==================== block 1
Fig. 1: block 1, the metal 3 layer
Scale: 4 px per um. Cells faint in the background.
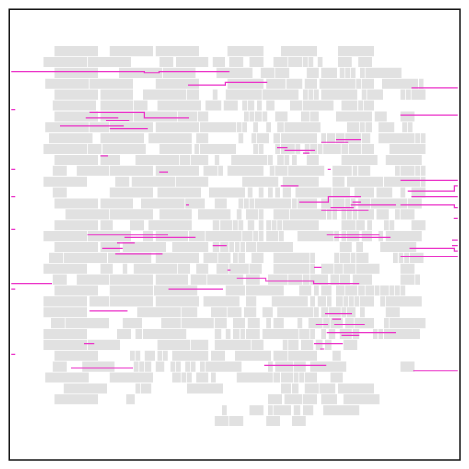
Fig. 2: block 1, M4 wires
Scale: 3 px per um. Supply wires on this layer in grey. Cells faint in the background.
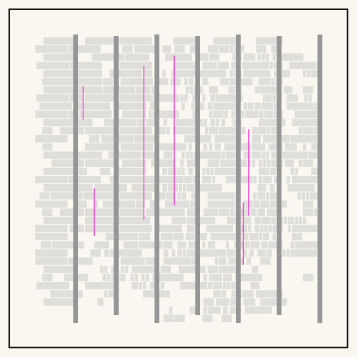
[config.mk]
export PLATFORM = sky130hd
export DESIGN_NAME = uart_tx_fifo
export DESIGN_NICKNAME = d
export VERILOG_FILES = /design/src/rtl/uart_phy_pkg.sv /design/src/rtl/sync_fifo.sv /design/src/rtl/uart_tx_fifo.sv
export SDC_FILE = /design/constraint.sdc
export NUM_CORES = 1
export LEC_CHECK = 0
export CORE_MARGIN = 8
export CORE_UTILIZATION = 61
export CTS_BUF_LIST = sky130_fd_sc_hd__clkbuf_8
export DETAILED_ROUTE_END_ITERATION = 12
export GPL_ROUTABILITY_DRIVEN = 0
export PLACE_DENSITY = 0.82
export SLEW_MARGIN = 20
export SYNTH_ARGS = -nofsm -noshare
export SYNTH_HDL_FRONTEND = slang
export SYNTH_SLANG_ARGS = --single-unit
export TNS_END_PERCENT = 1
[constraint.sdc]
create_clock -name clock -period 4.27 [get_ports clock]
set_clock_uncertainty 0.1 [all_clocks]
set_input_delay 0.854 -clock clock [delete_from_list [all_inputs] [get_ports clock]]
set_output_delay 0.854 -clock clock [all_outputs]
set_load 0.03 [all_outputs]
[src/rtl/uart_phy_pkg.sv]
// Shared UART transmit definitions: FSM state type and parity encodings.
package uart_phy_pkg;

  typedef enum logic [2:0] {
    ST_IDLE,
    ST_START,
    ST_DATA,
    ST_PARITY,
    ST_STOP1,
    ST_STOP2
  } tx_state_t;

  // parity_type encodings: bit 1 enables parity, bit 0 selects odd
  localparam logic [1:0] PARITY_NONE = 2'b00;
  localparam logic [1:0] PARITY_EVEN = 2'b10;
  localparam logic [1:0] PARITY_ODD  = 2'b11;

  function automatic logic parity_enabled(input logic [1:0] ptype);
    return (ptype & PARITY_EVEN) != PARITY_NONE;
  endfunction

  function automatic logic parity_is_odd(input logic [1:0] ptype);
    return ptype == PARITY_ODD;
  endfunction

endpackage

[src/rtl/sync_fifo.sv]
// Single-clock FIFO with combinational head-of-queue read and occupancy count.
module sync_fifo #(
  parameter int unsigned WIDTH = 8,
  parameter int unsigned DEPTH = 8
) (
  input  logic                     clock,
  input  logic                     reset,
  input  logic                     push,
  input  logic                     pop,
  input  logic [WIDTH-1:0]         din,
  output logic [WIDTH-1:0]         dout,
  output logic                     full,
  output logic                     empty,
  output logic [$clog2(DEPTH):0]   count
);

  localparam int unsigned AW = $clog2(DEPTH);
  localparam int unsigned CW = AW + 1;

  logic [WIDTH-1:0] mem [DEPTH];
  logic [AW-1:0]    wr_ptr;
  logic [AW-1:0]    rd_ptr;
  logic             do_push;
  logic             do_pop;

  assign full    = (count == CW'(DEPTH));
  assign empty   = (count == '0);
  assign do_push = push && !full;
  assign do_pop  = pop && !empty;
  assign dout    = mem[rd_ptr];

  // Storage array: written on accepted pushes only, no reset needed.
  always_ff @(posedge clock) begin
    if (do_push) begin
      mem[wr_ptr] <= din;
    end
  end

  // Pointers wrap naturally because DEPTH is a power of two.
  always_ff @(posedge clock or posedge reset) begin
    if (reset) begin
      wr_ptr <= '0;
      rd_ptr <= '0;
      count  <= '0;
    end else begin
      if (do_push) begin
        wr_ptr <= wr_ptr + AW'(1);
      end
      if (do_pop) begin
        rd_ptr <= rd_ptr + AW'(1);
      end
      if (do_push && !do_pop) begin
        count <= count + CW'(1);
      end else if (do_pop && !do_push) begin
        count <= count - CW'(1);
      end
    end
  end

endmodule

[src/rtl/uart_tx_fifo.sv]
// UART transmitter fed by an internal FIFO; frame config is shadowed per frame.
module uart_tx_fifo
  import uart_phy_pkg::*;
#(
  parameter int unsigned DATA_WIDTH = 8,
  parameter int unsigned FIFO_DEPTH = 8,
  parameter int unsigned DIV_WIDTH  = 16
) (
  input  logic                          clock,
  input  logic                          reset,
  input  logic                          tx_en,
  input  logic [1:0]                    parity_type,
  input  logic                          nstop,
  input  logic [DIV_WIDTH-1:0]          baud_div,
  input  logic [DATA_WIDTH-1:0]         data_in,
  input  logic                          data_valid,
  output logic                          data_ready,
  output logic                          txd,
  output logic                          tx_busy,
  output logic                          tx_empty,
  output logic [$clog2(FIFO_DEPTH):0]   fifo_count
);

  localparam int unsigned IW = $clog2(DATA_WIDTH);
  localparam logic [IW-1:0] LAST_IDX = IW'(DATA_WIDTH - 1);

  tx_state_t             state, state_n;
  logic [DIV_WIDTH-1:0]  bit_cnt, cnt_n;
  logic [IW-1:0]         idx, idx_n;
  logic [DATA_WIDTH-1:0] shift_reg, shift_n;
  logic [1:0]            sh_par, sh_par_n;
  logic                  sh_nstop, sh_nstop_n;
  logic [DIV_WIDTH-1:0]  sh_div, sh_div_n;
  logic                  txd_r, txd_n;

  logic                  fifo_pop;
  logic                  fifo_full;
  logic                  fifo_empty;
  logic [DATA_WIDTH-1:0] fifo_dout;
  logic                  bit_done;
  logic                  can_start;
  logic                  load_frame;

  sync_fifo #(
    .WIDTH (DATA_WIDTH),
    .DEPTH (FIFO_DEPTH)
  ) u_fifo (
    .clock (clock),
    .reset (reset),
    .push  (data_valid),
    .pop   (fifo_pop),
    .din   (data_in),
    .dout  (fifo_dout),
    .full  (fifo_full),
    .empty (fifo_empty),
    .count (fifo_count)
  );

  assign data_ready = !fifo_full;
  assign tx_busy    = (state != ST_IDLE);
  assign tx_empty   = fifo_empty && (state == ST_IDLE);
  assign txd        = txd_r;
  assign bit_done   = (bit_cnt == '0);
  assign can_start  = tx_en && !fifo_empty;

  // State, timing and shadow registers; txd is registered from the next-state view.
  always_ff @(posedge clock or posedge reset) begin
    if (reset) begin
      state     <= ST_IDLE;
      bit_cnt   <= '0;
      idx       <= '0;
      shift_reg <= '0;
      sh_par    <= PARITY_NONE;
      sh_nstop  <= 1'b0;
      sh_div    <= '0;
      txd_r     <= 1'b1;
    end else begin
      state     <= state_n;
      bit_cnt   <= cnt_n;
      idx       <= idx_n;
      shift_reg <= shift_n;
      sh_par    <= sh_par_n;
      sh_nstop  <= sh_nstop_n;
      sh_div    <= sh_div_n;
      txd_r     <= txd_n;
    end
  end

  // Next-state, bit timing, FIFO pop and next line level.
  always_comb begin
    state_n    = state;
    cnt_n      = bit_cnt;
    idx_n      = idx;
    shift_n    = shift_reg;
    sh_par_n   = sh_par;
    sh_nstop_n = sh_nstop;
    sh_div_n   = sh_div;
    fifo_pop   = 1'b0;
    load_frame = 1'b0;
    txd_n      = 1'b1;

    if (state != ST_IDLE && !bit_done) begin
      cnt_n = bit_cnt - DIV_WIDTH'(1);
    end

    unique case (state)
      ST_IDLE: begin
        load_frame = can_start;
      end
      ST_START: begin
        if (bit_done) begin
          state_n = ST_DATA;
          idx_n   = '0;
          cnt_n   = sh_div;
        end
      end
      ST_DATA: begin
        if (bit_done) begin
          cnt_n = sh_div;
          if (idx == LAST_IDX) begin
            state_n = parity_enabled(sh_par) ? ST_PARITY : ST_STOP1;
          end else begin
            idx_n = idx + IW'(1);
          end
        end
      end
      ST_PARITY: begin
        if (bit_done) begin
          state_n = ST_STOP1;
          cnt_n   = sh_div;
        end
      end
      ST_STOP1: begin
        if (bit_done) begin
          if (sh_nstop) begin
            state_n = ST_STOP2;
            cnt_n   = sh_div;
          end else if (can_start) begin
            load_frame = 1'b1;
          end else begin
            state_n = ST_IDLE;
          end
        end
      end
      ST_STOP2: begin
        if (bit_done) begin
          if (can_start) begin
            load_frame = 1'b1;
          end else begin
            state_n = ST_IDLE;
          end
        end
      end
      default: state_n = ST_IDLE;
    endcase

    if (load_frame) begin
      fifo_pop   = 1'b1;
      shift_n    = fifo_dout;
      sh_par_n   = parity_type;
      sh_nstop_n = nstop;
      sh_div_n   = baud_div;
      cnt_n      = baud_div;
      state_n    = ST_START;
    end

    // Level for the bit being entered, so txd changes on the same edge as state.
    unique case (state_n)
      ST_START:  txd_n = 1'b0;
      ST_DATA:   txd_n = shift_n[idx_n];
      ST_PARITY: txd_n = (^shift_n) ^ parity_is_odd(sh_par_n);
      default:   txd_n = 1'b1;
    endcase
  end

endmodule

==> datasheet_impl.txt <==
Summary of implementation characteristics

Parameter                              Value

Global routing
  Met1 track demand over resource in global routing .................. 0.2237
  Number of global-route vias before repair .................. around 3.6k

Pwr
  Sequential group share of total power .................. 0.505
  Cell-internal power .................. 2.061 mW

Synthesis
  Total of warnings raised by yosys .................. 0
  Fraction of synthesis flops using an asynchronous set or reset pin .................. 0.4839
  Mean cell area of the mapped netlist .................. around 13 um2
  Count of state elements after synthesis .................. approximately 120

Floorplanning
  Total die size .................. between 10,000 and 15,000 um2
  Floorplan-stage core utilization .................. 0.6209
  Area of the core region .................. just over 9000 um2

Hold path
  HP Class .................. reg -> reg

Setup path
  Element type at the critical path start .................. register
  Slack of the worst reg-to-reg path .................. 1.13 ns
  Total buffers and inverters traversed by the critical path .................. 2
  Destination of the critical timing path .................. tx_empty
  R2r endpoint .................. txd
  Max incr delay on CP .................. approximately 0.7 ns

Outcome
  Status .................. completed

Routing
  Average wire per cell in the routed design .................. between 15 and 20 um
  Total DRC errors in the routed layout .................. 0
  M1 WL .................. around 4.6 mm

STA
  Unrepaired setup endpoints after global routing .................. false
  Final setup violation count .................. 0
  Fmax .................. between 0.2 and 0.3 GHz

Placed design
  Area post-placement .................. between 6000 and 7000 um2
  Place WS .................. between 0.8 and 0.9 ns

Clocking
  Number of setup buffers added after CTS .................. 0
  Clock tree from TritonCTS .................. built
  Resize count post-CTS .................. 0
  Max Root-Sink Buffers .................. 2

Cells and area
  Post-route standard cell area excluding fillers .................. about 6500 um2
## Picture notes: Fig. 1
- longest straight run: 33.1 um
- wire length on this layer: 574 um
total wire length: 11.27 mm
met3 global-route usage: 0.05207
routed vias: 3,576

## Picture notes: Fig. 2
- share of all routed wire: 1.6%
- longest straight run: 51.0 um

-- cells by family after synthesis --
kind of cell | share of synthesized area
simple gates | 0.1312
flops | 0.6055
compound gates | 0.05399
mux | 0.1111
xor+xnor | 0.05597
buf+inv | 0.02323
fa+ha+maj | 0.01903
-- layout make-up --
cell class                 count  area (um2)
sequential                   124        3425
fill                         604        2570
multi-input combinational    294        2103
timing repair buffer          46       440.4
clock buffer                  17       234.0
clock inverter                15       156.4
tap                          111       138.9
inverter                      11       41.29
-- tightest hold or removal path: cells and delay by family (launching register included) --
family        cells  cell delay, ns
flops             1            0.33
simple gates      2            0.12

==================== block 2
`config.mk`:
```
export PLATFORM = sky130hd
export DESIGN_NAME = cmd_frame_rx_flat
export DESIGN_NICKNAME = d
export VERILOG_FILES = /design/src/rtl/cmd_frame_rx_pkg.sv /design/src/rtl/cmd_frame_rx_if.sv /design/src/rtl/cmd_frame_buf.sv /design/src/rtl/cmd_frame_rx.sv /design/src/flat_wrapper.sv
export SDC_FILE = /design/constraint.sdc
export NUM_CORES = 1
export LEC_CHECK = 0
export CAP_MARGIN = 20
export CORE_UTILIZATION = 54
export CTS_CLUSTER_DIAMETER = 40
export CTS_CLUSTER_SIZE = 20
export DETAILED_ROUTE_END_ITERATION = 12
export PLACE_DENSITY = 0.77
export SLEW_MARGIN = 20
export SYNTH_ARGS = -nofsm -noshare
export SYNTH_HDL_FRONTEND = slang
export SYNTH_SLANG_ARGS = --single-unit
export TNS_END_PERCENT = 20
```
`constraint.sdc`:
```
create_clock -name clk -period 8.8 [get_ports clk]
set_input_delay 2.64 -clock clk [delete_from_list [all_inputs] [get_ports clk]]
set_output_delay 2.64 -clock clk [all_outputs]
set_load 0.05 [all_outputs]
```
`src/rtl/cmd_frame_rx_pkg.sv`:
```
`default_nettype none
// +--------------------------------------------------------------------+
// | cmd_frame_rx_pkg : sync bytes, parser states and helpers shared by  |
// | the command frame receiver and the UART command writer. Rev 1.0     |
// +--------------------------------------------------------------------+
package cmd_frame_rx_pkg;

   localparam int c_DEF_MAX_LEN = 16;

   localparam logic [7:0] c_SYNC_0 = 8'hAA;
   localparam logic [7:0] c_SYNC_1 = 8'h99;
   localparam logic [7:0] c_SYNC_2 = 8'h55;
   localparam logic [7:0] c_SYNC_3 = 8'h66;

   typedef logic [2:0] state_t;

   localparam state_t c_ST_HUNT = 3'd0;
   localparam state_t c_ST_CMD  = 3'd1;
   localparam state_t c_ST_TAG  = 3'd2;
   localparam state_t c_ST_LEN  = 3'd3;
   localparam state_t c_ST_PAY  = 3'd4;
   localparam state_t c_ST_CSUM = 3'd5;
   localparam state_t c_ST_HOLD = 3'd6;

   function automatic logic [7:0] sync_byte(input logic [1:0] idx);
      case (idx)
         2'd0:    return c_SYNC_0;
         2'd1:    return c_SYNC_1;
         2'd2:    return c_SYNC_2;
         default: return c_SYNC_3;
      endcase
   endfunction

   function automatic logic [7:0] sat_inc(input logic [7:0] v);
      return (v == 8'hFF) ? v : v + 8'd1;
   endfunction

   // A one-entry buffer still needs a one-bit read index.
   function automatic int idx_width(input int depth);
      return (depth > 1) ? $clog2(depth) : 1;
   endfunction

endpackage
`default_nettype wire

```
`src/rtl/cmd_frame_rx_if.sv`:
```
`default_nettype none
// +--------------------------------------------------------------------+
// | cmd_frame_rx_if : byte input, frame handshake, payload read port    |
// | and error counters of the command frame receiver. Rev 1.0           |
// +--------------------------------------------------------------------+
interface cmd_frame_rx_if #(
   parameter int MAX_LEN = cmd_frame_rx_pkg::c_DEF_MAX_LEN
);
   localparam int IDX_W = cmd_frame_rx_pkg::idx_width(MAX_LEN);

   logic             rx_valid;
   logic [7:0]       rx_data;
   logic             frm_valid;
   logic             frm_ready;
   logic [7:0]       frm_cmd;
   logic [7:0]       frm_tag;
   logic [7:0]       frm_len;
   logic [IDX_W-1:0] frm_rd_idx;
   logic [7:0]       frm_rd_data;
   logic [7:0]       csum_err_cnt;
   logic [7:0]       len_err_cnt;
   logic [7:0]       tmo_cnt;
   logic [7:0]       drop_cnt;

   modport master (
      output rx_valid, rx_data, frm_ready, frm_rd_idx,
      input  frm_valid, frm_cmd, frm_tag, frm_len, frm_rd_data,
             csum_err_cnt, len_err_cnt, tmo_cnt, drop_cnt
   );

   modport slave (
      input  rx_valid, rx_data, frm_ready, frm_rd_idx,
      output frm_valid, frm_cmd, frm_tag, frm_len, frm_rd_data,
             csum_err_cnt, len_err_cnt, tmo_cnt, drop_cnt
   );

endinterface
`default_nettype wire

```
`src/rtl/cmd_frame_buf.sv`:
```
`default_nettype none
// +--------------------------------------------------------------------+
// | cmd_frame_buf : DEPTH x 8 register-file payload store, one write    |
// | port and a combinational read port. Rev 1.0                         |
// +--------------------------------------------------------------------+
module cmd_frame_buf #(
   parameter int DEPTH = 16,
   parameter int IDX_W = 4
) (
   input  logic             clk,
   input  logic             i_we,
   input  logic [IDX_W-1:0] i_waddr,
   input  logic [7:0]       i_wdata,
   input  logic [IDX_W-1:0] i_raddr,
   output logic [7:0]       o_rdata
);
   localparam logic [IDX_W:0] c_DEPTH = (IDX_W + 1)'(DEPTH);

   logic [7:0] r_mem [DEPTH];

   always_ff @(posedge clk) begin
      if (i_we) begin
         r_mem[i_waddr] <= i_wdata;
      end
   end

   // Indices past the last entry exist when DEPTH is not a power of two.
   assign o_rdata = ({1'b0, i_raddr} < c_DEPTH) ? r_mem[i_raddr] : 8'h00;

endmodule
`default_nettype wire

```
`src/rtl/cmd_frame_rx.sv`:
```
`default_nettype none
// +--------------------------------------------------------------------+
// | cmd_frame_rx : hunts AA 99 55 66, parses CMD TAG LEN payload CSUM,  |
// | holds checked frames until consumed, counts errors. Rev 1.0         |
// +--------------------------------------------------------------------+
module cmd_frame_rx
   import cmd_frame_rx_pkg::*;
#(
   parameter int MAX_LEN     = c_DEF_MAX_LEN,
   parameter int TIMEOUT_CYC = 50000
) (
   input  logic          clk,
   input  logic          rst_b,
   cmd_frame_rx_if.slave bus
);
   localparam int IDX_W = idx_width(MAX_LEN);
   localparam int TMO_W = (TIMEOUT_CYC > 1) ? $clog2(TIMEOUT_CYC) : 1;

   localparam logic [7:0]       c_MAX_LEN8 = 8'(MAX_LEN);
   localparam logic [TMO_W-1:0] c_TMO_LAST = TMO_W'(TIMEOUT_CYC - 1);
   localparam logic [TMO_W-1:0] c_TMO_ONE  = TMO_W'(1);

   state_t           r_state;
   logic [1:0]       r_sync_idx;
   logic [7:0]       r_sum;
   logic [7:0]       r_cnt;
   logic [TMO_W-1:0] r_idle;
   logic [7:0]       r_cmd;
   logic [7:0]       r_tag;
   logic [7:0]       r_len;
   logic             r_valid;
   logic [7:0]       r_csum_err;
   logic [7:0]       r_len_err;
   logic [7:0]       r_tmo;
   logic [7:0]       r_drop;

   logic             w_in_frame;
   logic             w_we;
   logic [IDX_W-1:0] w_waddr;

   assign w_in_frame = (r_state != c_ST_HUNT) && (r_state != c_ST_HOLD);
   assign w_we       = bus.rx_valid && (r_state == c_ST_PAY);
   assign w_waddr    = r_cnt[IDX_W-1:0];

   always_ff @(posedge clk) begin
      if (!rst_b) begin
         r_state    <= c_ST_HUNT;
         r_sync_idx <= 2'd0;
         r_sum      <= 8'h00;
         r_cnt      <= 8'h00;
         r_idle     <= '0;
         r_cmd      <= 8'h00;
         r_tag      <= 8'h00;
         r_len      <= 8'h00;
         r_valid    <= 1'b0;
         r_csum_err <= 8'h00;
         r_len_err  <= 8'h00;
         r_tmo      <= 8'h00;
         r_drop     <= 8'h00;
      end else begin
         if (bus.rx_valid) begin
            r_idle <= '0;
         end
         case (r_state)
            c_ST_HUNT: begin
               if (bus.rx_valid) begin
                  if (bus.rx_data == sync_byte(r_sync_idx)) begin
                     if (r_sync_idx == 2'd3) begin
                        r_state    <= c_ST_CMD;
                        r_sync_idx <= 2'd0;
                     end else begin
                        r_sync_idx <= r_sync_idx + 2'd1;
                     end
                  end else begin
                     // A stray AA may itself open the next header.
                     r_sync_idx <= (bus.rx_data == c_SYNC_0) ? 2'd1 : 2'd0;
                  end
               end
            end
            c_ST_CMD: begin
               if (bus.rx_valid) begin
                  r_cmd   <= bus.rx_data;
                  r_sum   <= bus.rx_data;
                  r_state <= c_ST_TAG;
               end
            end
            c_ST_TAG: begin
               if (bus.rx_valid) begin
                  r_tag   <= bus.rx_data;
                  r_sum   <= r_sum + bus.rx_data;
                  r_state <= c_ST_LEN;
               end
            end
            c_ST_LEN: begin
               if (bus.rx_valid) begin
                  if (bus.rx_data > c_MAX_LEN8) begin
                     r_len_err <= sat_inc(r_len_err);
                     r_state   <= c_ST_HUNT;
                  end else begin
                     r_len   <= bus.rx_data;
                     r_sum   <= r_sum + bus.rx_data;
                     r_cnt   <= 8'h00;
                     r_state <= (bus.rx_data == 8'h00) ? c_ST_CSUM : c_ST_PAY;
                  end
               end
            end
            c_ST_PAY: begin
               if (bus.rx_valid) begin
                  r_sum <= r_sum + bus.rx_data;
                  r_cnt <= r_cnt + 8'd1;
                  if (r_cnt == r_len - 8'd1) begin
                     r_state <= c_ST_CSUM;
                  end
               end
            end
            c_ST_CSUM: begin
               if (bus.rx_valid) begin
                  if (bus.rx_data == r_sum) begin
                     r_valid <= 1'b1;
                     r_state <= c_ST_HOLD;
                  end else begin
                     r_csum_err <= sat_inc(r_csum_err);
                     r_state    <= c_ST_HUNT;
                  end
               end
            end
            c_ST_HOLD: begin
               if (bus.rx_valid) begin
                  r_drop <= sat_inc(r_drop);
               end
               if (bus.frm_ready) begin
                  r_valid <= 1'b0;
                  r_state <= c_ST_HUNT;
               end
            end
            default: begin
               r_state <= c_ST_HUNT;
            end
         endcase
         if (!bus.rx_valid && w_in_frame) begin
            if (r_idle == c_TMO_LAST) begin
               r_idle  <= '0;
               r_tmo   <= sat_inc(r_tmo);
               r_state <= c_ST_HUNT;
            end else begin
               r_idle <= r_idle + c_TMO_ONE;
            end
         end
      end
   end

   cmd_frame_buf #(
      .DEPTH (MAX_LEN),
      .IDX_W (IDX_W)
   ) u_buf (
      .clk     (clk),
      .i_we    (w_we),
      .i_waddr (w_waddr),
      .i_wdata (bus.rx_data),
      .i_raddr (bus.frm_rd_idx),
      .o_rdata (bus.frm_rd_data)
   );

   assign bus.frm_valid    = r_valid;
   assign bus.frm_cmd      = r_cmd;
   assign bus.frm_tag      = r_tag;
   assign bus.frm_len      = r_len;
   assign bus.csum_err_cnt = r_csum_err;
   assign bus.len_err_cnt  = r_len_err;
   assign bus.tmo_cnt      = r_tmo;
   assign bus.drop_cnt     = r_drop;

endmodule
`default_nettype wire

```
`src/flat_wrapper.sv`:
```
// flat-port wrapper written by rule: the top's interface ports become plain ports
module cmd_frame_rx_flat import cmd_frame_rx_pkg::*;
#(
   parameter int MAX_LEN     = c_DEF_MAX_LEN,
   parameter int TIMEOUT_CYC = 50000
)
  (clk, rst_b, bus_rx_valid, bus_rx_data, bus_frm_ready, bus_frm_rd_idx, bus_frm_valid, bus_frm_cmd, bus_frm_tag, bus_frm_len, bus_frm_rd_data, bus_csum_err_cnt, bus_len_err_cnt, bus_tmo_cnt, bus_drop_cnt);
  cmd_frame_rx_if #(.MAX_LEN(MAX_LEN)) bus_i ();
  input  logic clk;
  input  logic rst_b;
  input wire logic [$bits(bus_i.rx_valid)-1:0] bus_rx_valid;
  input wire logic [$bits(bus_i.rx_data)-1:0] bus_rx_data;
  input wire logic [$bits(bus_i.frm_ready)-1:0] bus_frm_ready;
  input wire logic [$bits(bus_i.frm_rd_idx)-1:0] bus_frm_rd_idx;
  output wire logic [$bits(bus_i.frm_valid)-1:0] bus_frm_valid;
  output wire logic [$bits(bus_i.frm_cmd)-1:0] bus_frm_cmd;
  output wire logic [$bits(bus_i.frm_tag)-1:0] bus_frm_tag;
  output wire logic [$bits(bus_i.frm_len)-1:0] bus_frm_len;
  output wire logic [$bits(bus_i.frm_rd_data)-1:0] bus_frm_rd_data;
  output wire logic [$bits(bus_i.csum_err_cnt)-1:0] bus_csum_err_cnt;
  output wire logic [$bits(bus_i.len_err_cnt)-1:0] bus_len_err_cnt;
  output wire logic [$bits(bus_i.tmo_cnt)-1:0] bus_tmo_cnt;
  output wire logic [$bits(bus_i.drop_cnt)-1:0] bus_drop_cnt;
  assign bus_i.rx_valid = bus_rx_valid;
  assign bus_i.rx_data = bus_rx_data;
  assign bus_i.frm_ready = bus_frm_ready;
  assign bus_i.frm_rd_idx = bus_frm_rd_idx;
  assign bus_frm_valid = bus_i.frm_valid;
  assign bus_frm_cmd = bus_i.frm_cmd;
  assign bus_frm_tag = bus_i.frm_tag;
  assign bus_frm_len = bus_i.frm_len;
  assign bus_frm_rd_data = bus_i.frm_rd_data;
  assign bus_csum_err_cnt = bus_i.csum_err_cnt;
  assign bus_len_err_cnt = bus_i.len_err_cnt;
  assign bus_tmo_cnt = bus_i.tmo_cnt;
  assign bus_drop_cnt = bus_i.drop_cnt;
  cmd_frame_rx #(.MAX_LEN(MAX_LEN), .TIMEOUT_CYC(TIMEOUT_CYC)) u_core (.clk(clk), .rst_b(rst_b), .bus(bus_i));
endmodule
```
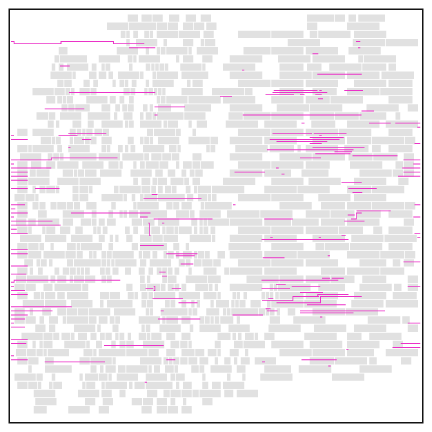
Fig. 3. The metal 3 layer (block 2).
Scale: 3 px per um. Cells faint in the background.
- share of all routed wire: 5.6%
- nets with wire on the layer: 109
- wire length on this layer: 1,250 um
- main direction: horizontal
met3 global-route usage: 0.04194
routed vias: 6,748

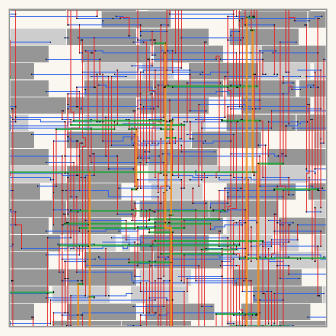
Fig. 4. Layout detail (block 2).
Region (78, 78) to (128, 128) um. Cells in grey, sequential cells in the stronger grey; small squares are vias.
- metal 3: green
- metal 1: blue
- metal 2: red
- metal 4: orange
- most frequent: edfxtp_1 (49), mux4_2 (14), clkbuf_16 (5)
- cells with their middle in the window: 74
- sequential cells in the window: 49
- netlist names of flops here include: `u_core.u_buf.r_mem` (49)

==> datasheet_impl.txt <==
Summary of implementation characteristics

Parameter                              Value

Outcome
  Status .................. completed

Clocking
  Max Root-Sink Buffers .................. 3

Setup path
  Category of the critical setup timing path .................. in -> out
  Startpoint of the lowest-slack register-to-register path .................. u_core.r_state[2]
  Destination of the critical timing path .................. bus_frm_rd_data[3]

Pwr
  Power of the clock network .................. about 1.1 mW
  Power share of the combinational group .................. 0.042
  Power density over the cells .................. 197.3 nW/um2

STA
  Shortest period the worst path allows .................. slightly below 8 ns

Synthesis
  Dominant combinational cell family by area after synthesis .................. simple AND/OR/NAND/NOR gates
  Synthesized instance count .................. 807
  Mean cell area of the mapped netlist .................. around 12 um2
  Yosys-reported design area after synthesis .................. ~9900 um2

Placed design
  Final weighted congestion in routability-driven placement .................. between 0.8 and 0.9

Cells and area
  Count of inverters other than clock inverters in the layout .................. 17
  Layout overhead on the synthesized area .................. 19.90%
  Logic Gate Count .................. roughly 530

Floorplanning
  Number of rows created at floorplan .................. 49
  Number of well-tap cells placed .................. 229

Routing
  First drt pass iteration count .................. 5

Hold path
  Cell depth of the worst hold path .................. 2
[state kept, by name, summed over array words and instances (netlist names)]
| name | count |
|---|---|
| u_core.r_sum | 8 |
| u_core.bus.len_err_cnt | 8 |
| u_core.bus.tmo_cnt | 8 |
| u_core.bus.frm_tag | 8 |
| u_core.r_cnt | 8 |
| u_core.bus.frm_valid | 1 |
| u_core.bus.frm_cmd | 8 |
| u_core.r_state | 3 |
| u_core.bus.csum_err_cnt | 8 |
| u_core.u_buf.r_mem | 128 |
| u_core.bus.frm_len | 8 |
| u_core.r_idle | 16 |
| u_core.bus.drop_cnt | 8 |
| u_core.r_sync_idx | 2 |

==================== block 3
Fig. 5: block 3, M4 wires
Scale: 1 px per um. Supply wires on this layer in grey. Cells faint in the background.
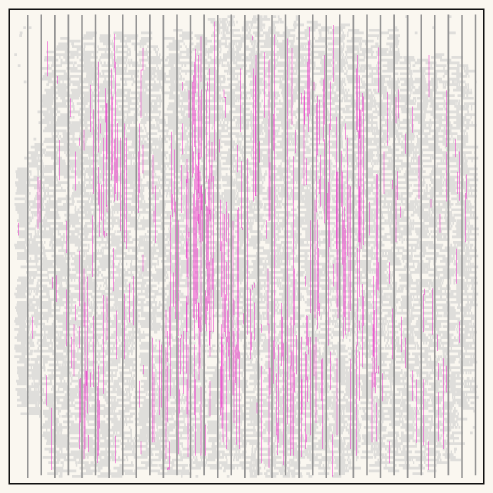
Fig. 6: block 3, ports around the boundary
Pins as bars across the die edge, other pins in grey.
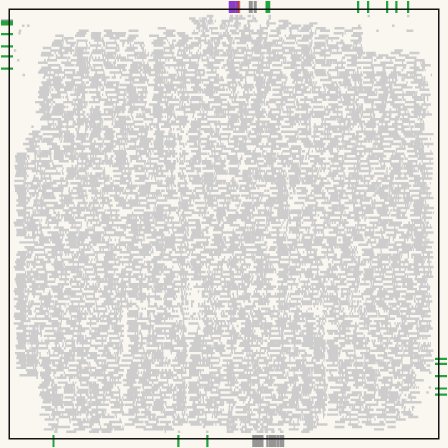
Fig. 7: block 3, the metal 3 layer
Scale: 1 px per um. Cells faint in the background.
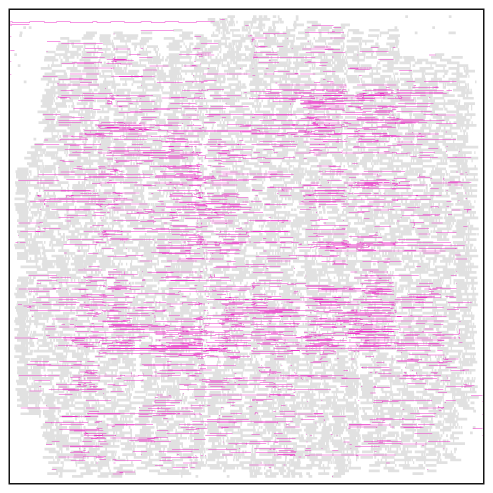
[src/rtl/led_pkg.sv]
// rtl/led_pkg.sv - shared constants, types and FSM encoding for the LED frame streamer
// Purpose: pixel width, default geometry/latch constants, FSM state type.
// Ports: none (package).
package led_pkg;

    localparam int PIXEL_WIDTH          = 24;
    localparam int DEFAULT_NUM_LEDS     = 60;
    localparam int DEFAULT_LATCH_CYCLES = 240;

    typedef logic [PIXEL_WIDTH-1:0] pixel_t;

    typedef enum logic [1:0] {
        ST_IDLE    = 2'd0,
        ST_FETCH   = 2'd1,
        ST_PRESENT = 2'd2,
        ST_LATCH   = 2'd3
    } state_e;

endpackage

[src/rtl/led_frame_ram.sv]
// rtl/led_frame_ram.sv - two-bank pixel RAM, one write port, one registered read port
// Purpose: holds 2*NUM_LEDS pixels; bank 0 at [0, NUM_LEDS), bank 1 at [NUM_LEDS, 2*NUM_LEDS).
// Ports:
//   clock_i                  clock
//   wr_en_i, wr_bank_i       write strobe and target bank
//   wr_addr_i, wr_data_i     pixel index (>= NUM_LEDS dropped) and pixel value
//   rd_bank_i, rd_addr_i     read bank and pixel index
//   rd_data_o                registered read data, one cycle after address
module led_frame_ram
    import led_pkg::*;
#(
    parameter  int NUM_LEDS = DEFAULT_NUM_LEDS,
    localparam int AW       = $clog2(NUM_LEDS),
    localparam int DEPTH    = 2 * NUM_LEDS,
    localparam int DW       = $clog2(DEPTH)
) (
    input  logic          clock_i,
    input  logic          wr_en_i,
    input  logic          wr_bank_i,
    input  logic [AW-1:0] wr_addr_i,
    input  pixel_t        wr_data_i,
    input  logic          rd_bank_i,
    input  logic [AW-1:0] rd_addr_i,
    output pixel_t        rd_data_o
);

    pixel_t        mem [0:DEPTH-1];
    pixel_t        rd_data_q;
    logic [DW-1:0] wr_phys;
    logic [DW-1:0] rd_phys;
    logic          wr_in_range;

    // Banks are packed back to back so the array is exactly 2*NUM_LEDS deep
    // even when NUM_LEDS is not a power of two.
    assign wr_phys     = DW'(wr_addr_i) + (wr_bank_i ? DW'(NUM_LEDS) : '0);
    assign rd_phys     = DW'(rd_addr_i) + (rd_bank_i ? DW'(NUM_LEDS) : '0);
    assign wr_in_range = int'(wr_addr_i) < NUM_LEDS;

    always_ff @(posedge clock_i) begin
        if (wr_en_i && wr_in_range) begin
            mem[wr_phys] <= wr_data_i;
        end
        rd_data_q <= mem[rd_phys];
    end

    assign rd_data_o = rd_data_q;

endmodule

[src/rtl/led_frame_streamer.sv]
// rtl/led_frame_streamer.sv - double-buffered frame streamer feeding the strip encoder
// Purpose: on frame_start swap banks, stream the front bank over valid/ready, then hold strip_latch.
// Ports:
//   clock, reset                         single clock, synchronous active-high reset
//   write_enable/address/data            host writes, always into the back bank
//   frame_start                          frame tick; dropped (frame_dropped) while busy
//   pixel_data, pixel_valid, pixel_ready stream to the encoder
//   strip_latch                          high during the latch gap
//   busy, frame_done, frame_dropped      status
module led_frame_streamer
    import led_pkg::*;
#(
    parameter  int NUM_LEDS     = DEFAULT_NUM_LEDS,
    parameter  int LATCH_CYCLES = DEFAULT_LATCH_CYCLES,
    localparam int AW           = $clog2(NUM_LEDS),
    localparam int CW           = $clog2(LATCH_CYCLES + 1)
) (
    input  logic          clock,
    input  logic          reset,
    input  logic          write_enable,
    input  logic [AW-1:0] write_address,
    input  pixel_t        write_data,
    input  logic          frame_start,
    output pixel_t        pixel_data,
    output logic          pixel_valid,
    input  logic          pixel_ready,
    output logic          strip_latch,
    output logic          busy,
    output logic          frame_done,
    output logic          frame_dropped
);

    localparam logic [AW-1:0] LAST_INDEX = AW'(NUM_LEDS - 1);
    localparam logic [CW-1:0] LAST_LATCH = CW'(LATCH_CYCLES - 1);

    state_e        state_q;
    logic [AW-1:0] index_q;
    logic [CW-1:0] latch_cnt_q;
    logic          front_q;
    logic          fetch_phase_q;
    pixel_t        pixel_data_q;
    logic          pixel_valid_q;
    logic          strip_latch_q;
    logic          busy_q;
    logic          frame_done_q;
    logic          frame_dropped_q;
    pixel_t        ram_rdata;

    // Writes always target the bank not being streamed. A write in the swap
    // cycle still uses the pre-swap front bit, so it lands in the bank that
    // becomes front and is read back by the first fetch.
    led_frame_ram #(
        .NUM_LEDS (NUM_LEDS)
    ) u_ram (
        .clock_i   (clock),
        .wr_en_i   (write_enable),
        .wr_bank_i (~front_q),
        .wr_addr_i (write_address),
        .wr_data_i (write_data),
        .rd_bank_i (front_q),
        .rd_addr_i (index_q),
        .rd_data_o (ram_rdata)
    );

    // FETCH is two cycles: phase 0 presents the address and the RAM registers
    // the word; phase 1 copies it into the output register and raises valid.
    always_ff @(posedge clock) begin
        if (reset) begin
            state_q         <= ST_IDLE;
            index_q         <= '0;
            latch_cnt_q     <= '0;
            front_q         <= 1'b0;
            fetch_phase_q   <= 1'b0;
            pixel_data_q    <= '0;
            pixel_valid_q   <= 1'b0;
            strip_latch_q   <= 1'b0;
            busy_q          <= 1'b0;
            frame_done_q    <= 1'b0;
            frame_dropped_q <= 1'b0;
        end else begin
            frame_done_q    <= 1'b0;
            frame_dropped_q <= frame_start && (state_q != ST_IDLE);
            case (state_q)
                ST_IDLE: begin
                    if (frame_start) begin
                        front_q       <= ~front_q;
                        index_q       <= '0;
                        fetch_phase_q <= 1'b0;
                        busy_q        <= 1'b1;
                        state_q       <= ST_FETCH;
                    end
                end
                ST_FETCH: begin
                    if (!fetch_phase_q) begin
                        fetch_phase_q <= 1'b1;
                    end else begin
                        fetch_phase_q <= 1'b0;
                        pixel_data_q  <= ram_rdata;
                        pixel_valid_q <= 1'b1;
                        state_q       <= ST_PRESENT;
                    end
                end
                ST_PRESENT: begin
                    if (pixel_valid_q && pixel_ready) begin
                        pixel_valid_q <= 1'b0;
                        if (index_q == LAST_INDEX) begin
                            latch_cnt_q   <= '0;
                            strip_latch_q <= 1'b1;
                            state_q       <= ST_LATCH;
                        end else begin
                            index_q <= index_q + 1'b1;
                            state_q <= ST_FETCH;
                        end
                    end
                end
                ST_LATCH: begin
                    if (latch_cnt_q == LAST_LATCH) begin
                        strip_latch_q <= 1'b0;
                        frame_done_q  <= 1'b1;
                        busy_q        <= 1'b0;
                        state_q       <= ST_IDLE;
                    end else begin
                        latch_cnt_q <= latch_cnt_q + 1'b1;
                    end
                end
                default: begin
                    state_q <= ST_IDLE;
                end
            endcase
        end
    end

    assign pixel_data    = pixel_data_q;
    assign pixel_valid   = pixel_valid_q;
    assign strip_latch   = strip_latch_q;
    assign busy          = busy_q;
    assign frame_done    = frame_done_q;
    assign frame_dropped = frame_dropped_q;

endmodule

[config.mk]
export PLATFORM = sky130hd
export DESIGN_NAME = led_frame_streamer
export DESIGN_NICKNAME = d
export VERILOG_FILES = /design/src/rtl/led_pkg.sv /design/src/rtl/led_frame_ram.sv /design/src/rtl/led_frame_streamer.sv
export SDC_FILE = /design/constraint.sdc
export NUM_CORES = 2
export LEC_CHECK = 0
export ABC_AREA = 1
export ABC_CLOCK_PERIOD_IN_PS = 6400
export CORE_MARGIN = 4
export CORE_UTILIZATION = 55
export CTS_CLUSTER_SIZE = 10
export DETAILED_ROUTE_END_ITERATION = 8
export PLACE_DENSITY_LB_ADDON = 0.1
export SYNTH_ARGS = -nofsm -noshare
export SYNTH_HDL_FRONTEND = slang
export SYNTH_SLANG_ARGS = --single-unit
[constraint.sdc]
create_clock -name clock -period 6.4 [get_ports clock]
set_input_delay 0.64 -clock clock [delete_from_list [all_inputs] [get_ports clock]]
set_output_delay 0.64 -clock clock [all_outputs]
set_load 0.005 [all_outputs]
==> datasheet_impl.txt <==
Summary of implementation characteristics

Parameter                              Value

Cells and area
  Number of non-clock buffers in the layout .................. approximately 280
  Final std cells w/o fill .................. around 13k

Hold path
  Cell depth of the worst hold path .................. 1
  HP Class .................. in -> reg

Setup path
  Maximum fanout along the worst path .................. 14
  Crit end category .................. register

Pwr
  Main power-consuming group .................. sequential cells

STA
  Pins over their slew limit .................. 0
  Final critical-path setup slack .................. slightly below 2 ns

Synthesis
  Number of nets at floorplan .................. a little under 10k
  Adder share .................. 0.001388
  Dominant combinational cell family by area after synthesis .................. simple AND/OR/NAND/NOR gates

Outcome
  Status .................. completed

Clocking
  Max Root-Sink Buffers .................. 4
  CTS hold repair buffers .................. 1

Routing
  Count of antenna-violating nets left after detailed routing .................. 0

Placed design
  Final weighted congestion in routability-driven placement .................. 0.9881
Notes on Fig. 5 above:
- nets with wire on the layer: 250
- wire length on this layer: 22.4 mm
- longest straight run: 386 um
- main direction: vertical
routed vias: 78.01k
total wire length: 358.0 mm

Notes on Fig. 6 above:
- `write_data`: green (pins 24; direction input; edge 9 north, 7 west, 5 east, 3 south)
- `frame_dropped`: red (pins 1; direction output; edge north)
- `write_address`: purple (pins 6; direction input; edge north)
number of input and output port buffers inserted: 63
overall die width: 473.1 um
vertical die dimension: 473.1 um

Notes on Fig. 7 above:
- nets with wire on the layer: 953
- wire length on this layer: 33.6 mm
- longest straight run: 184 um
- main direction: horizontal
- share of all routed wire: 9.4%

==> metal layers <==
layer	global-route usage	vias up	wire, um
met4	0.1690	0	22370
met3	0.05128	811	33610
met1	0.4328	38300	135600
met2	0.4870	4172	166400
li1	-	34720	-
met5	0	-	0
==> state kept, by name (all words and copies together) (netlist names), 2 cells and up <==
signal and cells:
pixel_data 24, u_ram.mem 2880, latch_cnt_q 8, index_q 6, state_q 2, u_ram.rd_data_o 24

==================== block 4
Fig. 8: block 4, cell classes on the final placement
Scale: 8 px per um.
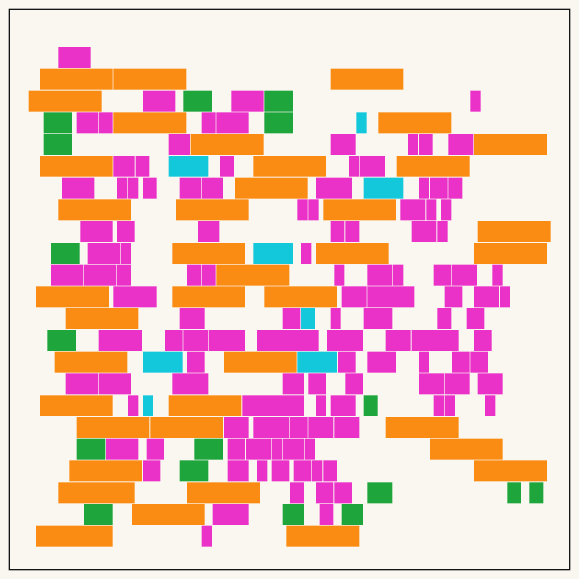
==> config.mk <==
export PLATFORM = sky130hd
export DESIGN_NAME = uart_rx_byte
export DESIGN_NICKNAME = d
export VERILOG_FILES = /design/src/rtl/uart_rx_byte.sv
export SDC_FILE = /design/constraint.sdc
export NUM_CORES = 1
export LEC_CHECK = 0
export CORE_MARGIN = 2
export CORE_UTILIZATION = 45
export DETAILED_ROUTE_END_ITERATION = 8
export GPL_ROUTABILITY_DRIVEN = 0
export RECOVER_POWER = 100
export SETUP_SLACK_MARGIN = 0.1
export SYNTH_ARGS = -nofsm -noshare
export SYNTH_HDL_FRONTEND = slang
export SYNTH_SLANG_ARGS = --single-unit
==> constraint.sdc <==
create_clock -name clk -period 2.3 [get_ports clk]
set_input_delay 0.575 -clock clk [delete_from_list [all_inputs] [get_ports clk]]
set_output_delay 0.575 -clock clk [all_outputs]
set_load 0.03 [all_outputs]
==> src/rtl/uart_rx_byte.sv <==
`default_nettype none
// ============================================================================
// uart_rx_byte : 8N1 UART receiver producing a held 8-bit command word
// Rev 1.0
// ============================================================================
module uart_rx_byte #(
  parameter int CLK_HZ = 50_000_000,
  parameter int BAUD   = 9600
) (
  input  logic       clk,
  input  logic       rst_n,
  input  logic       uart_rx,
  output logic [7:0] out,
  output logic       valid,
  output logic       frame_err,
  output logic       busy
);

  localparam int CPB  = CLK_HZ / BAUD;
  localparam int HALF = CPB / 2;
  localparam int CW   = (CPB > 1) ? $clog2(CPB) : 1;
  localparam logic [CW-1:0] HALF_M1 = CW'(HALF - 1);
  localparam logic [CW-1:0] CPB_M1  = CW'(CPB - 1);

  generate
    if (CPB < 4) begin : g_cpb_check
      $error("uart_rx_byte: CLK_HZ/BAUD must be at least 4");
    end
  endgenerate

  typedef enum logic [2:0] {
    S_IDLE  = 3'd0,
    S_START = 3'd1,
    S_DATA  = 3'd2,
    S_STOP  = 3'd3,
    S_BREAK = 3'd4
  } state_t;

  state_t        state;
  logic          sync1;
  logic          rxs;
  logic [CW-1:0] cnt;
  logic [2:0]    bit_idx;
  logic [7:0]    shreg;

  // Synchronizer resets high so a reset never fabricates a start bit.
  always_ff @(posedge clk or negedge rst_n) begin
    if (!rst_n) begin
      sync1 <= 1'b1;
      rxs   <= 1'b1;
    end else begin
      sync1 <= uart_rx;
      rxs   <= sync1;
    end
  end

  always_ff @(posedge clk or negedge rst_n) begin
    if (!rst_n) begin
      state     <= S_IDLE;
      cnt       <= '0;
      bit_idx   <= '0;
      shreg     <= '0;
      out       <= '0;
      valid     <= 1'b0;
      frame_err <= 1'b0;
    end else begin
      valid     <= 1'b0;
      frame_err <= 1'b0;
      case (state)
        S_IDLE: begin
          cnt <= '0;
          if (!rxs) state <= S_START;
        end
        S_START: begin
          if (cnt == HALF_M1) begin
            cnt <= '0;
            if (!rxs) begin
              state   <= S_DATA;
              bit_idx <= '0;
            end else begin
              state <= S_IDLE;
            end
          end else begin
            cnt <= cnt + 1'b1;
          end
        end
        S_DATA: begin
          if (cnt == CPB_M1) begin
            cnt            <= '0;
            shreg[bit_idx] <= rxs;
            bit_idx        <= bit_idx + 3'd1;
            if (bit_idx == 3'd7) state <= S_STOP;
          end else begin
            cnt <= cnt + 1'b1;
          end
        end
        S_STOP: begin
          if (cnt == CPB_M1) begin
            cnt <= '0;
            if (rxs) begin
              out   <= shreg;
              valid <= 1'b1;
              state <= S_IDLE;
            end else begin
              frame_err <= 1'b1;
              state     <= S_BREAK;
            end
          end else begin
            cnt <= cnt + 1'b1;
          end
        end
        S_BREAK: begin
          // A held-low line must not decode as a stream of 0x00 frames.
          cnt <= '0;
          if (rxs) state <= S_IDLE;
        end
        default: begin
          cnt   <= '0;
          state <= S_IDLE;
        end
      endcase
    end
  end

  assign busy = (state != S_IDLE);

endmodule
`default_nettype wire

==> datasheet_impl.txt <==
Summary of implementation characteristics

Parameter                              Value

Outcome
  Status .................. completed

Routing
  Routed vias .................. 1,352
  Highest signal layer in the routed design .................. met4
  Average wire per cell in the routed design .................. around 16 um

Synthesis
  Yosys cell count .................. around 170
  Mean cell area of the mapped netlist .................. ~11 um2
  Flip-flop cell with the highest count after synthesis .................. sky130_fd_sc_hd__dfrtp_1
  Unique cell type count in the Yosys netlist .................. around 43
  Synth area leaders .................. sky130_fd_sc_hd__dfrtp_1 (47%), sky130_fd_sc_hd__mux2_2 (6.3%), sky130_fd_sc_hd__nor2_1 (3.7%), sky130_fd_sc_hd__dfstp_2 (2.7%), sky130_fd_sc_hd__xor2_1 (2.7%)

Job
  Total of max-cap violations .................. 0

Cells and area
  Leading cell type in the layout, fill and taps excluded .................. sky130_fd_sc_hd__dfrtp_1
  Flip-flop count of the largest register, all copies and words added .................. 13
  Register with the highest flop count .................. cnt
  Seq. cell area .................. around 980 um2
  Commonest cells after routing, fill and taps aside .................. sky130_fd_sc_hd__dfrtp_1 (37), sky130_fd_sc_hd__nor2_1 (19), sky130_fd_sc_hd__mux2_2 (11), sky130_fd_sc_hd__dlygate4sd3_1 (11)
  Layout overhead on the synthesized area .................. 11.47%

STA
  Unrepaired setup endpoints after global routing .................. false
  Clock skew .................. slightly above 0.008 ns
  Final setup TNS .................. 0 ns
  Number of failing hold endpoints at the final stage .................. 0
  Final clock period utilization by the worst path .................. 0.8918
  Pins over their slew limit .................. 0
  Fin Hold WS .................. roughly 0.36 ns

Global routing
  First-pass GRT wire length .................. between 6 and 7 mm
  Maximum number of pins on one net before global-route repair .................. 40
  GR Layer Usage met2 .................. 0.2984
  Met1 track demand over resource in global routing .................. 0.1895

Setup path
  Depth of the critical timing path with buffers and inverters included .................. 2
  Element type at the critical path start .................. register

Pwr
  Switching Power .................. between 0.2 and 0.25 mW
  Power share of the combinational group .................. 0.018
  Sequential group share of total power .................. 0.599

Placed design
  Area post-placement .................. approximately 2100 um2

Floorplanning
  Total die size .................. approximately 4900 um2

Clocking
  Skew-Pair Late Insertion Delay .................. between 0.2 and 0.3 ns
Notes on Fig. 8 above:
- clock drivers and dummy loads: cyan (cells 8; share of their area 3.8%)
- combinational and other logic: magenta (cells 122; share of their area 43%)
- flops: orange (cells 39; share of their area 46%)
- other buffers and delay cells: green (cells 17; share of their area 7.0%)
number of rows created at floorplan: 23
post-route standard cell area excluding fillers: 2176 um2
utilization after layout: 0.5325
area of the core region: 4086 um2
flop share of the area: 0.4497

==> layout make-up <==
class                      count  area share
multi-input combinational    119      0.4106
clock inverter                 1    0.002300
clock buffer                   7     0.03508
sequential                    39      0.4497
tap                           50     0.02875
inverter                       3    0.005175
timing repair buffer          17     0.06843
==> worst paths after layout <==
check,from,endpoint,slack (ns)
max in group asynchronous,rst_n,valid,1.20
setup / recovery,state[1],busy,0.25
min in group asynchronous,rst_n,cnt[10],0.49
hold / removal,sync1,rxs,0.36
setup reg to reg,cnt[0],shreg[2],0.34
hold reg to reg,sync1,rxs,0.36

==================== block 5
Fig. 9: block 5, clock nets
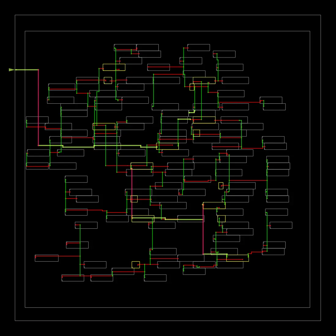
Fig. 10: block 5, ports around the boundary
Scale: 3 px per um. Pins as bars across the die edge, other pins in grey.
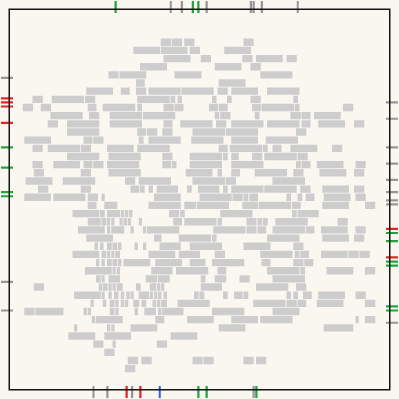
**config.mk**
```make
export PLATFORM = sky130hd
export DESIGN_NAME = systolic_feeder
export DESIGN_NICKNAME = d
export VERILOG_FILES = /design/src/rtl/systolic_feeder.sv
export SDC_FILE = /design/constraint.sdc
export NUM_CORES = 1
export LEC_CHECK = 0
export ABC_AREA = 1
export ABC_CLOCK_PERIOD_IN_PS = 3900
export CAP_MARGIN = 25
export CORE_MARGIN = 4
export CORE_UTILIZATION = 32
export CTS_BUF_LIST = sky130_fd_sc_hd__clkbuf_16
export DETAILED_ROUTE_END_ITERATION = 16
export GPL_TIMING_DRIVEN = 0
export SKIP_LAST_GASP = 1
export SYNTH_ARGS = -nofsm -noshare
export SYNTH_HDL_FRONTEND = slang
export SYNTH_SLANG_ARGS = --single-unit
export TNS_END_PERCENT = 50
```
**constraint.sdc**
```tcl
create_clock -name clk -period 3.9 [get_ports clk]
set_clock_uncertainty 0.15 [all_clocks]
set_input_delay 0.39 -clock clk [delete_from_list [all_inputs] [get_ports clk]]
set_output_delay 0.39 -clock clk [all_outputs]
set_load 0.02 [all_outputs]
```
**src/rtl/systolic_feeder.sv**
```systemverilog
// systolic_feeder: operand-staging stage for an output-stationary FP8 PE array.
// Buffers A and B from a byte-wide load port, then streams skewed rows/columns
// into the array edges after a one-cycle accumulator clear.
module systolic_feeder #(
    parameter int unsigned N      = 2,
    parameter int unsigned DATA_W = 8
) (
    input  logic                clk,
    input  logic                rst,
    input  logic                in_valid,
    output logic                in_ready,
    input  logic [DATA_W-1:0]   in_data,
    input  logic                start,
    output logic [N*DATA_W-1:0] a_edge,
    output logic [N*DATA_W-1:0] b_edge,
    output logic                clear_out,
    output logic                busy,
    output logic                done
);

    localparam int unsigned NN     = N * N;
    localparam int unsigned CNT_W  = $clog2(2 * NN + 1);
    localparam int unsigned T_W    = $clog2(3 * N - 2);
    localparam int unsigned IDX_W  = $clog2(NN);
    localparam int unsigned T_LAST = 3 * N - 3;

    localparam logic [2:0] S_IDLE   = 3'd0;
    localparam logic [2:0] S_FULL   = 3'd1;
    localparam logic [2:0] S_CLEAR  = 3'd2;
    localparam logic [2:0] S_STREAM = 3'd3;
    localparam logic [2:0] S_DONE   = 3'd4;

    logic [2:0]          state;
    logic [2:0]          state_n;
    logic [CNT_W-1:0]    cnt;
    logic [CNT_W-1:0]    cnt_n;
    logic [T_W-1:0]      t;
    logic [T_W-1:0]      t_n;
    logic                accept;
    logic [N*DATA_W-1:0] a_edge_n;
    logic [N*DATA_W-1:0] b_edge_n;

    logic [DATA_W-1:0]   a_buf [NN];
    logic [DATA_W-1:0]   b_buf [NN];

    // Next-state, load counter and stream counter decode
    always_comb begin
        state_n = state;
        cnt_n   = cnt;
        t_n     = t;
        accept  = 1'b0;
        case (state)
            S_IDLE: begin
                if (in_valid) begin
                    accept = 1'b1;
                    cnt_n  = cnt + CNT_W'(1);
                    if (cnt == CNT_W'(2 * NN - 1)) begin
                        state_n = S_FULL;
                    end
                end
            end
            S_FULL: begin
                if (start) begin
                    state_n = S_CLEAR;
                end
            end
            S_CLEAR: begin
                state_n = S_STREAM;
                t_n     = '0;
            end
            S_STREAM: begin
                if (t == T_W'(T_LAST)) begin
                    state_n = S_DONE;
                end else begin
                    t_n = t + T_W'(1);
                end
            end
            S_DONE: begin
                state_n = S_IDLE;
                cnt_n   = '0;
            end
            default: begin
                state_n = S_IDLE;
                cnt_n   = '0;
            end
        endcase
    end

    // Skewed edge operands for the upcoming cycle; zero outside the active diagonal window
    always_comb begin
        a_edge_n = '0;
        b_edge_n = '0;
        if (state_n == S_STREAM) begin
            for (int i = 0; i < int'(N); i++) begin
                if (int'(t_n) >= i && int'(t_n) < i + int'(N)) begin
                    a_edge_n[DATA_W*i +: DATA_W] = a_buf[IDX_W'(i * int'(N) + (int'(t_n) - i))];
                    b_edge_n[DATA_W*i +: DATA_W] = b_buf[IDX_W'((int'(t_n) - i) * int'(N) + i)];
                end
            end
        end
    end

    // State and counter registers
    always_ff @(posedge clk or posedge rst) begin
        if (rst) begin
            state <= S_IDLE;
            cnt   <= '0;
            t     <= '0;
        end else begin
            state <= state_n;
            cnt   <= cnt_n;
            t     <= t_n;
        end
    end

    // Operand buffers: A fills first, then B, both row-major
    always_ff @(posedge clk) begin
        if (accept) begin
            if (cnt < CNT_W'(NN)) begin
                a_buf[IDX_W'(cnt)] <= in_data;
            end else begin
                b_buf[IDX_W'(cnt - CNT_W'(NN))] <= in_data;
            end
        end
    end

    // Registered outputs, decoded from the state being entered
    always_ff @(posedge clk or posedge rst) begin
        if (rst) begin
            in_ready  <= 1'b1;
            a_edge    <= '0;
            b_edge    <= '0;
            clear_out <= 1'b0;
            busy      <= 1'b0;
            done      <= 1'b0;
        end else begin
            in_ready  <= (state_n == S_IDLE);
            a_edge    <= a_edge_n;
            b_edge    <= b_edge_n;
            clear_out <= (state_n == S_CLEAR);
            busy      <= (state_n == S_CLEAR) || (state_n == S_STREAM);
            done      <= (state_n == S_DONE);
        end
    end

endmodule

```
==> datasheet_impl.txt <==
Summary of implementation characteristics

Parameter                              Value

Cells and area
  Post-route standard cell area excluding fillers .................. 5477 um2
  Fraction of area in clock buffers and inverters .................. 0.05049
  Utilization after layout .................. 0.4071
  Layout overhead on the synthesized area .................. 22.19%

Synthesis
  Mapped Area .................. roughly 4500 um2
  Leading post-synthesis cells by instance count .................. sky130_fd_sc_hd__edfxtp_1 (64), sky130_fd_sc_hd__dfrtp_1 (44), sky130_fd_sc_hd__nand3_1 (37)
  Seq/Total Area, Yosys .................. 0.6803
  Mean cell area of the mapped netlist .................. ~15 um2
  Total of warnings raised by yosys .................. 0
  Fraction of synthesis flops using an asynchronous set or reset pin .................. 0.4128

Pwr
  Combinational gate power .................. between 2 and 2.5 mW
  Power after layout .................. between 4 and 5 mW
  Power share of the combinational group .................. 0.476

Setup path
  Category of the critical setup timing path .................. reg -> reg
  Crit end category .................. register
  Arrival time at the worst endpoint .................. roughly 2.2 ns
  Destination of the critical timing path .................. a_buf[3][0]
  Cells along the critical path .................. inv_2 > nand3_1 > nor2_1 > nand3_1 > nor2_1

Clocking
  CTS hold repair buffers .................. 0
  Skew-Pair Late Insertion Delay .................. roughly 0.35 ns
  CTS H-tree lvls .................. 3

Global routing
  Met3 global-route usage .................. 0.03489
  Met1 track demand over resource in global routing .................. 0.1623
  Most utilized layer in the global route result .................. met2

Routing
  Routed vias .................. 2,491
  Detail Route met3 WL .................. 441 um

STA
  Fin Hold WS .................. ~0.26 ns
  Pins over their slew limit .................. 0
  Relative slew slack .................. 0.4528
  Number of failing hold endpoints at the final stage .................. 0

Job
  Stage-log warning count .................. 29

Outcome
  Status .................. completed

Floorplanning
  I/O pin total .................. approximately 48
  Number of well-tap cells placed .................. around 180
About Fig. 9:
cts bufs inserted: 9
power of the clock network: 0.850 mW
Clock Buffer Count: 9
final sequential cell count: 109

About Fig. 10:
- `in_data`: red (pins 8; direction input; edge 4 west, 2 south, 2 east)
- `a_edge`: green (pins 16; direction output; edge 6 east, 4 west, 3 south, 3 north)
- `done`: blue (pins 1; direction output; edge south)
- all pins by edge: 17 east, 11 west, 10 south, 10 north
number of input and output port buffers inserted: 47
vertical die dimension: 126.3 um
overall die width: 126.3 um

-- state kept, by name, indices dropped and copies added, names as in the netlist --
register	count
done	1
t	2
a_buf	32
state	3
clear_out	1
b_buf	32
busy	1
in_ready	1
b_edge	16
a_edge	16
cnt	4
-- logic make-up after synthesis --
| logic type | synth area share |
|---|---|
| AND/OR/NAND/NOR | 0.1803 |
| AND-OR/OR-AND | 0.06728 |
| flip-flops | 0.6803 |
| adder cells (fa/ha/maj) | 0.01117 |
| buffers and inverters | 0.06086 |

==================== block 6
File: config.mk
export PLATFORM = sky130hd
export DESIGN_NAME = gcd_core_hs
export DESIGN_NICKNAME = d
export VERILOG_FILES = /design/src/rtl/gcd_core_hs.sv
export SDC_FILE = /design/constraint.sdc
export NUM_CORES = 1
export LEC_CHECK = 0
export CAP_MARGIN = 20
export CORE_MARGIN = 5
export CORE_UTILIZATION = 35
export DETAILED_ROUTE_END_ITERATION = 7
export PLACE_DENSITY_LB_ADDON = 0.05
export SYNTH_ARGS = -nofsm -noshare
export SYNTH_HDL_FRONTEND = slang
export SYNTH_SLANG_ARGS = --single-unit
File: constraint.sdc
create_clock -name clk -period 5.2 [get_ports clk]
set_input_delay 1.04 -clock clk [delete_from_list [all_inputs] [get_ports clk]]
set_output_delay 1.04 -clock clk [all_outputs]
set_load 0.01 [all_outputs]
File: src/rtl/gcd_core_hs.sv
// GCD engine by subtractive Euclid, fed and drained over four-phase handshake channels.
// Loops fetch -> compute -> push while activate_0r is held, then acknowledges activate.
module gcd_core_hs #(
    parameter int WIDTH  = 16,
    parameter int ITER_W = 16
) (
    input  logic              clk,
    input  logic              initialise_n,
    input  logic              activate_0r,
    output logic              activate_0a,
    output logic              x_0r,
    input  logic              x_0a,
    input  logic [WIDTH-1:0]  x_0d,
    output logic              y_0r,
    input  logic              y_0a,
    input  logic [WIDTH-1:0]  y_0d,
    output logic              z_0r,
    input  logic              z_0a,
    output logic [WIDTH-1:0]  z_0d,
    output logic [ITER_W-1:0] z_iter
);

    typedef enum logic [2:0] {
        IDLE  = 3'd0,
        FETCH = 3'd1,
        FRTZ  = 3'd2,
        CALC  = 3'd3,
        PUSH  = 3'd4,
        PRTZ  = 3'd5,
        ACK   = 3'd6
    } state_t;

    state_t             state_reg, state_next;
    logic [WIDTH-1:0]   a_reg, a_next;
    logic [WIDTH-1:0]   b_reg, b_next;
    logic [ITER_W-1:0]  cnt_reg, cnt_next;
    logic [WIDTH-1:0]   z_d_reg, z_d_next;
    logic [ITER_W-1:0]  z_iter_reg, z_iter_next;
    logic               x_r_reg, x_r_next;
    logic               y_r_reg, y_r_next;
    logic               z_r_reg, z_r_next;
    logic               act_a_reg, act_a_next;

    logic               x_done, y_done, found;
    logic [WIDTH-1:0]   result;

    always_ff @(posedge clk) begin
        if (!initialise_n) begin
            state_reg  <= IDLE;
            a_reg      <= '0;
            b_reg      <= '0;
            cnt_reg    <= '0;
            z_d_reg    <= '0;
            z_iter_reg <= '0;
            x_r_reg    <= 1'b0;
            y_r_reg    <= 1'b0;
            z_r_reg    <= 1'b0;
            act_a_reg  <= 1'b0;
        end else begin
            state_reg  <= state_next;
            a_reg      <= a_next;
            b_reg      <= b_next;
            cnt_reg    <= cnt_next;
            z_d_reg    <= z_d_next;
            z_iter_reg <= z_iter_next;
            x_r_reg    <= x_r_next;
            y_r_reg    <= y_r_next;
            z_r_reg    <= z_r_next;
            act_a_reg  <= act_a_next;
        end
    end

    always_comb begin
        state_next  = state_reg;
        a_next      = a_reg;
        b_next      = b_reg;
        cnt_next    = cnt_reg;
        z_d_next    = z_d_reg;
        z_iter_next = z_iter_reg;
        x_r_next    = x_r_reg;
        y_r_next    = y_r_reg;
        z_r_next    = z_r_reg;
        act_a_next  = act_a_reg;
        x_done      = 1'b0;
        y_done      = 1'b0;
        found       = 1'b0;
        result      = '0;

        case (state_reg)
            IDLE: begin
                if (activate_0r) begin
                    state_next = FETCH;
                    x_r_next   = 1'b1;
                    y_r_next   = 1'b1;
                end
            end
            FETCH: begin
                // A lowered request marks an operand already latched; acks only count while the request is high.
                x_done = !x_r_reg;
                y_done = !y_r_reg;
                if (x_r_reg && x_0a) begin
                    a_next   = x_0d;
                    x_r_next = 1'b0;
                    x_done   = 1'b1;
                end
                if (y_r_reg && y_0a) begin
                    b_next   = y_0d;
                    y_r_next = 1'b0;
                    y_done   = 1'b1;
                end
                if (x_done && y_done)
                    state_next = FRTZ;
            end
            FRTZ: begin
                if (!x_0a && !y_0a) begin
                    state_next = CALC;
                    cnt_next   = '0;
                end
            end
            CALC: begin
                if (a_reg == '0) begin
                    found  = 1'b1;
                    result = b_reg;
                end else if (b_reg == '0 || a_reg == b_reg) begin
                    found  = 1'b1;
                    result = a_reg;
                end else begin
                    if (a_reg > b_reg)
                        a_next = a_reg - b_reg;
                    else
                        b_next = b_reg - a_reg;
                    if (cnt_reg != '1)
                        cnt_next = cnt_reg + 1'b1;
                end
                if (found) begin
                    z_d_next    = result;
                    z_iter_next = cnt_reg;
                    z_r_next    = 1'b1;
                    state_next  = PUSH;
                end
            end
            PUSH: begin
                if (z_r_reg && z_0a) begin
                    z_r_next   = 1'b0;
                    state_next = PRTZ;
                end
            end
            PRTZ: begin
                if (!z_0a) begin
                    if (activate_0r) begin
                        state_next = FETCH;
                        x_r_next   = 1'b1;
                        y_r_next   = 1'b1;
                    end else begin
                        act_a_next = 1'b1;
                        state_next = ACK;
                    end
                end
            end
            ACK: begin
                if (!activate_0r) begin
                    act_a_next = 1'b0;
                    state_next = IDLE;
                end
            end
            default: state_next = IDLE;
        endcase
    end

    always_comb begin
        activate_0a = act_a_reg;
        x_0r        = x_r_reg;
        y_0r        = y_r_reg;
        z_0r        = z_r_reg;
        z_0d        = z_d_reg;
        z_iter      = z_iter_reg;
    end

endmodule
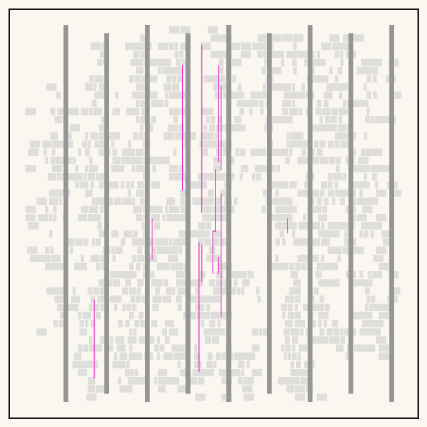
Fig. 11. M4 wires (block 6).
Scale: 3 px per um. Supply wires on this layer in grey. Cells faint in the background.
- wire length on this layer: 338 um
- nets with wire on the layer: 11

==> datasheet_impl.txt <==
Summary of implementation characteristics

Parameter                              Value

Clocking
  CTS clock-pin slew for the worst setup and hold paths .................. ~0.07 ns
  CTS hold repair buffers .................. 0

Cells and area
  Count of inverters other than clock inverters in the layout .................. 37

Synthesis
  Unique cell type count in the Yosys netlist .................. roughly 60
  XOR Share, Synth .................. 0.04741
  Synth area leaders .................. sky130_fd_sc_hd__dfxtp_1 (31%), sky130_fd_sc_hd__ha_1 (7.2%), sky130_fd_sc_hd__a21oi_1 (6.1%), sky130_fd_sc_hd__nand2_1 (5.6%), sky130_fd_sc_hd__nor2_1 (5.3%)
  Yosys cell count .................. roughly 730
  Number of nets at floorplan .................. 802

Setup path
  Element type at the critical path start .................. register
  Category of the critical setup timing path .................. reg -> reg
  Startpoint of the lowest-slack register-to-register path .................. state_reg[0]
  Cells along the critical path .................. nor2b_1 > and2_1 > and4b_4 > a31oi_1 > a211oi_4 > buf_4 > nor2_1 > a311oi_1
  Reg2reg path depth .................. 8
  Maximum fanout along the worst path .................. 22

STA
  Final clock period utilization by the worst path .................. 0.6954

Global routing
  All-layer global routing usage .................. 0.1954
  Met1 track demand over resource in global routing .................. 0.2564
  Maximum number of pins on one net before global-route repair .................. between 50 and 60

Outcome
  Status .................. completed

Routing
  Detail Route met3 WL .................. approximately 890 um
  Highest signal layer in the routed design .................. met4

Floorplanning
  Overall die width .................. 135.8 um
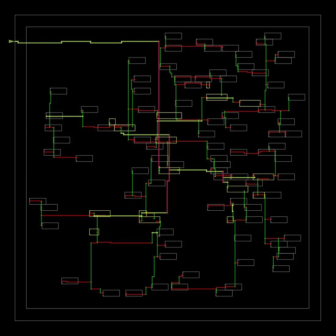
Fig. 12. Clock nets (block 6).
Clock Buffer Count: 11
power of the clock network: 0.690 mW
Skew-Pair Late Insertion Delay: 0.35 ns

## worst min-delay path, cell delays in order (launching register included)
cell and delay (ns):
sky130_fd_sc_hd__dfxtp_1 0.31, sky130_fd_sc_hd__nand2_1 0.05, sky130_fd_sc_hd__a21oi_1 0.05
## power groups by stage
stage / Sequential [mW] / Clock (mW) / Combinational, mW
2_1_floorplan: 0.813 / 0 / 1.48
3_3_place_gp: 0.853 / 0 / 1.98
3_5_place_dp: 0.854 / 0 / 1.98
4_1_cts: 0.838 / 0.703 / 1.99
5_1_grt: 0.851 / 0.724 / 2.19
6_report: 0.840 / 0.690 / 2.01

==================== block 7
Fig. 13: block 7, layout detail
Region (95, 96) to (145, 146) um. Cells in grey, sequential cells in the stronger grey; small squares are vias.
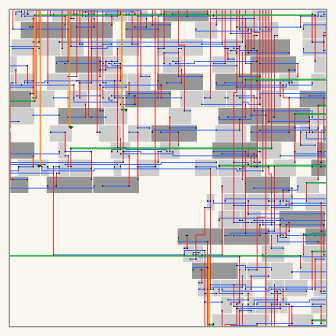
Fig. 14: block 7, M4 wires
Scale: 2 px per um. Supply wires on this layer in grey. Cells faint in the background.
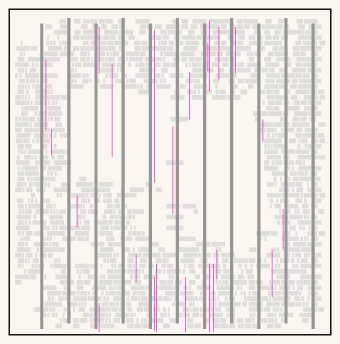
`src/rtl/riscv_mdsched_pkg.sv`:
```
// Shared types and constants for the mul/div sequencer.
// Optional trivial-op bypass is selected by RISCV_MDSCHED_FASTPATH_EN in riscv_muldiv_sched.
package riscv_mdsched_pkg;

  typedef enum logic [1:0] {
    IDLE  = 2'd0,
    ISSUE = 2'd1,
    BUSY  = 2'd2,
    DONE  = 2'd3
  } state_t;

  localparam int DIV_REM_BIT = 1;
  localparam int DIV_W_BIT   = 2;

  localparam logic SEL_MUL = 1'b0;
  localparam logic SEL_DIV = 1'b1;

endpackage

```
`src/rtl/riscv_mdsched_watchdog.sv`:
```
// Cycle counter that flags the enabled cycle on which the count would reach LIMIT.
// Cleared while the unit is being started, counts while the unit is busy.
module riscv_mdsched_watchdog
  import riscv_mdsched_pkg::*;
#(
  parameter int LIMIT = 80,
  parameter int CNT_W = $clog2(LIMIT + 1)
) (
  input  logic clk,
  input  logic rst,
  input  logic clr,
  input  logic en,
  output logic expire
);

  logic [CNT_W-1:0] count_reg;

  always_ff @(posedge clk) begin
    if (rst || clr) begin
      count_reg <= '0;
    end else if (en) begin
      count_reg <= count_reg + 1'b1;
    end
  end

  // Fires in the cycle whose increment brings the count to LIMIT.
  assign expire = en && (count_reg == CNT_W'(LIMIT - 1));

endmodule

```
`src/rtl/riscv_muldiv_sched.sv`:
```
// Execute-stage sequencer for the shared multi-cycle mul/div unit.
// Define RISCV_MDSCHED_FASTPATH_EN to complete trivial ops without starting the unit.
module riscv_muldiv_sched
  import riscv_mdsched_pkg::*;
#(
  parameter int XLEN           = 64,
  parameter int TIMEOUT_CYCLES = 80,
  parameter int CNT_W          = $clog2(TIMEOUT_CYCLES + 1)
) (
  input  logic            i_riscv_mdsched_clk,
  input  logic            i_riscv_mdsched_rst,
  input  logic            i_riscv_mdsched_globstall,
  input  logic            i_riscv_mdsched_flush,
  input  logic            i_riscv_mdsched_mul_en,
  input  logic            i_riscv_mdsched_div_en,
  input  logic [2:0]      i_riscv_mdsched_mulctrl,
  input  logic [2:0]      i_riscv_mdsched_divctrl,
  input  logic [XLEN-1:0] i_riscv_mdsched_rs1data,
  input  logic [XLEN-1:0] i_riscv_mdsched_rs2data,
  input  logic            i_riscv_mdsched_unit_done,
  input  logic [XLEN-1:0] i_riscv_mdsched_unit_result,
  output logic            o_riscv_mdsched_unit_start,
  output logic            o_riscv_mdsched_unit_sel,
  output logic [XLEN-1:0] o_riscv_mdsched_unit_opa,
  output logic [XLEN-1:0] o_riscv_mdsched_unit_opb,
  output logic [2:0]      o_riscv_mdsched_unit_ctrl,
  output logic            o_riscv_mdsched_unit_kill,
  output logic            o_riscv_mdsched_stall,
  output logic            o_riscv_mdsched_valid,
  output logic [XLEN-1:0] o_riscv_mdsched_result,
  output logic            o_riscv_mdsched_timeout
);

  state_t          state_reg;
  logic            start_reg;
  logic            kill_reg;
  logic            timeout_reg;
  logic            valid_reg;
  logic            sel_reg;
  logic [2:0]      ctrl_reg;
  logic [XLEN-1:0] opa_reg;
  logic [XLEN-1:0] opb_reg;
  logic [XLEN-1:0] result_reg;

  logic            req;
  logic            sel_next;
  logic [2:0]      ctrl_next;
  logic            fast_hit;
  logic [XLEN-1:0] fast_result;
  logic            wd_expire;

  assign req       = i_riscv_mdsched_mul_en | i_riscv_mdsched_div_en;
  assign sel_next  = i_riscv_mdsched_mul_en ? SEL_MUL : SEL_DIV;
  assign ctrl_next = i_riscv_mdsched_mul_en ? i_riscv_mdsched_mulctrl : i_riscv_mdsched_divctrl;

`ifdef RISCV_MDSCHED_FASTPATH_EN
  logic [XLEN-1:0] rem_by_zero;

  always_comb begin
    fast_hit    = 1'b0;
    fast_result = '0;
    rem_by_zero = i_riscv_mdsched_divctrl[DIV_W_BIT]
                ? {{(XLEN-32){i_riscv_mdsched_rs1data[31]}}, i_riscv_mdsched_rs1data[31:0]}
                : i_riscv_mdsched_rs1data;
    if (sel_next == SEL_MUL) begin
      fast_hit = (i_riscv_mdsched_rs1data == '0) || (i_riscv_mdsched_rs2data == '0);
    end else if (i_riscv_mdsched_rs2data == '0) begin
      fast_hit    = 1'b1;
      fast_result = i_riscv_mdsched_divctrl[DIV_REM_BIT] ? rem_by_zero : '1;
    end
  end
`else
  assign fast_hit    = 1'b0;
  assign fast_result = '0;
`endif

  riscv_mdsched_watchdog #(
    .LIMIT (TIMEOUT_CYCLES),
    .CNT_W (CNT_W)
  ) u_watchdog (
    .clk    (i_riscv_mdsched_clk),
    .rst    (i_riscv_mdsched_rst),
    .clr    (state_reg == ISSUE),
    .en     (state_reg == BUSY),
    .expire (wd_expire)
  );

  // Flush is checked first in every busy state so it overrides done, timeout and globstall.
  always_ff @(posedge i_riscv_mdsched_clk) begin
    if (i_riscv_mdsched_rst) begin
      state_reg   <= IDLE;
      start_reg   <= 1'b0;
      kill_reg    <= 1'b0;
      timeout_reg <= 1'b0;
      valid_reg   <= 1'b0;
      sel_reg     <= 1'b0;
      ctrl_reg    <= '0;
      opa_reg     <= '0;
      opb_reg     <= '0;
      result_reg  <= '0;
    end else begin
      start_reg   <= 1'b0;
      kill_reg    <= 1'b0;
      timeout_reg <= 1'b0;
      case (state_reg)
        IDLE: begin
          if (req && !i_riscv_mdsched_flush) begin
            opa_reg  <= i_riscv_mdsched_rs1data;
            opb_reg  <= i_riscv_mdsched_rs2data;
            sel_reg  <= sel_next;
            ctrl_reg <= ctrl_next;
            if (fast_hit) begin
              result_reg <= fast_result;
              valid_reg  <= 1'b1;
              state_reg  <= DONE;
            end else begin
              start_reg <= 1'b1;
              state_reg <= ISSUE;
            end
          end
        end
        ISSUE: begin
          if (i_riscv_mdsched_flush) begin
            kill_reg  <= 1'b1;
            state_reg <= IDLE;
          end else begin
            state_reg <= BUSY;
          end
        end
        BUSY: begin
          if (i_riscv_mdsched_flush) begin
            kill_reg  <= 1'b1;
            state_reg <= IDLE;
          end else if (i_riscv_mdsched_unit_done) begin
            result_reg <= i_riscv_mdsched_unit_result;
            valid_reg  <= 1'b1;
            state_reg  <= DONE;
          end else if (wd_expire) begin
            result_reg  <= '0;
            valid_reg   <= 1'b1;
            timeout_reg <= 1'b1;
            kill_reg    <= 1'b1;
            state_reg   <= DONE;
          end
        end
        DONE: begin
          if (i_riscv_mdsched_flush || !i_riscv_mdsched_globstall) begin
            valid_reg <= 1'b0;
            state_reg <= IDLE;
          end
        end
        default: state_reg <= IDLE;
      endcase
    end
  end

  assign o_riscv_mdsched_stall = ((state_reg == IDLE) && req && !i_riscv_mdsched_flush)
                               || (state_reg == ISSUE) || (state_reg == BUSY);

  assign o_riscv_mdsched_unit_start = start_reg;
  assign o_riscv_mdsched_unit_sel   = sel_reg;
  assign o_riscv_mdsched_unit_opa   = opa_reg;
  assign o_riscv_mdsched_unit_opb   = opb_reg;
  assign o_riscv_mdsched_unit_ctrl  = ctrl_reg;
  assign o_riscv_mdsched_unit_kill  = kill_reg;
  assign o_riscv_mdsched_valid      = valid_reg;
  assign o_riscv_mdsched_result     = result_reg;
  assign o_riscv_mdsched_timeout    = timeout_reg;

endmodule

```
`config.mk`:
```
export PLATFORM = sky130hd
export DESIGN_NAME = riscv_muldiv_sched
export DESIGN_NICKNAME = d
export VERILOG_FILES = /design/src/rtl/riscv_mdsched_pkg.sv /design/src/rtl/riscv_mdsched_watchdog.sv /design/src/rtl/riscv_muldiv_sched.sv
export SDC_FILE = /design/constraint.sdc
export NUM_CORES = 1
export LEC_CHECK = 0
export CAP_MARGIN = 20
export CORE_AREA = 2 2 158 160
export CTS_CLUSTER_SIZE = 12
export DETAILED_ROUTE_END_ITERATION = 12
export DIE_AREA = 0 0 160 162
export PLACE_DENSITY = 0.72
export SYNTH_ARGS = -nofsm -noshare
export SYNTH_HDL_FRONTEND = slang
export SYNTH_SLANG_ARGS = --single-unit
```
`constraint.sdc`:
```
create_clock -name i_riscv_mdsched_clk -period 2.5 [get_ports i_riscv_mdsched_clk]
set_input_delay 0.5 -clock i_riscv_mdsched_clk [delete_from_list [all_inputs] [get_ports i_riscv_mdsched_clk]]
set_output_delay 0.5 -clock i_riscv_mdsched_clk [all_outputs]
set_load 0.02 [all_outputs]
```
==> datasheet_impl.txt <==
Summary of implementation characteristics

Parameter                              Value

Pwr
  Switching Power .................. 2.060 mW
  Seq power .................. 3.57 mW
  Worst ir drop on vdd .................. 0.5529 mV
  Power of the clock network .................. roughly 3.5 mW
  Power after layout .................. around 8.4 mW

Setup path
  Cell with the most instances on the worst path .................. sky130_fd_sc_hd__inv_1
  Cells along the critical path .................. inv_1 > ha_1 > inv_1 > or2_4 > nand2_1 > clkdlybuf4s15_1

Clocking
  Number of setup buffers added after CTS .................. 0

Global routing
  All-layer global routing usage .................. 0.1763
  First-pass GRT wire length .................. 37.07 mm
  GR Layer Usage met2 .................. 0.3099

Cells and area
  Dominant kind of cell by area .................. buffers
  Antenna Cells .................. 0
  Clock Buffer Count .................. 35

STA
  Relative slew slack .................. 0.4361
  Number of failing hold endpoints at the final stage .................. 0
  Shortest period the worst path allows .................. 2.367 ns

Placed design
  Number of input and output port buffers inserted .................. approximately 410
  Final weighted congestion in routability-driven placement .................. between 0.8 and 0.9

Hold path
  HP Class .................. in -> reg

Synthesis
  Area fraction in mux cells .................. 0.005627
  XOR Share, Synth .................. 0.006154
  Synth area leaders .................. sky130_fd_sc_hd__dfxtp_1 (59%), sky130_fd_sc_hd__nand2_1 (14%), sky130_fd_sc_hd__a21oi_1 (9.2%), sky130_fd_sc_hd__a22o_1 (8.0%), sky130_fd_sc_hd__buf_2 (2.0%)
  Yosys-reported design area after synthesis .................. just over 7000 um2
  Mean cell area of the mapped netlist .................. ~9 um2

Floorplanning
  Vertical die dimension .................. between 150 and 200 um
  Number of rows created at floorplan .................. 57
  Overall die width .................. 160 um
  Floorplan-stage core utilization .................. 0.2952

Routing
  Total wire length .................. ~24 mm
  Routed vias .................. ~6.9k
  Total length of routed met2 wires .................. 11.74 mm
  Total DRC errors in the routed layout .................. 0

Outcome
  Status .................. completed

Job
  Stage-log warning count .................. 30
About Fig. 13:
- metal 3: green
- metal 1: blue
- metal 2: red
- metal 4: orange
- sequential cells in the window: 25
- cells with their middle in the window: 119
- most frequent: clkdlybuf4s50_1 (51), dfxtp_1 (25), a22o_1 (22)
- netlist names of flops here include: `o_riscv_mdsched_result` (22), `o_riscv_mdsched_unit_opb` (3)

About Fig. 14:
- main direction: vertical
- share of all routed wire: 2.6%
- longest straight run: 76.2 um
- wire length on this layer: 626 um
- nets with wire on the layer: 15

[path summary, 6_finish.rpt]
| check | from | end | slack [ns] | cells after the start |
|---|---|---|---|---|
| setup / recovery | state_reg[0] | o_riscv_mdsched_stall | 0.13 | 6 |
| hold / removal | i_riscv_mdsched_rst | o_riscv_mdsched_timeout | 0.25 | 2 |
| setup reg to reg | state_reg[0] | o_riscv_mdsched_result[47] | 0.44 | 8 |
| hold reg to reg | o_riscv_mdsched_unit_opb[8] | o_riscv_mdsched_unit_opb[8] | 0.45 | 2 |

==================== block 8
Fig. 15: block 8, clock nets
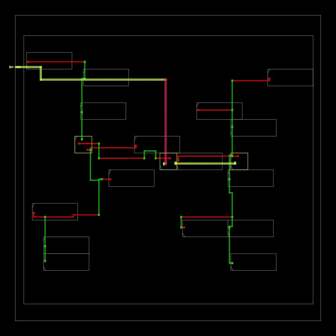
[config.mk]
export PLATFORM = sky130hd
export DESIGN_NAME = mux_arbiter_flat
export DESIGN_NICKNAME = d
export VERILOG_FILES = /design/src/rtl/mux_arbiter_pkg.sv /design/src/rtl/mux_arbiter_if.sv /design/src/rtl/mux_arbiter_hold_counter.sv /design/src/rtl/mux_arbiter.sv /design/src/flat_wrapper.sv
export SDC_FILE = /design/constraint.sdc
export NUM_CORES = 1
export LEC_CHECK = 0
export CELL_PAD_IN_SITES_DETAIL_PLACEMENT = 0
export CELL_PAD_IN_SITES_GLOBAL_PLACEMENT = 1
export CORE_UTILIZATION = 31
export DETAILED_ROUTE_END_ITERATION = 6
export PLACE_DENSITY_LB_ADDON = 0.1
export SLEW_MARGIN = 20
export SYNTH_ARGS = -nofsm -noshare
export SYNTH_HDL_FRONTEND = slang
export SYNTH_SLANG_ARGS = --single-unit
[constraint.sdc]
create_clock -name clk -period 1.7 [get_ports clk]
set_input_delay 0.17 -clock clk [delete_from_list [all_inputs] [get_ports clk]]
set_output_delay 0.17 -clock clk [all_outputs]
set_load 0.05 [all_outputs]
[src/rtl/mux_arbiter_pkg.sv]
// Shared types for the two-requester round-robin mux arbiter.
package mux_arb_pkg;

  typedef enum logic [1:0] {
    IDLE    = 2'd0,
    GRANT_X = 2'd1,
    GRANT_Y = 2'd2
  } state_t;

  // Also used directly as the selector encoding: 0 picks X, 1 picks Y.
  typedef enum logic {
    OWN_X = 1'b0,
    OWN_Y = 1'b1
  } owner_t;

  // Hold counter width: max(1, clog2(max_hold)).
  function automatic int cnt_w(input int max_hold);
    return (max_hold <= 2) ? 1 : $clog2(max_hold);
  endfunction

endpackage

[src/rtl/mux_arbiter_if.sv]
// Requester/bus bundle between the two sources and the shared output bus.
interface mux_arbiter_if #(
  parameter int WIDTH = 8
);
  logic             req_x;
  logic             req_y;
  logic [WIDTH-1:0] data_x;
  logic [WIDTH-1:0] data_y;
  logic             gnt_x;
  logic             gnt_y;
  logic             sel;
  logic [WIDTH-1:0] m_out;
  logic             m_valid;

  // Requester side: drives requests and words, observes grants and the bus.
  modport master (
    output req_x, req_y, data_x, data_y,
    input  gnt_x, gnt_y, sel, m_out, m_valid
  );

  // Arbiter side.
  modport slave (
    input  req_x, req_y, data_x, data_y,
    output gnt_x, gnt_y, sel, m_out, m_valid
  );
endinterface

[src/rtl/mux_arbiter_hold_counter.sv]
// Saturating tenure counter: counts grant cycles, parks at MAX_HOLD-1.
module hold_counter
  import mux_arb_pkg::*;
#(
  parameter int MAX_HOLD = 4,
  parameter int CW       = cnt_w(MAX_HOLD)
) (
  input  logic          clk,
  input  logic          rst,
  input  logic          clear,
  input  logic          enable,
  output logic [CW-1:0] cnt,
  output logic          term
);

  localparam logic [CW-1:0] TERM = CW'(MAX_HOLD - 1);

  assign term = (cnt == TERM);

  // Clear wins over count so a new tenure always starts at zero.
  always_ff @(posedge clk) begin
    if (rst || clear) begin
      cnt <= '0;
    end else if (enable && !term) begin
      cnt <= cnt + 1'b1;
    end
  end

endmodule

[src/rtl/mux_arbiter.sv]
// Round-robin arbiter owning a shared WIDTH-bit 2:1 selector and output register.
module mux_arbiter
  import mux_arb_pkg::*;
#(
  parameter int WIDTH    = 8,
  parameter int MAX_HOLD = 4
) (
  input  logic          clk,
  input  logic          rst,
  mux_arbiter_if.slave  bus
);

  localparam int CW = cnt_w(MAX_HOLD);

  state_t           state, nxt;
  owner_t           last;
  owner_t           sel_q;
  logic             gnt_x_q, gnt_y_q;
  logic [WIDTH-1:0] m_out_q;
  logic             m_valid_q;
  logic             entry;
  logic             term;
  logic [CW-1:0]    cnt;
  logic             own_req;
  logic [WIDTH-1:0] word;

  hold_counter #(.MAX_HOLD(MAX_HOLD), .CW(CW)) u_hold (
    .clk    (clk),
    .rst    (rst),
    .clear  (entry),
    .enable (state != IDLE),
    .cnt    (cnt),
    .term   (term)
  );

  // Next-state decision from the requests present at this edge.
  always_comb begin
    nxt = state;
    unique case (state)
      IDLE: begin
        if (bus.req_x && bus.req_y) nxt = (last == OWN_Y) ? GRANT_X : GRANT_Y;
        else if (bus.req_x)         nxt = GRANT_X;
        else if (bus.req_y)         nxt = GRANT_Y;
      end
      GRANT_X: begin
        if (!bus.req_x)             nxt = bus.req_y ? GRANT_Y : IDLE;
        else if (bus.req_y && term) nxt = GRANT_Y;
      end
      GRANT_Y: begin
        if (!bus.req_y)             nxt = bus.req_x ? GRANT_X : IDLE;
        else if (bus.req_x && term) nxt = GRANT_X;
      end
      default: nxt = IDLE;
    endcase
  end

  // A new tenure starts whenever we move into a grant state (incl. direct handoff).
  assign entry = (nxt != state) && (nxt != IDLE);

  // Word only counts as valid while its owner is still asking for the bus.
  assign own_req = (gnt_x_q & bus.req_x) | (gnt_y_q & bus.req_y);
  assign word    = (sel_q == OWN_Y) ? bus.data_y : bus.data_x;

  // FSM state, round-robin memory, registered grant decodes and output register.
  always_ff @(posedge clk) begin
    if (rst) begin
      state     <= IDLE;
      last      <= OWN_Y;
      gnt_x_q   <= 1'b0;
      gnt_y_q   <= 1'b0;
      sel_q     <= OWN_X;
      m_out_q   <= '0;
      m_valid_q <= 1'b0;
    end else begin
      state     <= nxt;
      if (entry) last <= (nxt == GRANT_Y) ? OWN_Y : OWN_X;
      gnt_x_q   <= (nxt == GRANT_X);
      gnt_y_q   <= (nxt == GRANT_Y);
      sel_q     <= (nxt == GRANT_Y) ? OWN_Y : OWN_X;
      m_valid_q <= own_req;
      m_out_q   <= own_req ? word : '0;
    end
  end

  assign bus.gnt_x   = gnt_x_q;
  assign bus.gnt_y   = gnt_y_q;
  assign bus.sel     = sel_q;
  assign bus.m_out   = m_out_q;
  assign bus.m_valid = m_valid_q;

endmodule

[src/flat_wrapper.sv]
// flat-port wrapper written by rule: the top's interface ports become plain ports
module mux_arbiter_flat import mux_arb_pkg::*;
#(
  parameter int WIDTH    = 8,
  parameter int MAX_HOLD = 4
)
  (clk, rst, bus_req_x, bus_req_y, bus_data_x, bus_data_y, bus_gnt_x, bus_gnt_y, bus_sel, bus_m_out, bus_m_valid);
  mux_arbiter_if #(.WIDTH(WIDTH)) bus_i ();
  input  logic clk;
  input  logic rst;
  input wire logic [$bits(bus_i.req_x)-1:0] bus_req_x;
  input wire logic [$bits(bus_i.req_y)-1:0] bus_req_y;
  input wire logic [$bits(bus_i.data_x)-1:0] bus_data_x;
  input wire logic [$bits(bus_i.data_y)-1:0] bus_data_y;
  output wire logic [$bits(bus_i.gnt_x)-1:0] bus_gnt_x;
  output wire logic [$bits(bus_i.gnt_y)-1:0] bus_gnt_y;
  output wire logic [$bits(bus_i.sel)-1:0] bus_sel;
  output wire logic [$bits(bus_i.m_out)-1:0] bus_m_out;
  output wire logic [$bits(bus_i.m_valid)-1:0] bus_m_valid;
  assign bus_i.req_x = bus_req_x;
  assign bus_i.req_y = bus_req_y;
  assign bus_i.data_x = bus_data_x;
  assign bus_i.data_y = bus_data_y;
  assign bus_gnt_x = bus_i.gnt_x;
  assign bus_gnt_y = bus_i.gnt_y;
  assign bus_sel = bus_i.sel;
  assign bus_m_out = bus_i.m_out;
  assign bus_m_valid = bus_i.m_valid;
  mux_arbiter #(.WIDTH(WIDTH), .MAX_HOLD(MAX_HOLD)) u_core (.clk(clk), .rst(rst), .bus(bus_i));
endmodule
==> datasheet_impl.txt <==
Summary of implementation characteristics

Parameter                              Value

Synthesis
  XOR Share, Synth .................. 0.01250
  Top cell type by total area after synthesis .................. sky130_fd_sc_hd__dfxtp_1
  Fraction of synthesized cell area taken by the top area cell type .................. 0.4571
  Yosys cell count .................. around 67
  Mapped Area .................. ~700 um2
  Adder share .................. 0.01786

Cells and area
  Fraction of area in clock buffers and inverters .................. 0.02103
  Combinational Area .................. 345.3 um2
  Antenna Cells .................. 0
  Layout overhead on the synthesized area .................. 52.86%
  Logic Gate Count .................. approximately 45
  Seq. cell area .................. between 300 and 400 um2
  Count of inverters other than clock inverters in the layout .................. 3
  Nets@finish .................. between 100 and 150

Clocking
  CTS hold repair buffers .................. 0
  CTS clock-pin slew for the worst setup and hold paths .................. approximately 0.090 ns
  Clock tree from TritonCTS .................. built

Setup path
  Slack of the worst reg-to-reg path .................. about 0.37 ns
  Maximum fanout along the worst path .................. 2
  Depth of the critical timing path with buffers and inverters included .................. 1
  Crit end category .................. output pin
  Element type at the critical path start .................. register
  Worst EP required .................. around 1.5 ns
  Arrival time at the worst endpoint .................. about 1.4 ns

Floorplanning
  Floorplan-stage core utilization .................. 0.3431

Outcome
  Status .................. completed

Global routing
  Maximum number of pins on one net before global-route repair .................. 11

Hold path
  Worst Min Path Start .................. bus_data_x[3]

STA
  Fin Hold WS .................. roughly 0.49 ns
  Fmax .................. 0.6276 GHz
  Final critical-path setup slack .................. 0.1067 ns

Routing
  Via/cell ratio .................. 4.730
  First drt pass iteration count .................. 3
Notes on Fig. 15 above:
clock skew: 0.003608 ns
clock sink count: 16
Clock Buffer Count: 3
final sequential cell count: 16

sequential cells by signal, summed over array words and instances (netlist names):
name,count
u_core.state,2
u_core.bus.gnt_y,1
u_core.u_hold.cnt,2
u_core.bus.m_out,8
u_core.bus.gnt_x,1
u_core.last,1
u_core.bus.m_valid,1
metal layers:
metal / wire [um] / global-route usage
met5: 0 / 0
met2: 679 / 0.2140
met3: 97 / 0.07407
met4: 13 / 0.04286
met1: 624 / 0.1391

==================== block 9
Fig. 16: block 9, ports around the boundary
Scale: 6 px per um. Pins as bars across the die edge, other pins in grey.
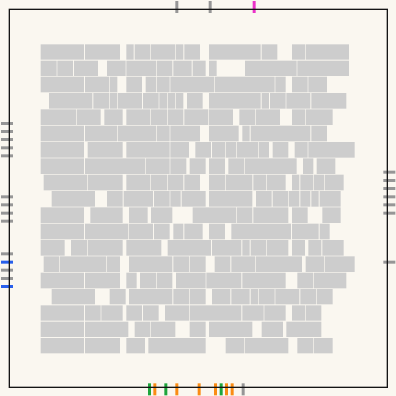
**src/rtl/mc_controller.sv**
```systemverilog
// -----------------------------------------------------------------------------
// mc_controller
// Multicycle MIPS control unit. A two-process state machine steps each
// instruction through fetch, decode, execute, memory and write-back against a
// single shared instruction/data memory that can insert wait states through
// mem_ready. All control outputs are decoded from the current state. The only
// exceptions are the FETCH load strobes, the MEMWR completion pulse and the
// branch PC write, which also follow mem_ready or zero in the same cycle.
//
// Parameters
//   ENABLE_ADDI     : 1 decodes opcode 001000 (addi), 0 treats it as illegal
//   ENABLE_BNE      : 1 decodes opcode 000101 (bne),  0 treats it as illegal
//   HALT_ON_ILLEGAL : 1 parks in HALT on an illegal instruction,
//                     0 retires it as a NOP and fetches the next one
//
// Ports
//   clk, rst            : clock and synchronous active-high reset
//   op, funct           : instruction fields from the instruction register
//   zero                : ALU zero flag (branch condition)
//   mem_ready           : memory completes the current access this cycle
//   mem_req, mem_we     : memory request and write qualifier
//   iord                : memory address select (0 PC, 1 ALU-out)
//   ir_write, pc_write  : instruction register and PC load enables
//   pc_src              : PC source (00 ALU, 01 ALU-out, 10 jump target)
//   alu_src_a/b, alu_ctrl : ALU operand selects and operation
//   reg_dst, mem_to_reg, reg_write : register-file write controls
//   instr_done          : pulse in the last cycle of every instruction
//   illegal             : sticky illegal-instruction flag
// -----------------------------------------------------------------------------
module mc_controller #(
    parameter bit ENABLE_ADDI     = 1'b1,
    parameter bit ENABLE_BNE      = 1'b1,
    parameter bit HALT_ON_ILLEGAL = 1'b1
) (
    input  logic       clk,
    input  logic       rst,
    input  logic [5:0] op,
    input  logic [5:0] funct,
    input  logic       zero,
    input  logic       mem_ready,
    output logic       mem_req,
    output logic       mem_we,
    output logic       iord,
    output logic       ir_write,
    output logic       pc_write,
    output logic [1:0] pc_src,
    output logic       alu_src_a,
    output logic [1:0] alu_src_b,
    output logic [2:0] alu_ctrl,
    output logic       reg_dst,
    output logic       mem_to_reg,
    output logic       reg_write,
    output logic       instr_done,
    output logic       illegal
);

    localparam logic [5:0] OP_RTYPE = 6'b000000;
    localparam logic [5:0] OP_J     = 6'b000010;
    localparam logic [5:0] OP_BEQ   = 6'b000100;
    localparam logic [5:0] OP_BNE   = 6'b000101;
    localparam logic [5:0] OP_ADDI  = 6'b001000;
    localparam logic [5:0] OP_LW    = 6'b100011;
    localparam logic [5:0] OP_SW    = 6'b101011;

    localparam logic [5:0] FN_ADD = 6'b100000;
    localparam logic [5:0] FN_SUB = 6'b100010;
    localparam logic [5:0] FN_AND = 6'b100100;
    localparam logic [5:0] FN_OR  = 6'b100101;
    localparam logic [5:0] FN_SLT = 6'b101010;

    localparam logic [2:0] ALU_AND = 3'b000;
    localparam logic [2:0] ALU_OR  = 3'b001;
    localparam logic [2:0] ALU_ADD = 3'b010;
    localparam logic [2:0] ALU_SUB = 3'b110;
    localparam logic [2:0] ALU_SLT = 3'b111;

    typedef enum logic [3:0] {
        S_FETCH  = 4'd0,
        S_DECODE = 4'd1,
        S_MEMADR = 4'd2,
        S_MEMRD  = 4'd3,
        S_MEMWB  = 4'd4,
        S_MEMWR  = 4'd5,
        S_EXEC   = 4'd6,
        S_ALUWB  = 4'd7,
        S_BRANCH = 4'd8,
        S_ADDIEX = 4'd9,
        S_ADDIWB = 4'd10,
        S_JUMP   = 4'd11,
        S_HALT   = 4'd12
    } state_t;

    state_t     state_q, state_d;
    logic       illegal_q, illegal_d;
    logic       illegal_hit_s;

    logic       mem_req_s, mem_we_s, iord_s, ir_write_s, pc_write_s;
    logic [1:0] pc_src_s;
    logic       alu_src_a_s;
    logic [1:0] alu_src_b_s;
    logic [2:0] alu_ctrl_s;
    logic       reg_dst_s, mem_to_reg_s, reg_write_s, instr_done_s;

    // State register and sticky illegal flag.
    always_ff @(posedge clk) begin
        if (rst) begin
            state_q   <= S_FETCH;
            illegal_q <= 1'b0;
        end else begin
            state_q   <= state_d;
            illegal_q <= illegal_d;
        end
    end

    // Next-state and control decode for the current state.
    always_comb begin
        state_d       = state_q;
        illegal_d     = illegal_q;
        illegal_hit_s = 1'b0;
        mem_req_s     = 1'b0;
        mem_we_s      = 1'b0;
        iord_s        = 1'b0;
        ir_write_s    = 1'b0;
        pc_write_s    = 1'b0;
        pc_src_s      = 2'b00;
        alu_src_a_s   = 1'b0;
        alu_src_b_s   = 2'b00;
        alu_ctrl_s    = ALU_AND;
        reg_dst_s     = 1'b0;
        mem_to_reg_s  = 1'b0;
        reg_write_s   = 1'b0;
        instr_done_s  = 1'b0;

        case (state_q)
            S_FETCH: begin
                // PC + 4 is computed while the instruction is read; both the
                // IR and the PC load only on the cycle the memory completes.
                mem_req_s   = 1'b1;
                alu_src_b_s = 2'b01;
                alu_ctrl_s  = ALU_ADD;
                ir_write_s  = mem_ready;
                pc_write_s  = mem_ready;
                if (mem_ready) begin
                    state_d = S_DECODE;
                end else begin
                    state_d = S_FETCH;
                end
            end
            S_DECODE: begin
                // Branch target is computed speculatively into ALU-out.
                alu_src_b_s = 2'b11;
                alu_ctrl_s  = ALU_ADD;
                case (op)
                    OP_LW, OP_SW: state_d = S_MEMADR;
                    OP_RTYPE:     state_d = S_EXEC;
                    OP_BEQ:       state_d = S_BRANCH;
                    OP_J:         state_d = S_JUMP;
                    OP_BNE: begin
                        if (ENABLE_BNE) begin
                            state_d = S_BRANCH;
                        end else begin
                            illegal_hit_s = 1'b1;
                        end
                    end
                    OP_ADDI: begin
                        if (ENABLE_ADDI) begin
                            state_d = S_ADDIEX;
                        end else begin
                            illegal_hit_s = 1'b1;
                        end
                    end
                    default: illegal_hit_s = 1'b1;
                endcase
            end
            S_MEMADR: begin
                alu_src_a_s = 1'b1;
                alu_src_b_s = 2'b10;
                alu_ctrl_s  = ALU_ADD;
                // Only lw and sw reach this state, so one compare suffices.
                if (op == OP_SW) begin
                    state_d = S_MEMWR;
                end else begin
                    state_d = S_MEMRD;
                end
            end
            S_MEMRD: begin
                mem_req_s = 1'b1;
                iord_s    = 1'b1;
                if (mem_ready) begin
                    state_d = S_MEMWB;
                end else begin
                    state_d = S_MEMRD;
                end
            end
            S_MEMWB: begin
                mem_to_reg_s = 1'b1;
                reg_write_s  = 1'b1;
                instr_done_s = 1'b1;
                state_d      = S_FETCH;
            end
            S_MEMWR: begin
                mem_req_s = 1'b1;
                mem_we_s  = 1'b1;
                iord_s    = 1'b1;
                if (mem_ready) begin
                    instr_done_s = 1'b1;
                    state_d      = S_FETCH;
                end else begin
                    state_d = S_MEMWR;
                end
            end
            S_EXEC: begin
                alu_src_a_s = 1'b1;
                state_d     = S_ALUWB;
                case (funct)
                    FN_ADD:  alu_ctrl_s = ALU_ADD;
                    FN_SUB:  alu_ctrl_s = ALU_SUB;
                    FN_AND:  alu_ctrl_s = ALU_AND;
                    FN_OR:   alu_ctrl_s = ALU_OR;
                    FN_SLT:  alu_ctrl_s = ALU_SLT;
                    default: illegal_hit_s = 1'b1;
                endcase
            end
            S_ALUWB: begin
                reg_dst_s    = 1'b1;
                reg_write_s  = 1'b1;
                instr_done_s = 1'b1;
                state_d      = S_FETCH;
            end
            S_BRANCH: begin
                alu_src_a_s  = 1'b1;
                alu_ctrl_s   = ALU_SUB;
                pc_src_s     = 2'b01;
                instr_done_s = 1'b1;
                state_d      = S_FETCH;
                if (ENABLE_BNE && (op == OP_BNE)) begin
                    pc_write_s = ~zero;
                end else begin
                    pc_write_s = zero;
                end
            end
            S_ADDIEX: begin
                alu_src_a_s = 1'b1;
                alu_src_b_s = 2'b10;
                alu_ctrl_s  = ALU_ADD;
                state_d     = S_ADDIWB;
            end
            S_ADDIWB: begin
                reg_write_s  = 1'b1;
                instr_done_s = 1'b1;
                state_d      = S_FETCH;
            end
            S_JUMP: begin
                pc_src_s     = 2'b10;
                pc_write_s   = 1'b1;
                instr_done_s = 1'b1;
                state_d      = S_FETCH;
            end
            S_HALT: begin
                state_d = S_HALT;
            end
            default: begin
                // Unused encodings recover to a fresh fetch.
                state_d = S_FETCH;
            end
        endcase

        // Illegal opcodes and functs share one resolution path: the flag is
        // latched, then either park in HALT or retire as a NOP with no writes.
        if (illegal_hit_s) begin
            illegal_d = 1'b1;
            if (HALT_ON_ILLEGAL) begin
                state_d = S_HALT;
            end else begin
                state_d      = S_FETCH;
                instr_done_s = 1'b1;
            end
        end else begin
            illegal_d = illegal_q;
        end
    end

    // Output stage: reset holds every output low in the cycle it is asserted,
    // so an aborted store never reaches memory.
    always_comb begin
        if (rst) begin
            mem_req    = 1'b0;
            mem_we     = 1'b0;
            iord       = 1'b0;
            ir_write   = 1'b0;
            pc_write   = 1'b0;
            pc_src     = 2'b00;
            alu_src_a  = 1'b0;
            alu_src_b  = 2'b00;
            alu_ctrl   = 3'b000;
            reg_dst    = 1'b0;
            mem_to_reg = 1'b0;
            reg_write  = 1'b0;
            instr_done = 1'b0;
            illegal    = 1'b0;
        end else begin
            mem_req    = mem_req_s;
            mem_we     = mem_we_s;
            iord       = iord_s;
            ir_write   = ir_write_s;
            pc_write   = pc_write_s;
            pc_src     = pc_src_s;
            alu_src_a  = alu_src_a_s;
            alu_src_b  = alu_src_b_s;
            alu_ctrl   = alu_ctrl_s;
            reg_dst    = reg_dst_s;
            mem_to_reg = mem_to_reg_s;
            reg_write  = reg_write_s;
            instr_done = instr_done_s;
            illegal    = illegal_q;
        end
    end

endmodule

```
**config.mk**
```make
export PLATFORM = sky130hd
export DESIGN_NAME = mc_controller
export DESIGN_NICKNAME = d
export VERILOG_FILES = /design/src/rtl/mc_controller.sv
export SDC_FILE = /design/constraint.sdc
export NUM_CORES = 1
export LEC_CHECK = 0
export CELL_PAD_IN_SITES_DETAIL_PLACEMENT = 0
export CELL_PAD_IN_SITES_GLOBAL_PLACEMENT = 1
export CORE_MARGIN = 5
export CORE_UTILIZATION = 29
export DETAILED_ROUTE_END_ITERATION = 8
export PLACE_DENSITY = 0.78
export SLEW_MARGIN = 20
export SYNTH_ARGS = -nofsm -noshare
export SYNTH_HDL_FRONTEND = slang
export SYNTH_SLANG_ARGS = --single-unit
```
**constraint.sdc**
```tcl
create_clock -name clk -period 1.8 [get_ports clk]
set_clock_uncertainty 0.15 [all_clocks]
set_input_delay 0.36 -clock clk [delete_from_list [all_inputs] [get_ports clk]]
set_output_delay 0.36 -clock clk [all_outputs]
set_load 0.1 [all_outputs]
```
==> datasheet_impl.txt <==
Summary of implementation characteristics

Parameter                              Value

Cells and area
  Number of non-clock buffers in the layout .................. 97
  Commonest cells after routing, fill and taps aside .................. sky130_fd_sc_hd__buf_4 (47), sky130_fd_sc_hd__buf_12 (23), sky130_fd_sc_hd__buf_6 (11)
  Post-route standard cell area excluding fillers .................. between 2000 and 2500 um2

STA
  Final critical-path setup slack .................. -0.3715 ns
  Final setup violation count .................. 19
  Relative slew slack .................. 0.7667

Synthesis
  Flip-flop cell with the highest count after synthesis .................. sky130_fd_sc_hd__dfxtp_1

Outcome
  Violated checks .................. negative setup slack
  Status .................. complete, but fails checks

Routing
  Via/cell ratio .................. about 6.0
  Routed vias .................. 1,425

Setup path
  Depth of the critical timing path with buffers and inverters included .................. 5

Hold path
  Cell depth of the worst hold path .................. 2

Pwr
  Fraction of power spent switching nets .................. 0.5274

Job
  Stage-log warning count .................. 29

Floorplanning
  Vertical die dimension .................. 62.75 um
## Picture notes: Fig. 16
- `alu_ctrl`: green (pins 3; direction output; edge south)
- `funct`: orange (pins 6; direction input; edge south)
- `mem_ready`: magenta (pins 1; direction input; edge north)
- `pc_src`: blue (pins 2; direction output; edge west)
- all pins by edge: 14 west, 10 south, 7 east, 3 north

[logic make-up after synthesis]
logic type             after synthesis  synth area share
AND/OR/NAND/NOR                     57            0.4217
AND-OR/OR-AND                       33            0.3008
buffers and inverters               15           0.09767
flip-flops                           5            0.1240
XOR/XNOR                             4           0.04342
multiplexers                         1           0.01240
[worst reg2reg max path: cells and delay by family, from the launching register on]
kind | cells | cell delay [ns]
compound gates | 2 | 0.28
simple gates | 2 | 0.64
flops | 1 | 0.37
buf+inv | 3 | 0.42
[state kept, by name, summed over array words and instances (netlist names)]
register and flops:
state_q 4, illegal_q 1

==================== block 10
Fig. 17: block 10, cell classes on the final placement
Scale: 8 px per um.
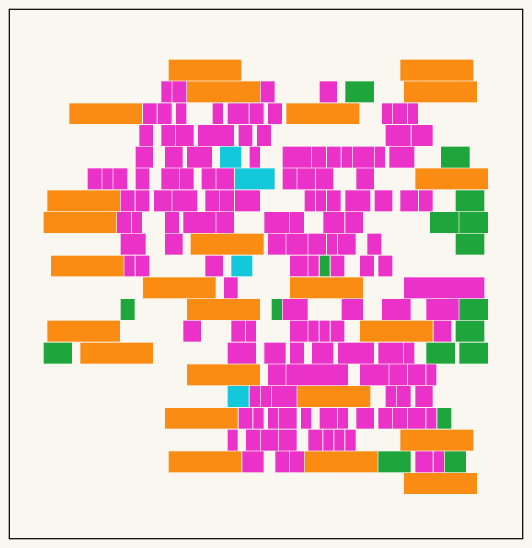
Fig. 18: block 10, the metal 3 layer
Scale: 8 px per um. Cells faint in the background.
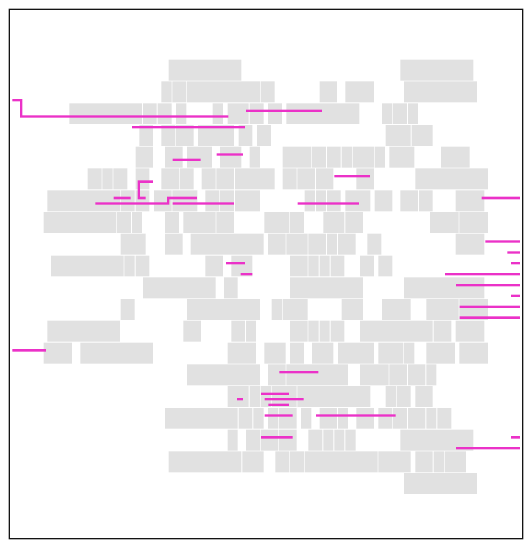
## src/rtl/adpll_lock_detect.sv

```systemverilog
// adpll_lock_detect: lock detector on the ADPLL loop-filter magnitude, sampled on synchronized clk_ref rises.
// Optional sticky loss_flag is enabled by defining ADPLL_LOCK_LOSS_FLAG_EN.
module adpll_lock_detect #(
   parameter int WIDTH      = 5,
   parameter int TOL        = 2,
   parameter int LOCK_CNT   = 16,
   parameter int UNLOCK_CNT = 4
) (
   input  logic             clk,
   input  logic             rst,
   input  logic             clk_ref,
   input  logic             clr,
   input  logic [WIDTH-1:0] dout,
   input  logic             sign,
   output logic             lock,
   output logic             lock_lost,
   output logic [1:0]       state,
   output logic             loss_flag
);
   typedef enum logic [1:0] {UNLOCKED, ACQUIRE, LOCKED, HOLD} state_t;
   state_t st;
   logic ref_s1, ref_s2, ref_s3, strobe, inwin, lose, unused_sign;
   logic [7:0] acq_cnt, miss_cnt, acq_inc, miss_inc;
   assign state = st;
   assign unused_sign = sign;
   always_comb begin
      inwin    = dout <= WIDTH'(TOL);
      acq_inc  = acq_cnt == 8'hff ? acq_cnt : acq_cnt + 8'd1;
      miss_inc = miss_cnt == 8'hff ? miss_cnt : miss_cnt + 8'd1;
      lose     = strobe & ~clr & ~inwin &
                 ((st == LOCKED & UNLOCK_CNT == 1) | (st == HOLD & miss_inc == 8'(UNLOCK_CNT)));
   end
   always_ff @(posedge clk or negedge rst) begin
      if (!rst) begin
         ref_s1 <= 1'b0;
         ref_s2 <= 1'b0;
         ref_s3 <= 1'b0;
         strobe <= 1'b0;
      end else begin
         ref_s1 <= clk_ref;
         ref_s2 <= ref_s1;
         ref_s3 <= ref_s2;
         strobe <= ref_s2 & ~ref_s3;
      end
   end
   always_ff @(posedge clk or negedge rst) begin
      if (!rst) begin
         st        <= UNLOCKED;
         acq_cnt   <= '0;
         miss_cnt  <= '0;
         lock      <= 1'b0;
         lock_lost <= 1'b0;
      end else begin
         lock_lost <= lose;
         if (clr || lose) begin
            st       <= UNLOCKED;
            acq_cnt  <= '0;
            miss_cnt <= '0;
            lock     <= 1'b0;
         end else if (strobe) begin
            case (st)
               UNLOCKED: if (inwin) begin
                  acq_cnt <= 8'd1;
                  st      <= LOCK_CNT == 1 ? LOCKED : ACQUIRE;
                  lock    <= LOCK_CNT == 1;
               end
               ACQUIRE: if (!inwin) begin
                  st      <= UNLOCKED;
                  acq_cnt <= '0;
               end else begin
                  acq_cnt <= acq_inc;
                  if (acq_inc == 8'(LOCK_CNT)) begin
                     st   <= LOCKED;
                     lock <= 1'b1;
                  end
               end
               LOCKED: if (!inwin) begin
                  st       <= HOLD;
                  miss_cnt <= 8'd1;
               end
               HOLD: if (inwin) begin
                  st       <= LOCKED;
                  miss_cnt <= '0;
               end else miss_cnt <= miss_inc;
            endcase
         end
      end
   end
`ifdef ADPLL_LOCK_LOSS_FLAG_EN
   always_ff @(posedge clk or negedge rst) begin
      if (!rst) loss_flag <= 1'b0;
      else      loss_flag <= clr ? 1'b0 : loss_flag | lose;
   end
`else
   assign loss_flag = 1'b0;
`endif
endmodule

```

## config.mk

```make
export PLATFORM = sky130hd
export DESIGN_NAME = adpll_lock_detect
export DESIGN_NICKNAME = d
export VERILOG_FILES = /design/src/rtl/adpll_lock_detect.sv
export SDC_FILE = /design/constraint.sdc
export NUM_CORES = 1
export LEC_CHECK = 0
export CORE_AREA = 4 4 60 62
export CTS_CLUSTER_SIZE = 24
export DETAILED_ROUTE_END_ITERATION = 7
export DIE_AREA = 0 0 64 66
export GPL_TIMING_DRIVEN = 0
export HOLD_SLACK_MARGIN = 0.06
export PLACE_DENSITY = 0.73
export SETUP_SLACK_MARGIN = 0.1
export SLEW_MARGIN = 20
export SYNTH_ARGS = -nofsm -noshare
export SYNTH_HDL_FRONTEND = slang
export SYNTH_SLANG_ARGS = --single-unit
```

## constraint.sdc

```tcl
create_clock -name clk -period 5.7 [get_ports clk]
set_input_delay 1.14 -clock clk [delete_from_list [all_inputs] [get_ports clk]]
set_output_delay 1.14 -clock clk [all_outputs]
set_load 0.005 [all_outputs]
```

==> datasheet_impl.txt <==
Summary of implementation characteristics

Parameter                              Value

Cells and area
  Comb/total area .................. 0.4982
  Logic Gate Count .................. ~140
  Commonest cells after routing, fill and taps aside .................. sky130_fd_sc_hd__dfrtp_1 (24), sky130_fd_sc_hd__a21oi_1 (17), sky130_fd_sc_hd__nor2_1 (16)

Pwr
  Worst ir drop on vdd .................. roughly 0.074 mV

Global routing
  Number of global-route vias before repair .................. between 1k and 1.5k

Clocking
  Clock sink count .................. 24

Synthesis
  Area fraction in compound gates .................. 0.2521
  Fraction of synthesized cell area taken by the top area cell type .................. 0.4020
  Count of state elements after synthesis .................. 24

Setup path
  CP delay by family, top .................. AND-OR/OR-AND gates

Outcome
  Status .................. completed

Placed design
  HPWL after detailed placement .................. 2.477 mm

Job
  Stage-log warning count .................. 27
  Total of max-cap violations .................. 0

STA
  Final setup TNS .................. 0 ns
  Fmax .................. 0.3509 GHz

Floorplanning
  I/O pin total .................. 15
Notes on Fig. 17 above:
- other buffers and delay cells: green (cells 17; share of their area 8.9%)
- clock drivers and dummy loads: cyan (cells 4; share of their area 2.2%)
- combinational and other logic: magenta (cells 142; share of their area 52%)
- flops: orange (cells 24; share of their area 37%)
number of rows created at floorplan: 20
post-route standard cell area excluding fillers: 1700 um2
area of the core region: 3028 um2
utilization after layout: 0.5616

Notes on Fig. 18 above:
- main direction: horizontal
- nets with wire on the layer: 27
- share of all routed wire: 5.3%
total wire length: 3.544 mm
routed vias: 1,449

-- routing by layer --
| layer | up-vias | wire, um | GRT usage |
|---|---|---|---|
| met1 | 715 | 1594 | 0.2187 |
| li1 | 678 | - | - |
| met5 | - | 0 | 0 |
| met2 | 51 | 1715 | 0.3200 |
| met4 | 0 | 48 | 0.06469 |
| met3 | 5 | 185 | 0.03231 |
-- where the power goes --
group          switching [mW]  total [mW]  internal, mW
clock                  0.0561      0.0952        0.0391
sequential            0.00224       0.175         0.172
combinational          0.0161      0.0270        0.0110
total                  0.0744       0.297         0.222

==================== block 11
Fig. 19: block 11, layout detail
Region (73, 51) to (123, 101) um. Cells in grey, sequential cells in the stronger grey; small squares are vias.
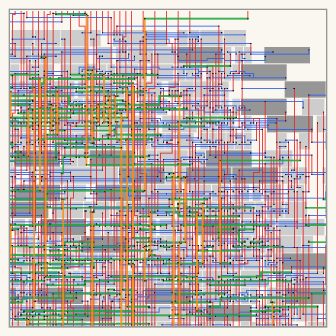
Fig. 20: block 11, clock nets
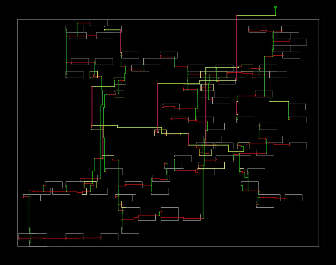
### src/rtl/instr_fetch.sv
// ---------------------------------------------------------------------------
// instr_fetch
//   Instruction fetch front end for a synchronous (1-cycle latency) ROM.
//   Issues one fetch per cycle, holds the in-flight request on stall,
//   accepts redirects with a single-cycle bubble, and stops permanently on
//   HALT_WORD until reset.
//
// Parameters
//   RESET_PC        first fetch address after reset
//   HALT_WORD       instruction encoding that stops fetch
//
// Ports
//   clk             clock, rising edge
//   reset           synchronous active-high reset
//   stall           downstream not accepting this cycle
//   redirect        taken branch/jump; redirect_target[1:0] ignored
//   redirect_target new fetch address
//   imem_addr       ROM address (combinational)
//   imem_rdata      ROM data for the address presented last cycle
//   instr           fetched instruction (= imem_rdata)
//   instr_pc        address of instr
//   instr_valid     instr/instr_pc valid
//   halted          fetch stopped on HALT_WORD
//   fetch_count     accepted instructions, saturating
// ---------------------------------------------------------------------------
module instr_fetch #(
  parameter logic [31:0] RESET_PC  = 32'h0000_0000,
  parameter logic [31:0] HALT_WORD = 32'hFFFF_FFFF
) (
  input  logic        clk,
  input  logic        reset,
  input  logic        stall,
  input  logic        redirect,
  input  logic [31:0] redirect_target,
  output logic [31:0] imem_addr,
  input  logic [31:0] imem_rdata,
  output logic [31:0] instr,
  output logic [31:0] instr_pc,
  output logic        instr_valid,
  output logic        halted,
  output logic [15:0] fetch_count
);

  typedef enum logic {
    FETCH = 1'b0,
    HALT  = 1'b1
  } state_t;

  logic [31:0] pc_q, pc_d;
  logic [31:0] req_pc_q, req_pc_d;
  logic        req_v_q, req_v_d;
  state_t      state_q, state_d;
  logic [15:0] fetch_count_q, fetch_count_d;

  logic [31:0] target_aligned;
  logic        in_fetch;
  logic        accepted;

  // Low target bits are word-offset garbage and never used.
  logic unused_target_bits;
  assign unused_target_bits = ^redirect_target[1:0];

  always_comb begin
    target_aligned = {redirect_target[31:2], 2'b00};
    in_fetch       = (state_q == FETCH);

    // Reset masks the outputs immediately, before the registers are cleared.
    instr_valid = req_v_q & in_fetch & ~redirect & ~reset;
    halted      = (state_q == HALT) & ~reset;
    accepted    = instr_valid & ~stall;

    instr    = imem_rdata;
    instr_pc = req_pc_q;

    // On stall the in-flight address is re-requested so the synchronous ROM
    // keeps presenting the same word next cycle.
    if (reset) begin
      imem_addr = RESET_PC;
    end else if (!in_fetch) begin
      imem_addr = pc_q;
    end else if (redirect) begin
      imem_addr = target_aligned;
    end else if (stall) begin
      imem_addr = req_pc_q;
    end else begin
      imem_addr = pc_q;
    end

    pc_d     = pc_q;
    req_pc_d = req_pc_q;
    req_v_d  = req_v_q;
    state_d  = state_q;

    if (in_fetch) begin
      if (redirect) begin
        req_pc_d = target_aligned;
        req_v_d  = 1'b1;
        pc_d     = target_aligned + 32'd4;
      end else if (accepted && (imem_rdata == HALT_WORD)) begin
        // The halt word is delivered this cycle; nothing further is issued.
        state_d = HALT;
        req_v_d = 1'b0;
      end else if (!stall) begin
        req_pc_d = pc_q;
        req_v_d  = 1'b1;
        pc_d     = pc_q + 32'd4;
      end
    end

    fetch_count_d = fetch_count_q;
    if (accepted && (fetch_count_q != 16'hFFFF)) begin
      fetch_count_d = fetch_count_q + 16'd1;
    end
  end

  assign fetch_count = fetch_count_q;

  always_ff @(posedge clk) begin
    if (reset) begin
      pc_q          <= RESET_PC;
      req_pc_q      <= RESET_PC;
      req_v_q       <= 1'b0;
      state_q       <= FETCH;
      fetch_count_q <= 16'd0;
    end else begin
      pc_q          <= pc_d;
      req_pc_q      <= req_pc_d;
      req_v_q       <= req_v_d;
      state_q       <= state_d;
      fetch_count_q <= fetch_count_d;
    end
  end

endmodule

### config.mk
export PLATFORM = sky130hd
export DESIGN_NAME = instr_fetch
export DESIGN_NICKNAME = d
export VERILOG_FILES = /design/src/rtl/instr_fetch.sv
export SDC_FILE = /design/constraint.sdc
export NUM_CORES = 1
export LEC_CHECK = 0
export ABC_AREA = 1
export CAP_MARGIN = 20
export CORE_AREA = 2 2 129 99
export CTS_BUF_LIST = sky130_fd_sc_hd__clkbuf_8
export DETAILED_ROUTE_END_ITERATION = 16
export DIE_AREA = 0 0 131 101
export GPL_ROUTABILITY_DRIVEN = 0
export HOLD_SLACK_MARGIN = 0.15
export MAX_ROUTING_LAYER = met4
export PLACE_DENSITY = 0.9
export SLEW_MARGIN = 20
export SYNTH_ARGS = -nofsm -noshare
export SYNTH_HDL_FRONTEND = slang
export SYNTH_SLANG_ARGS = --single-unit
### constraint.sdc
create_clock -name clk -period 2.3 [get_ports clk]
set_clock_uncertainty 0.1 [all_clocks]
set_input_delay 0.46 -clock clk [delete_from_list [all_inputs] [get_ports clk]]
set_output_delay 0.46 -clock clk [all_outputs]
set_load 0.01 [all_outputs]
==> datasheet_impl.txt <==
Summary of implementation characteristics

Parameter                              Value

Synthesis
  Flip-flop cell with the highest count after synthesis .................. sky130_fd_sc_hd__dfxtp_1
  Leading post-synthesis cells by instance count .................. sky130_fd_sc_hd__nand2_1 (339), sky130_fd_sc_hd__nor2_1 (132), sky130_fd_sc_hd__inv_1 (93)
  Count of library flops with an enable pin .................. 0
  Yosys-reported design area after synthesis .................. between 5000 and 6000 um2

Pwr
  Power after layout .................. just under 4 mW

Cells and area
  Final std cells w/o fill .................. 1,368
  Utilization after layout .................. 0.7108

Outcome
  Violated checks .................. negative setup slack
  Status .................. complete, but fails checks

Routing
  Via/cell ratio .................. ~5.5

Global routing
  Met3 global-route usage .................. 0.07325

Job
  Stage-log warning count .................. 30

STA
  Final setup violation count .................. 1
  Final critical-path setup slack .................. -0.03389 ns

Setup path
  Maximum fanout along the worst path .................. 12

Floorplanning
  Area of the core region .................. 12,040 um2
Notes on Fig. 19 above:
- metal 4: orange
- metal 3: green
- metal 1: blue
- metal 2: red
- cells with their middle in the window: 266
- sequential cells in the window: 24
- netlist names of flops here include: `instr_pc` (16), `pc_q` (8)
- most frequent: nand2_1 (73), nor2_1 (33), dfxtp_1 (24)

Notes on Fig. 20 above:
final sequential cell count: 80
Clock Buffer Count: 9
clock sink count: 80
Skew-Pair Late Insertion Delay: 0.37 ns

==> power groups by stage <==
stage / clock network, mW / registers, mW / logic (mW)
floorplan: 0 / 1.55 / 0.506
global placement: 0 / 1.54 / 1.01
detailed placement: 0 / 1.54 / 1.04
CTS: 1.20 / 1.51 / 1.06
global route: 1.25 / 1.53 / 1.21
finish: 1.20 / 1.52 / 1.14
==> worst register-to-register path: cells and delay by family, from the launching register on <==
| kind | cells | cell delay [ns] |
|---|---|---|
| buf+inv | 4 | 0.68 |
| simple gates | 4 | 0.65 |
| compound gates | 2 | 0.34 |
| flops | 1 | 0.33 |

==================== block 12
Fig. 21: block 12, ports around the boundary
Scale: 2 px per um. Pins as bars across the die edge, other pins in grey.
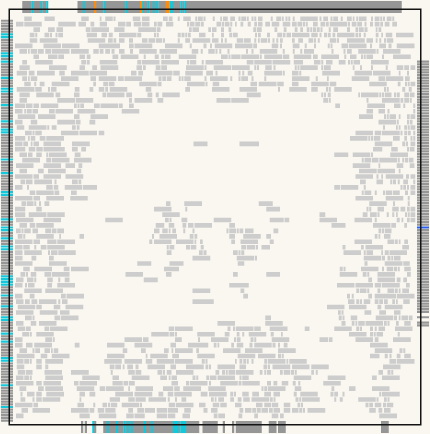
Fig. 22: block 12, layout detail
Region (129, 130) to (179, 180) um. Cells in grey, sequential cells in the stronger grey; small squares are vias.
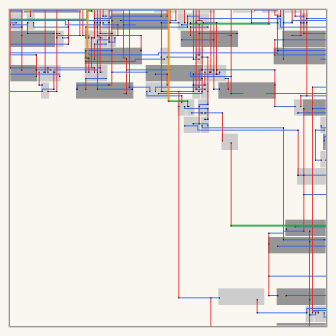
Fig. 23: block 12, M4 wires
Scale: 2 px per um. Supply wires on this layer in grey. Cells faint in the background.
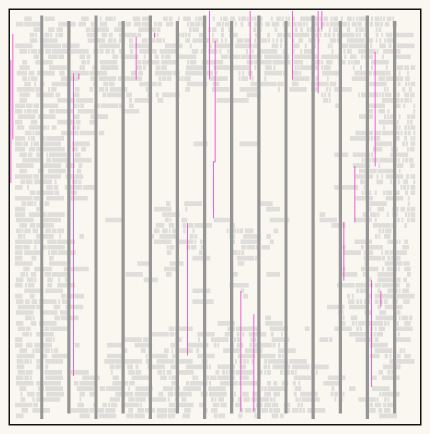
--- src/rtl/alu_mul_sequencer.sv ---
// ============================================================================
// Module   : alu_mul_sequencer
// Brief    : Shift-add RV64 MUL sequencer that borrows the shared ALU for adds.
// Revision : 1.0 - initial release
// ============================================================================
`default_nettype none

module alu_mul_sequencer #(
    parameter int          WIDTH    = 64,
    parameter int          CNT_W    = 7,
    parameter logic [3:0]  ADD_CODE = 4'b0010
) (
    input  logic             clk,
    input  logic             rst_n,
    input  logic             start,
    input  logic [WIDTH-1:0] op_a,
    input  logic [WIDTH-1:0] op_b,
    input  logic             flush,
    input  logic [3:0]       pipe_ctrl,
    input  logic [WIDTH-1:0] pipe_a,
    input  logic [WIDTH-1:0] pipe_b,
    output logic [3:0]       alu_ctrl,
    output logic [WIDTH-1:0] alu_a,
    output logic [WIDTH-1:0] alu_b,
    input  logic [WIDTH-1:0] alu_y,
    output logic             busy,
    output logic             done,
    output logic [WIDTH-1:0] result
);

    localparam logic [1:0] c_IDLE = 2'd0;
    localparam logic [1:0] c_RUN  = 2'd1;
    localparam logic [1:0] c_DONE = 2'd2;

    localparam logic [CNT_W-1:0] c_LAST_CNT = CNT_W'(WIDTH - 1);

    logic [1:0]       state_q,  state_d;
    logic [WIDTH-1:0] acc_q,    acc_d;
    logic [WIDTH-1:0] mcand_q,  mcand_d;
    logic [WIDTH-1:0] mplier_q, mplier_d;
    logic [CNT_W-1:0] count_q,  count_d;
    logic [WIDTH-1:0] result_q, result_d;

    logic             w_accept;
    logic [WIDTH-1:0] w_acc_next;
    logic [WIDTH-1:0] w_mplier_shift;
    logic             w_last;

    assign w_accept       = start && !flush;
    // The ALU sum is only meaningful while RUN owns the ALU inputs.
    assign w_acc_next     = mplier_q[0] ? alu_y : acc_q;
    assign w_mplier_shift = mplier_q >> 1;
    assign w_last         = (w_mplier_shift == '0) || (count_q == c_LAST_CNT);

    // State and datapath registers
    always_ff @(posedge clk or negedge rst_n) begin
        if (!rst_n) begin
            state_q  <= c_IDLE;
            acc_q    <= '0;
            mcand_q  <= '0;
            mplier_q <= '0;
            count_q  <= '0;
            result_q <= '0;
        end else begin
            state_q  <= state_d;
            acc_q    <= acc_d;
            mcand_q  <= mcand_d;
            mplier_q <= mplier_d;
            count_q  <= count_d;
            result_q <= result_d;
        end
    end

    // Next-state logic
    always_comb begin
        state_d = state_q;
        case (state_q)
            c_IDLE: begin
                if (w_accept) begin
                    state_d = (op_b != '0) ? c_RUN : c_DONE;
                end
            end
            c_RUN: begin
                if (flush) begin
                    state_d = c_IDLE;
                end else if (w_last) begin
                    state_d = c_DONE;
                end
            end
            c_DONE:  state_d = c_IDLE;
            default: state_d = c_IDLE;
        endcase
    end

    // Datapath next values
    always_comb begin
        acc_d    = acc_q;
        mcand_d  = mcand_q;
        mplier_d = mplier_q;
        count_d  = count_q;
        result_d = result_q;
        case (state_q)
            c_IDLE: begin
                if (w_accept) begin
                    acc_d    = '0;
                    mcand_d  = op_a;
                    mplier_d = op_b;
                    count_d  = '0;
                    if (op_b == '0) begin
                        result_d = '0;
                    end
                end
            end
            c_RUN: begin
                if (!flush) begin
                    acc_d    = w_acc_next;
                    mcand_d  = mcand_q << 1;
                    mplier_d = w_mplier_shift;
                    count_d  = count_q + CNT_W'(1);
                    if (w_last) begin
                        result_d = w_acc_next;
                    end
                end
            end
            default: begin
                acc_d = acc_q;
            end
        endcase
    end

    // Output logic
    always_comb begin
        alu_ctrl = pipe_ctrl;
        alu_a    = pipe_a;
        alu_b    = pipe_b;
        busy     = 1'b0;
        done     = 1'b0;
        case (state_q)
            c_RUN: begin
                alu_ctrl = ADD_CODE;
                alu_a    = acc_q;
                alu_b    = mcand_q;
                busy     = 1'b1;
            end
            c_DONE: begin
                busy = 1'b1;
                done = !flush;
            end
            default: begin
                busy = 1'b0;
            end
        endcase
    end

    assign result = result_q;

endmodule

`default_nettype wire

--- config.mk ---
export PLATFORM = sky130hd
export DESIGN_NAME = alu_mul_sequencer
export DESIGN_NICKNAME = d
export VERILOG_FILES = /design/src/rtl/alu_mul_sequencer.sv
export SDC_FILE = /design/constraint.sdc
export NUM_CORES = 1
export LEC_CHECK = 0
export ABC_AREA = 0
export CAP_MARGIN = 20
export CORE_AREA = 2 2 203 205
export CTS_CLUSTER_SIZE = 20
export DETAILED_ROUTE_END_ITERATION = 10
export DIE_AREA = 0 0 205 207
export DONT_BUFFER_PORTS = 1
export SYNTH_ARGS = -nofsm -noshare
export SYNTH_HDL_FRONTEND = slang
export SYNTH_SLANG_ARGS = --single-unit
--- constraint.sdc ---
create_clock -name clk -period 3.2 [get_ports clk]
set_input_delay 0.96 -clock clk [delete_from_list [all_inputs] [get_ports clk]]
set_output_delay 0.96 -clock clk [all_outputs]
set_load 0.05 [all_outputs]
==> datasheet_impl.txt <==
Summary of implementation characteristics

Parameter                              Value

Floorplanning
  I/O pin total .................. ~530
  Floorplan-stage core utilization .................. 0.3299

Setup path
  Max incr delay on CP .................. 0.49 ns
  CP startpoint .................. state_q[1]

STA
  Relative slew slack .................. 0.5390
  Shortest period the worst path allows .................. 3.131 ns

Synthesis
  Flip-flop cell with the highest count after synthesis .................. sky130_fd_sc_hd__dfrtp_1
  Yosys cell count .................. 1,300

Cells and area
  Nets@finish .................. ~1.7k
  Layout overhead on the synthesized area .................. 18.22%

Clocking
  Cts bufs inserted .................. 31
  CTS hold repair buffers .................. 0

Outcome
  Status .................. completed

Global routing
  All-layer global routing usage .................. 0.1843

Pwr
  Power of the clock network .................. 3.77 mW
## Picture notes: Fig. 21
- `alu_y`: cyan (pins 64; direction input; edge 36 west, 14 north, 14 south)
- `pipe_ctrl`: orange (pins 4; direction input; edge north)
- `done`: blue (pins 1; direction output; edge east)
- all pins by edge: 190 north, 148 west, 96 east, 92 south
overall die width: 205 um
vertical die dimension: 207 um
number of input and output port buffers inserted: 0

## Picture notes: Fig. 22
- metal 2: red
- metal 3: green
- metal 4: orange
- metal 1: blue
- netlist names of flops here include: `mcand_q` (12)
- most frequent: dfrtp_1 (12), nand2_1 (9), nor2_1 (9)
- cells with their middle in the window: 44
- sequential cells in the window: 12

## Picture notes: Fig. 23
- nets with wire on the layer: 14
- main direction: vertical
routed vias: 10.34k
total wire length: 40.89 mm

[logic make-up after synthesis]
group	share of synthesized area
compound gates	0.1969
xor+xnor	0.002631
fa+ha+maj	0.003758
buf+inv	0.05186
flops	0.4980
mux	0.1430
simple gates	0.1038
[final cells by class]
type	instances	area, um2
Fill cell	3971	24630
Sequential cell	265	6635
Multi-Input combinational cell	868	6102
Timing Repair Buffer	101	989.7
Clock buffer	42	897.1
Tap cell	532	665.6
Inverter	66	247.7
Clock inverter	16	202.7
Antenna cell	1	2.502


==> screenshots <==
Layout detail.
image #1
Region (77, 77) to (127, 127) um. Cells in grey, sequential cells in the stronger grey; small squares are vias.
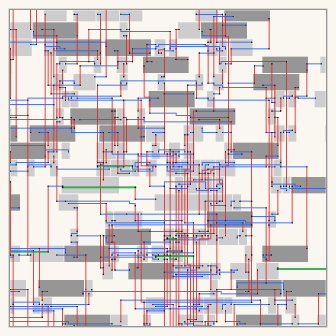
image #2
Region (59, 59) to (109, 109) um. Cells in grey, sequential cells in the stronger grey; small squares are vias.
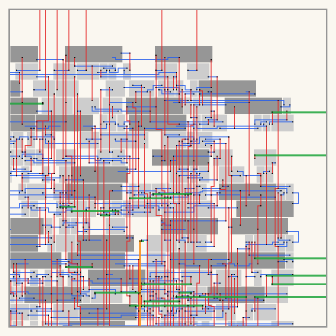
image #3
Region (330, 330) to (380, 380) um. Cells in grey, sequential cells in the stronger grey; small squares are vias.
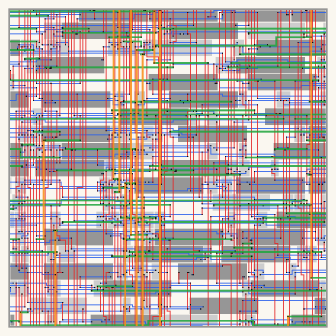
image #4
Region (70, 70) to (120, 120) um. Cells in grey, sequential cells in the stronger grey; small squares are vias.
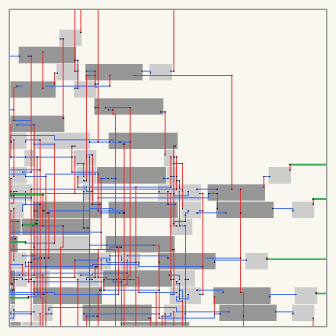
- image #2 = block 1
- image #3 = block 3
- image #1 = block 6
- image #4 = block 5

Key to image #3:
- metal 1: blue
- metal 2: red
- metal 4: orange
- metal 3: green
- sequential cells in the window: 36
- most frequent: nand3_1 (51), edfxtp_1 (36), nand2_1 (34)
- cells with their middle in the window: 131
- netlist names of flops here include: `u_ram.mem` (36)


==> gallery <==
Routed metal per tile.
Plate I
Scale: 4 px per um. The die is cut into 14 by 14 equal tiles; dark purple is low, yellow is high, scaled to the fullest tile. Values are wire area over tile area, all layers added.
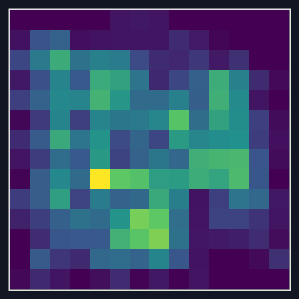
Plate II
Scale: 6 px per um. The die is cut into 10 by 10 equal tiles; dark purple is low, yellow is high, scaled to the fullest tile. Values are wire area over tile area, all layers added.
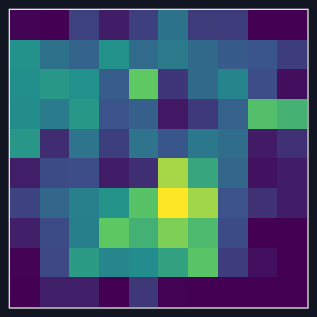
Plate III
Scale: 4 px per um. The die is cut into 13 by 13 equal tiles; dark purple is low, yellow is high, scaled to the fullest tile. Values are wire area over tile area, all layers added.
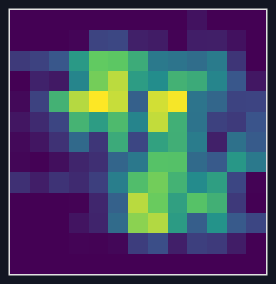
Plate II comes from block 8.
Plate III comes from block 10.
Plate I comes from block 4.
The one with the smallest die is Plate II.

No activity file was given, so power comes from the tool's default toggle rates.
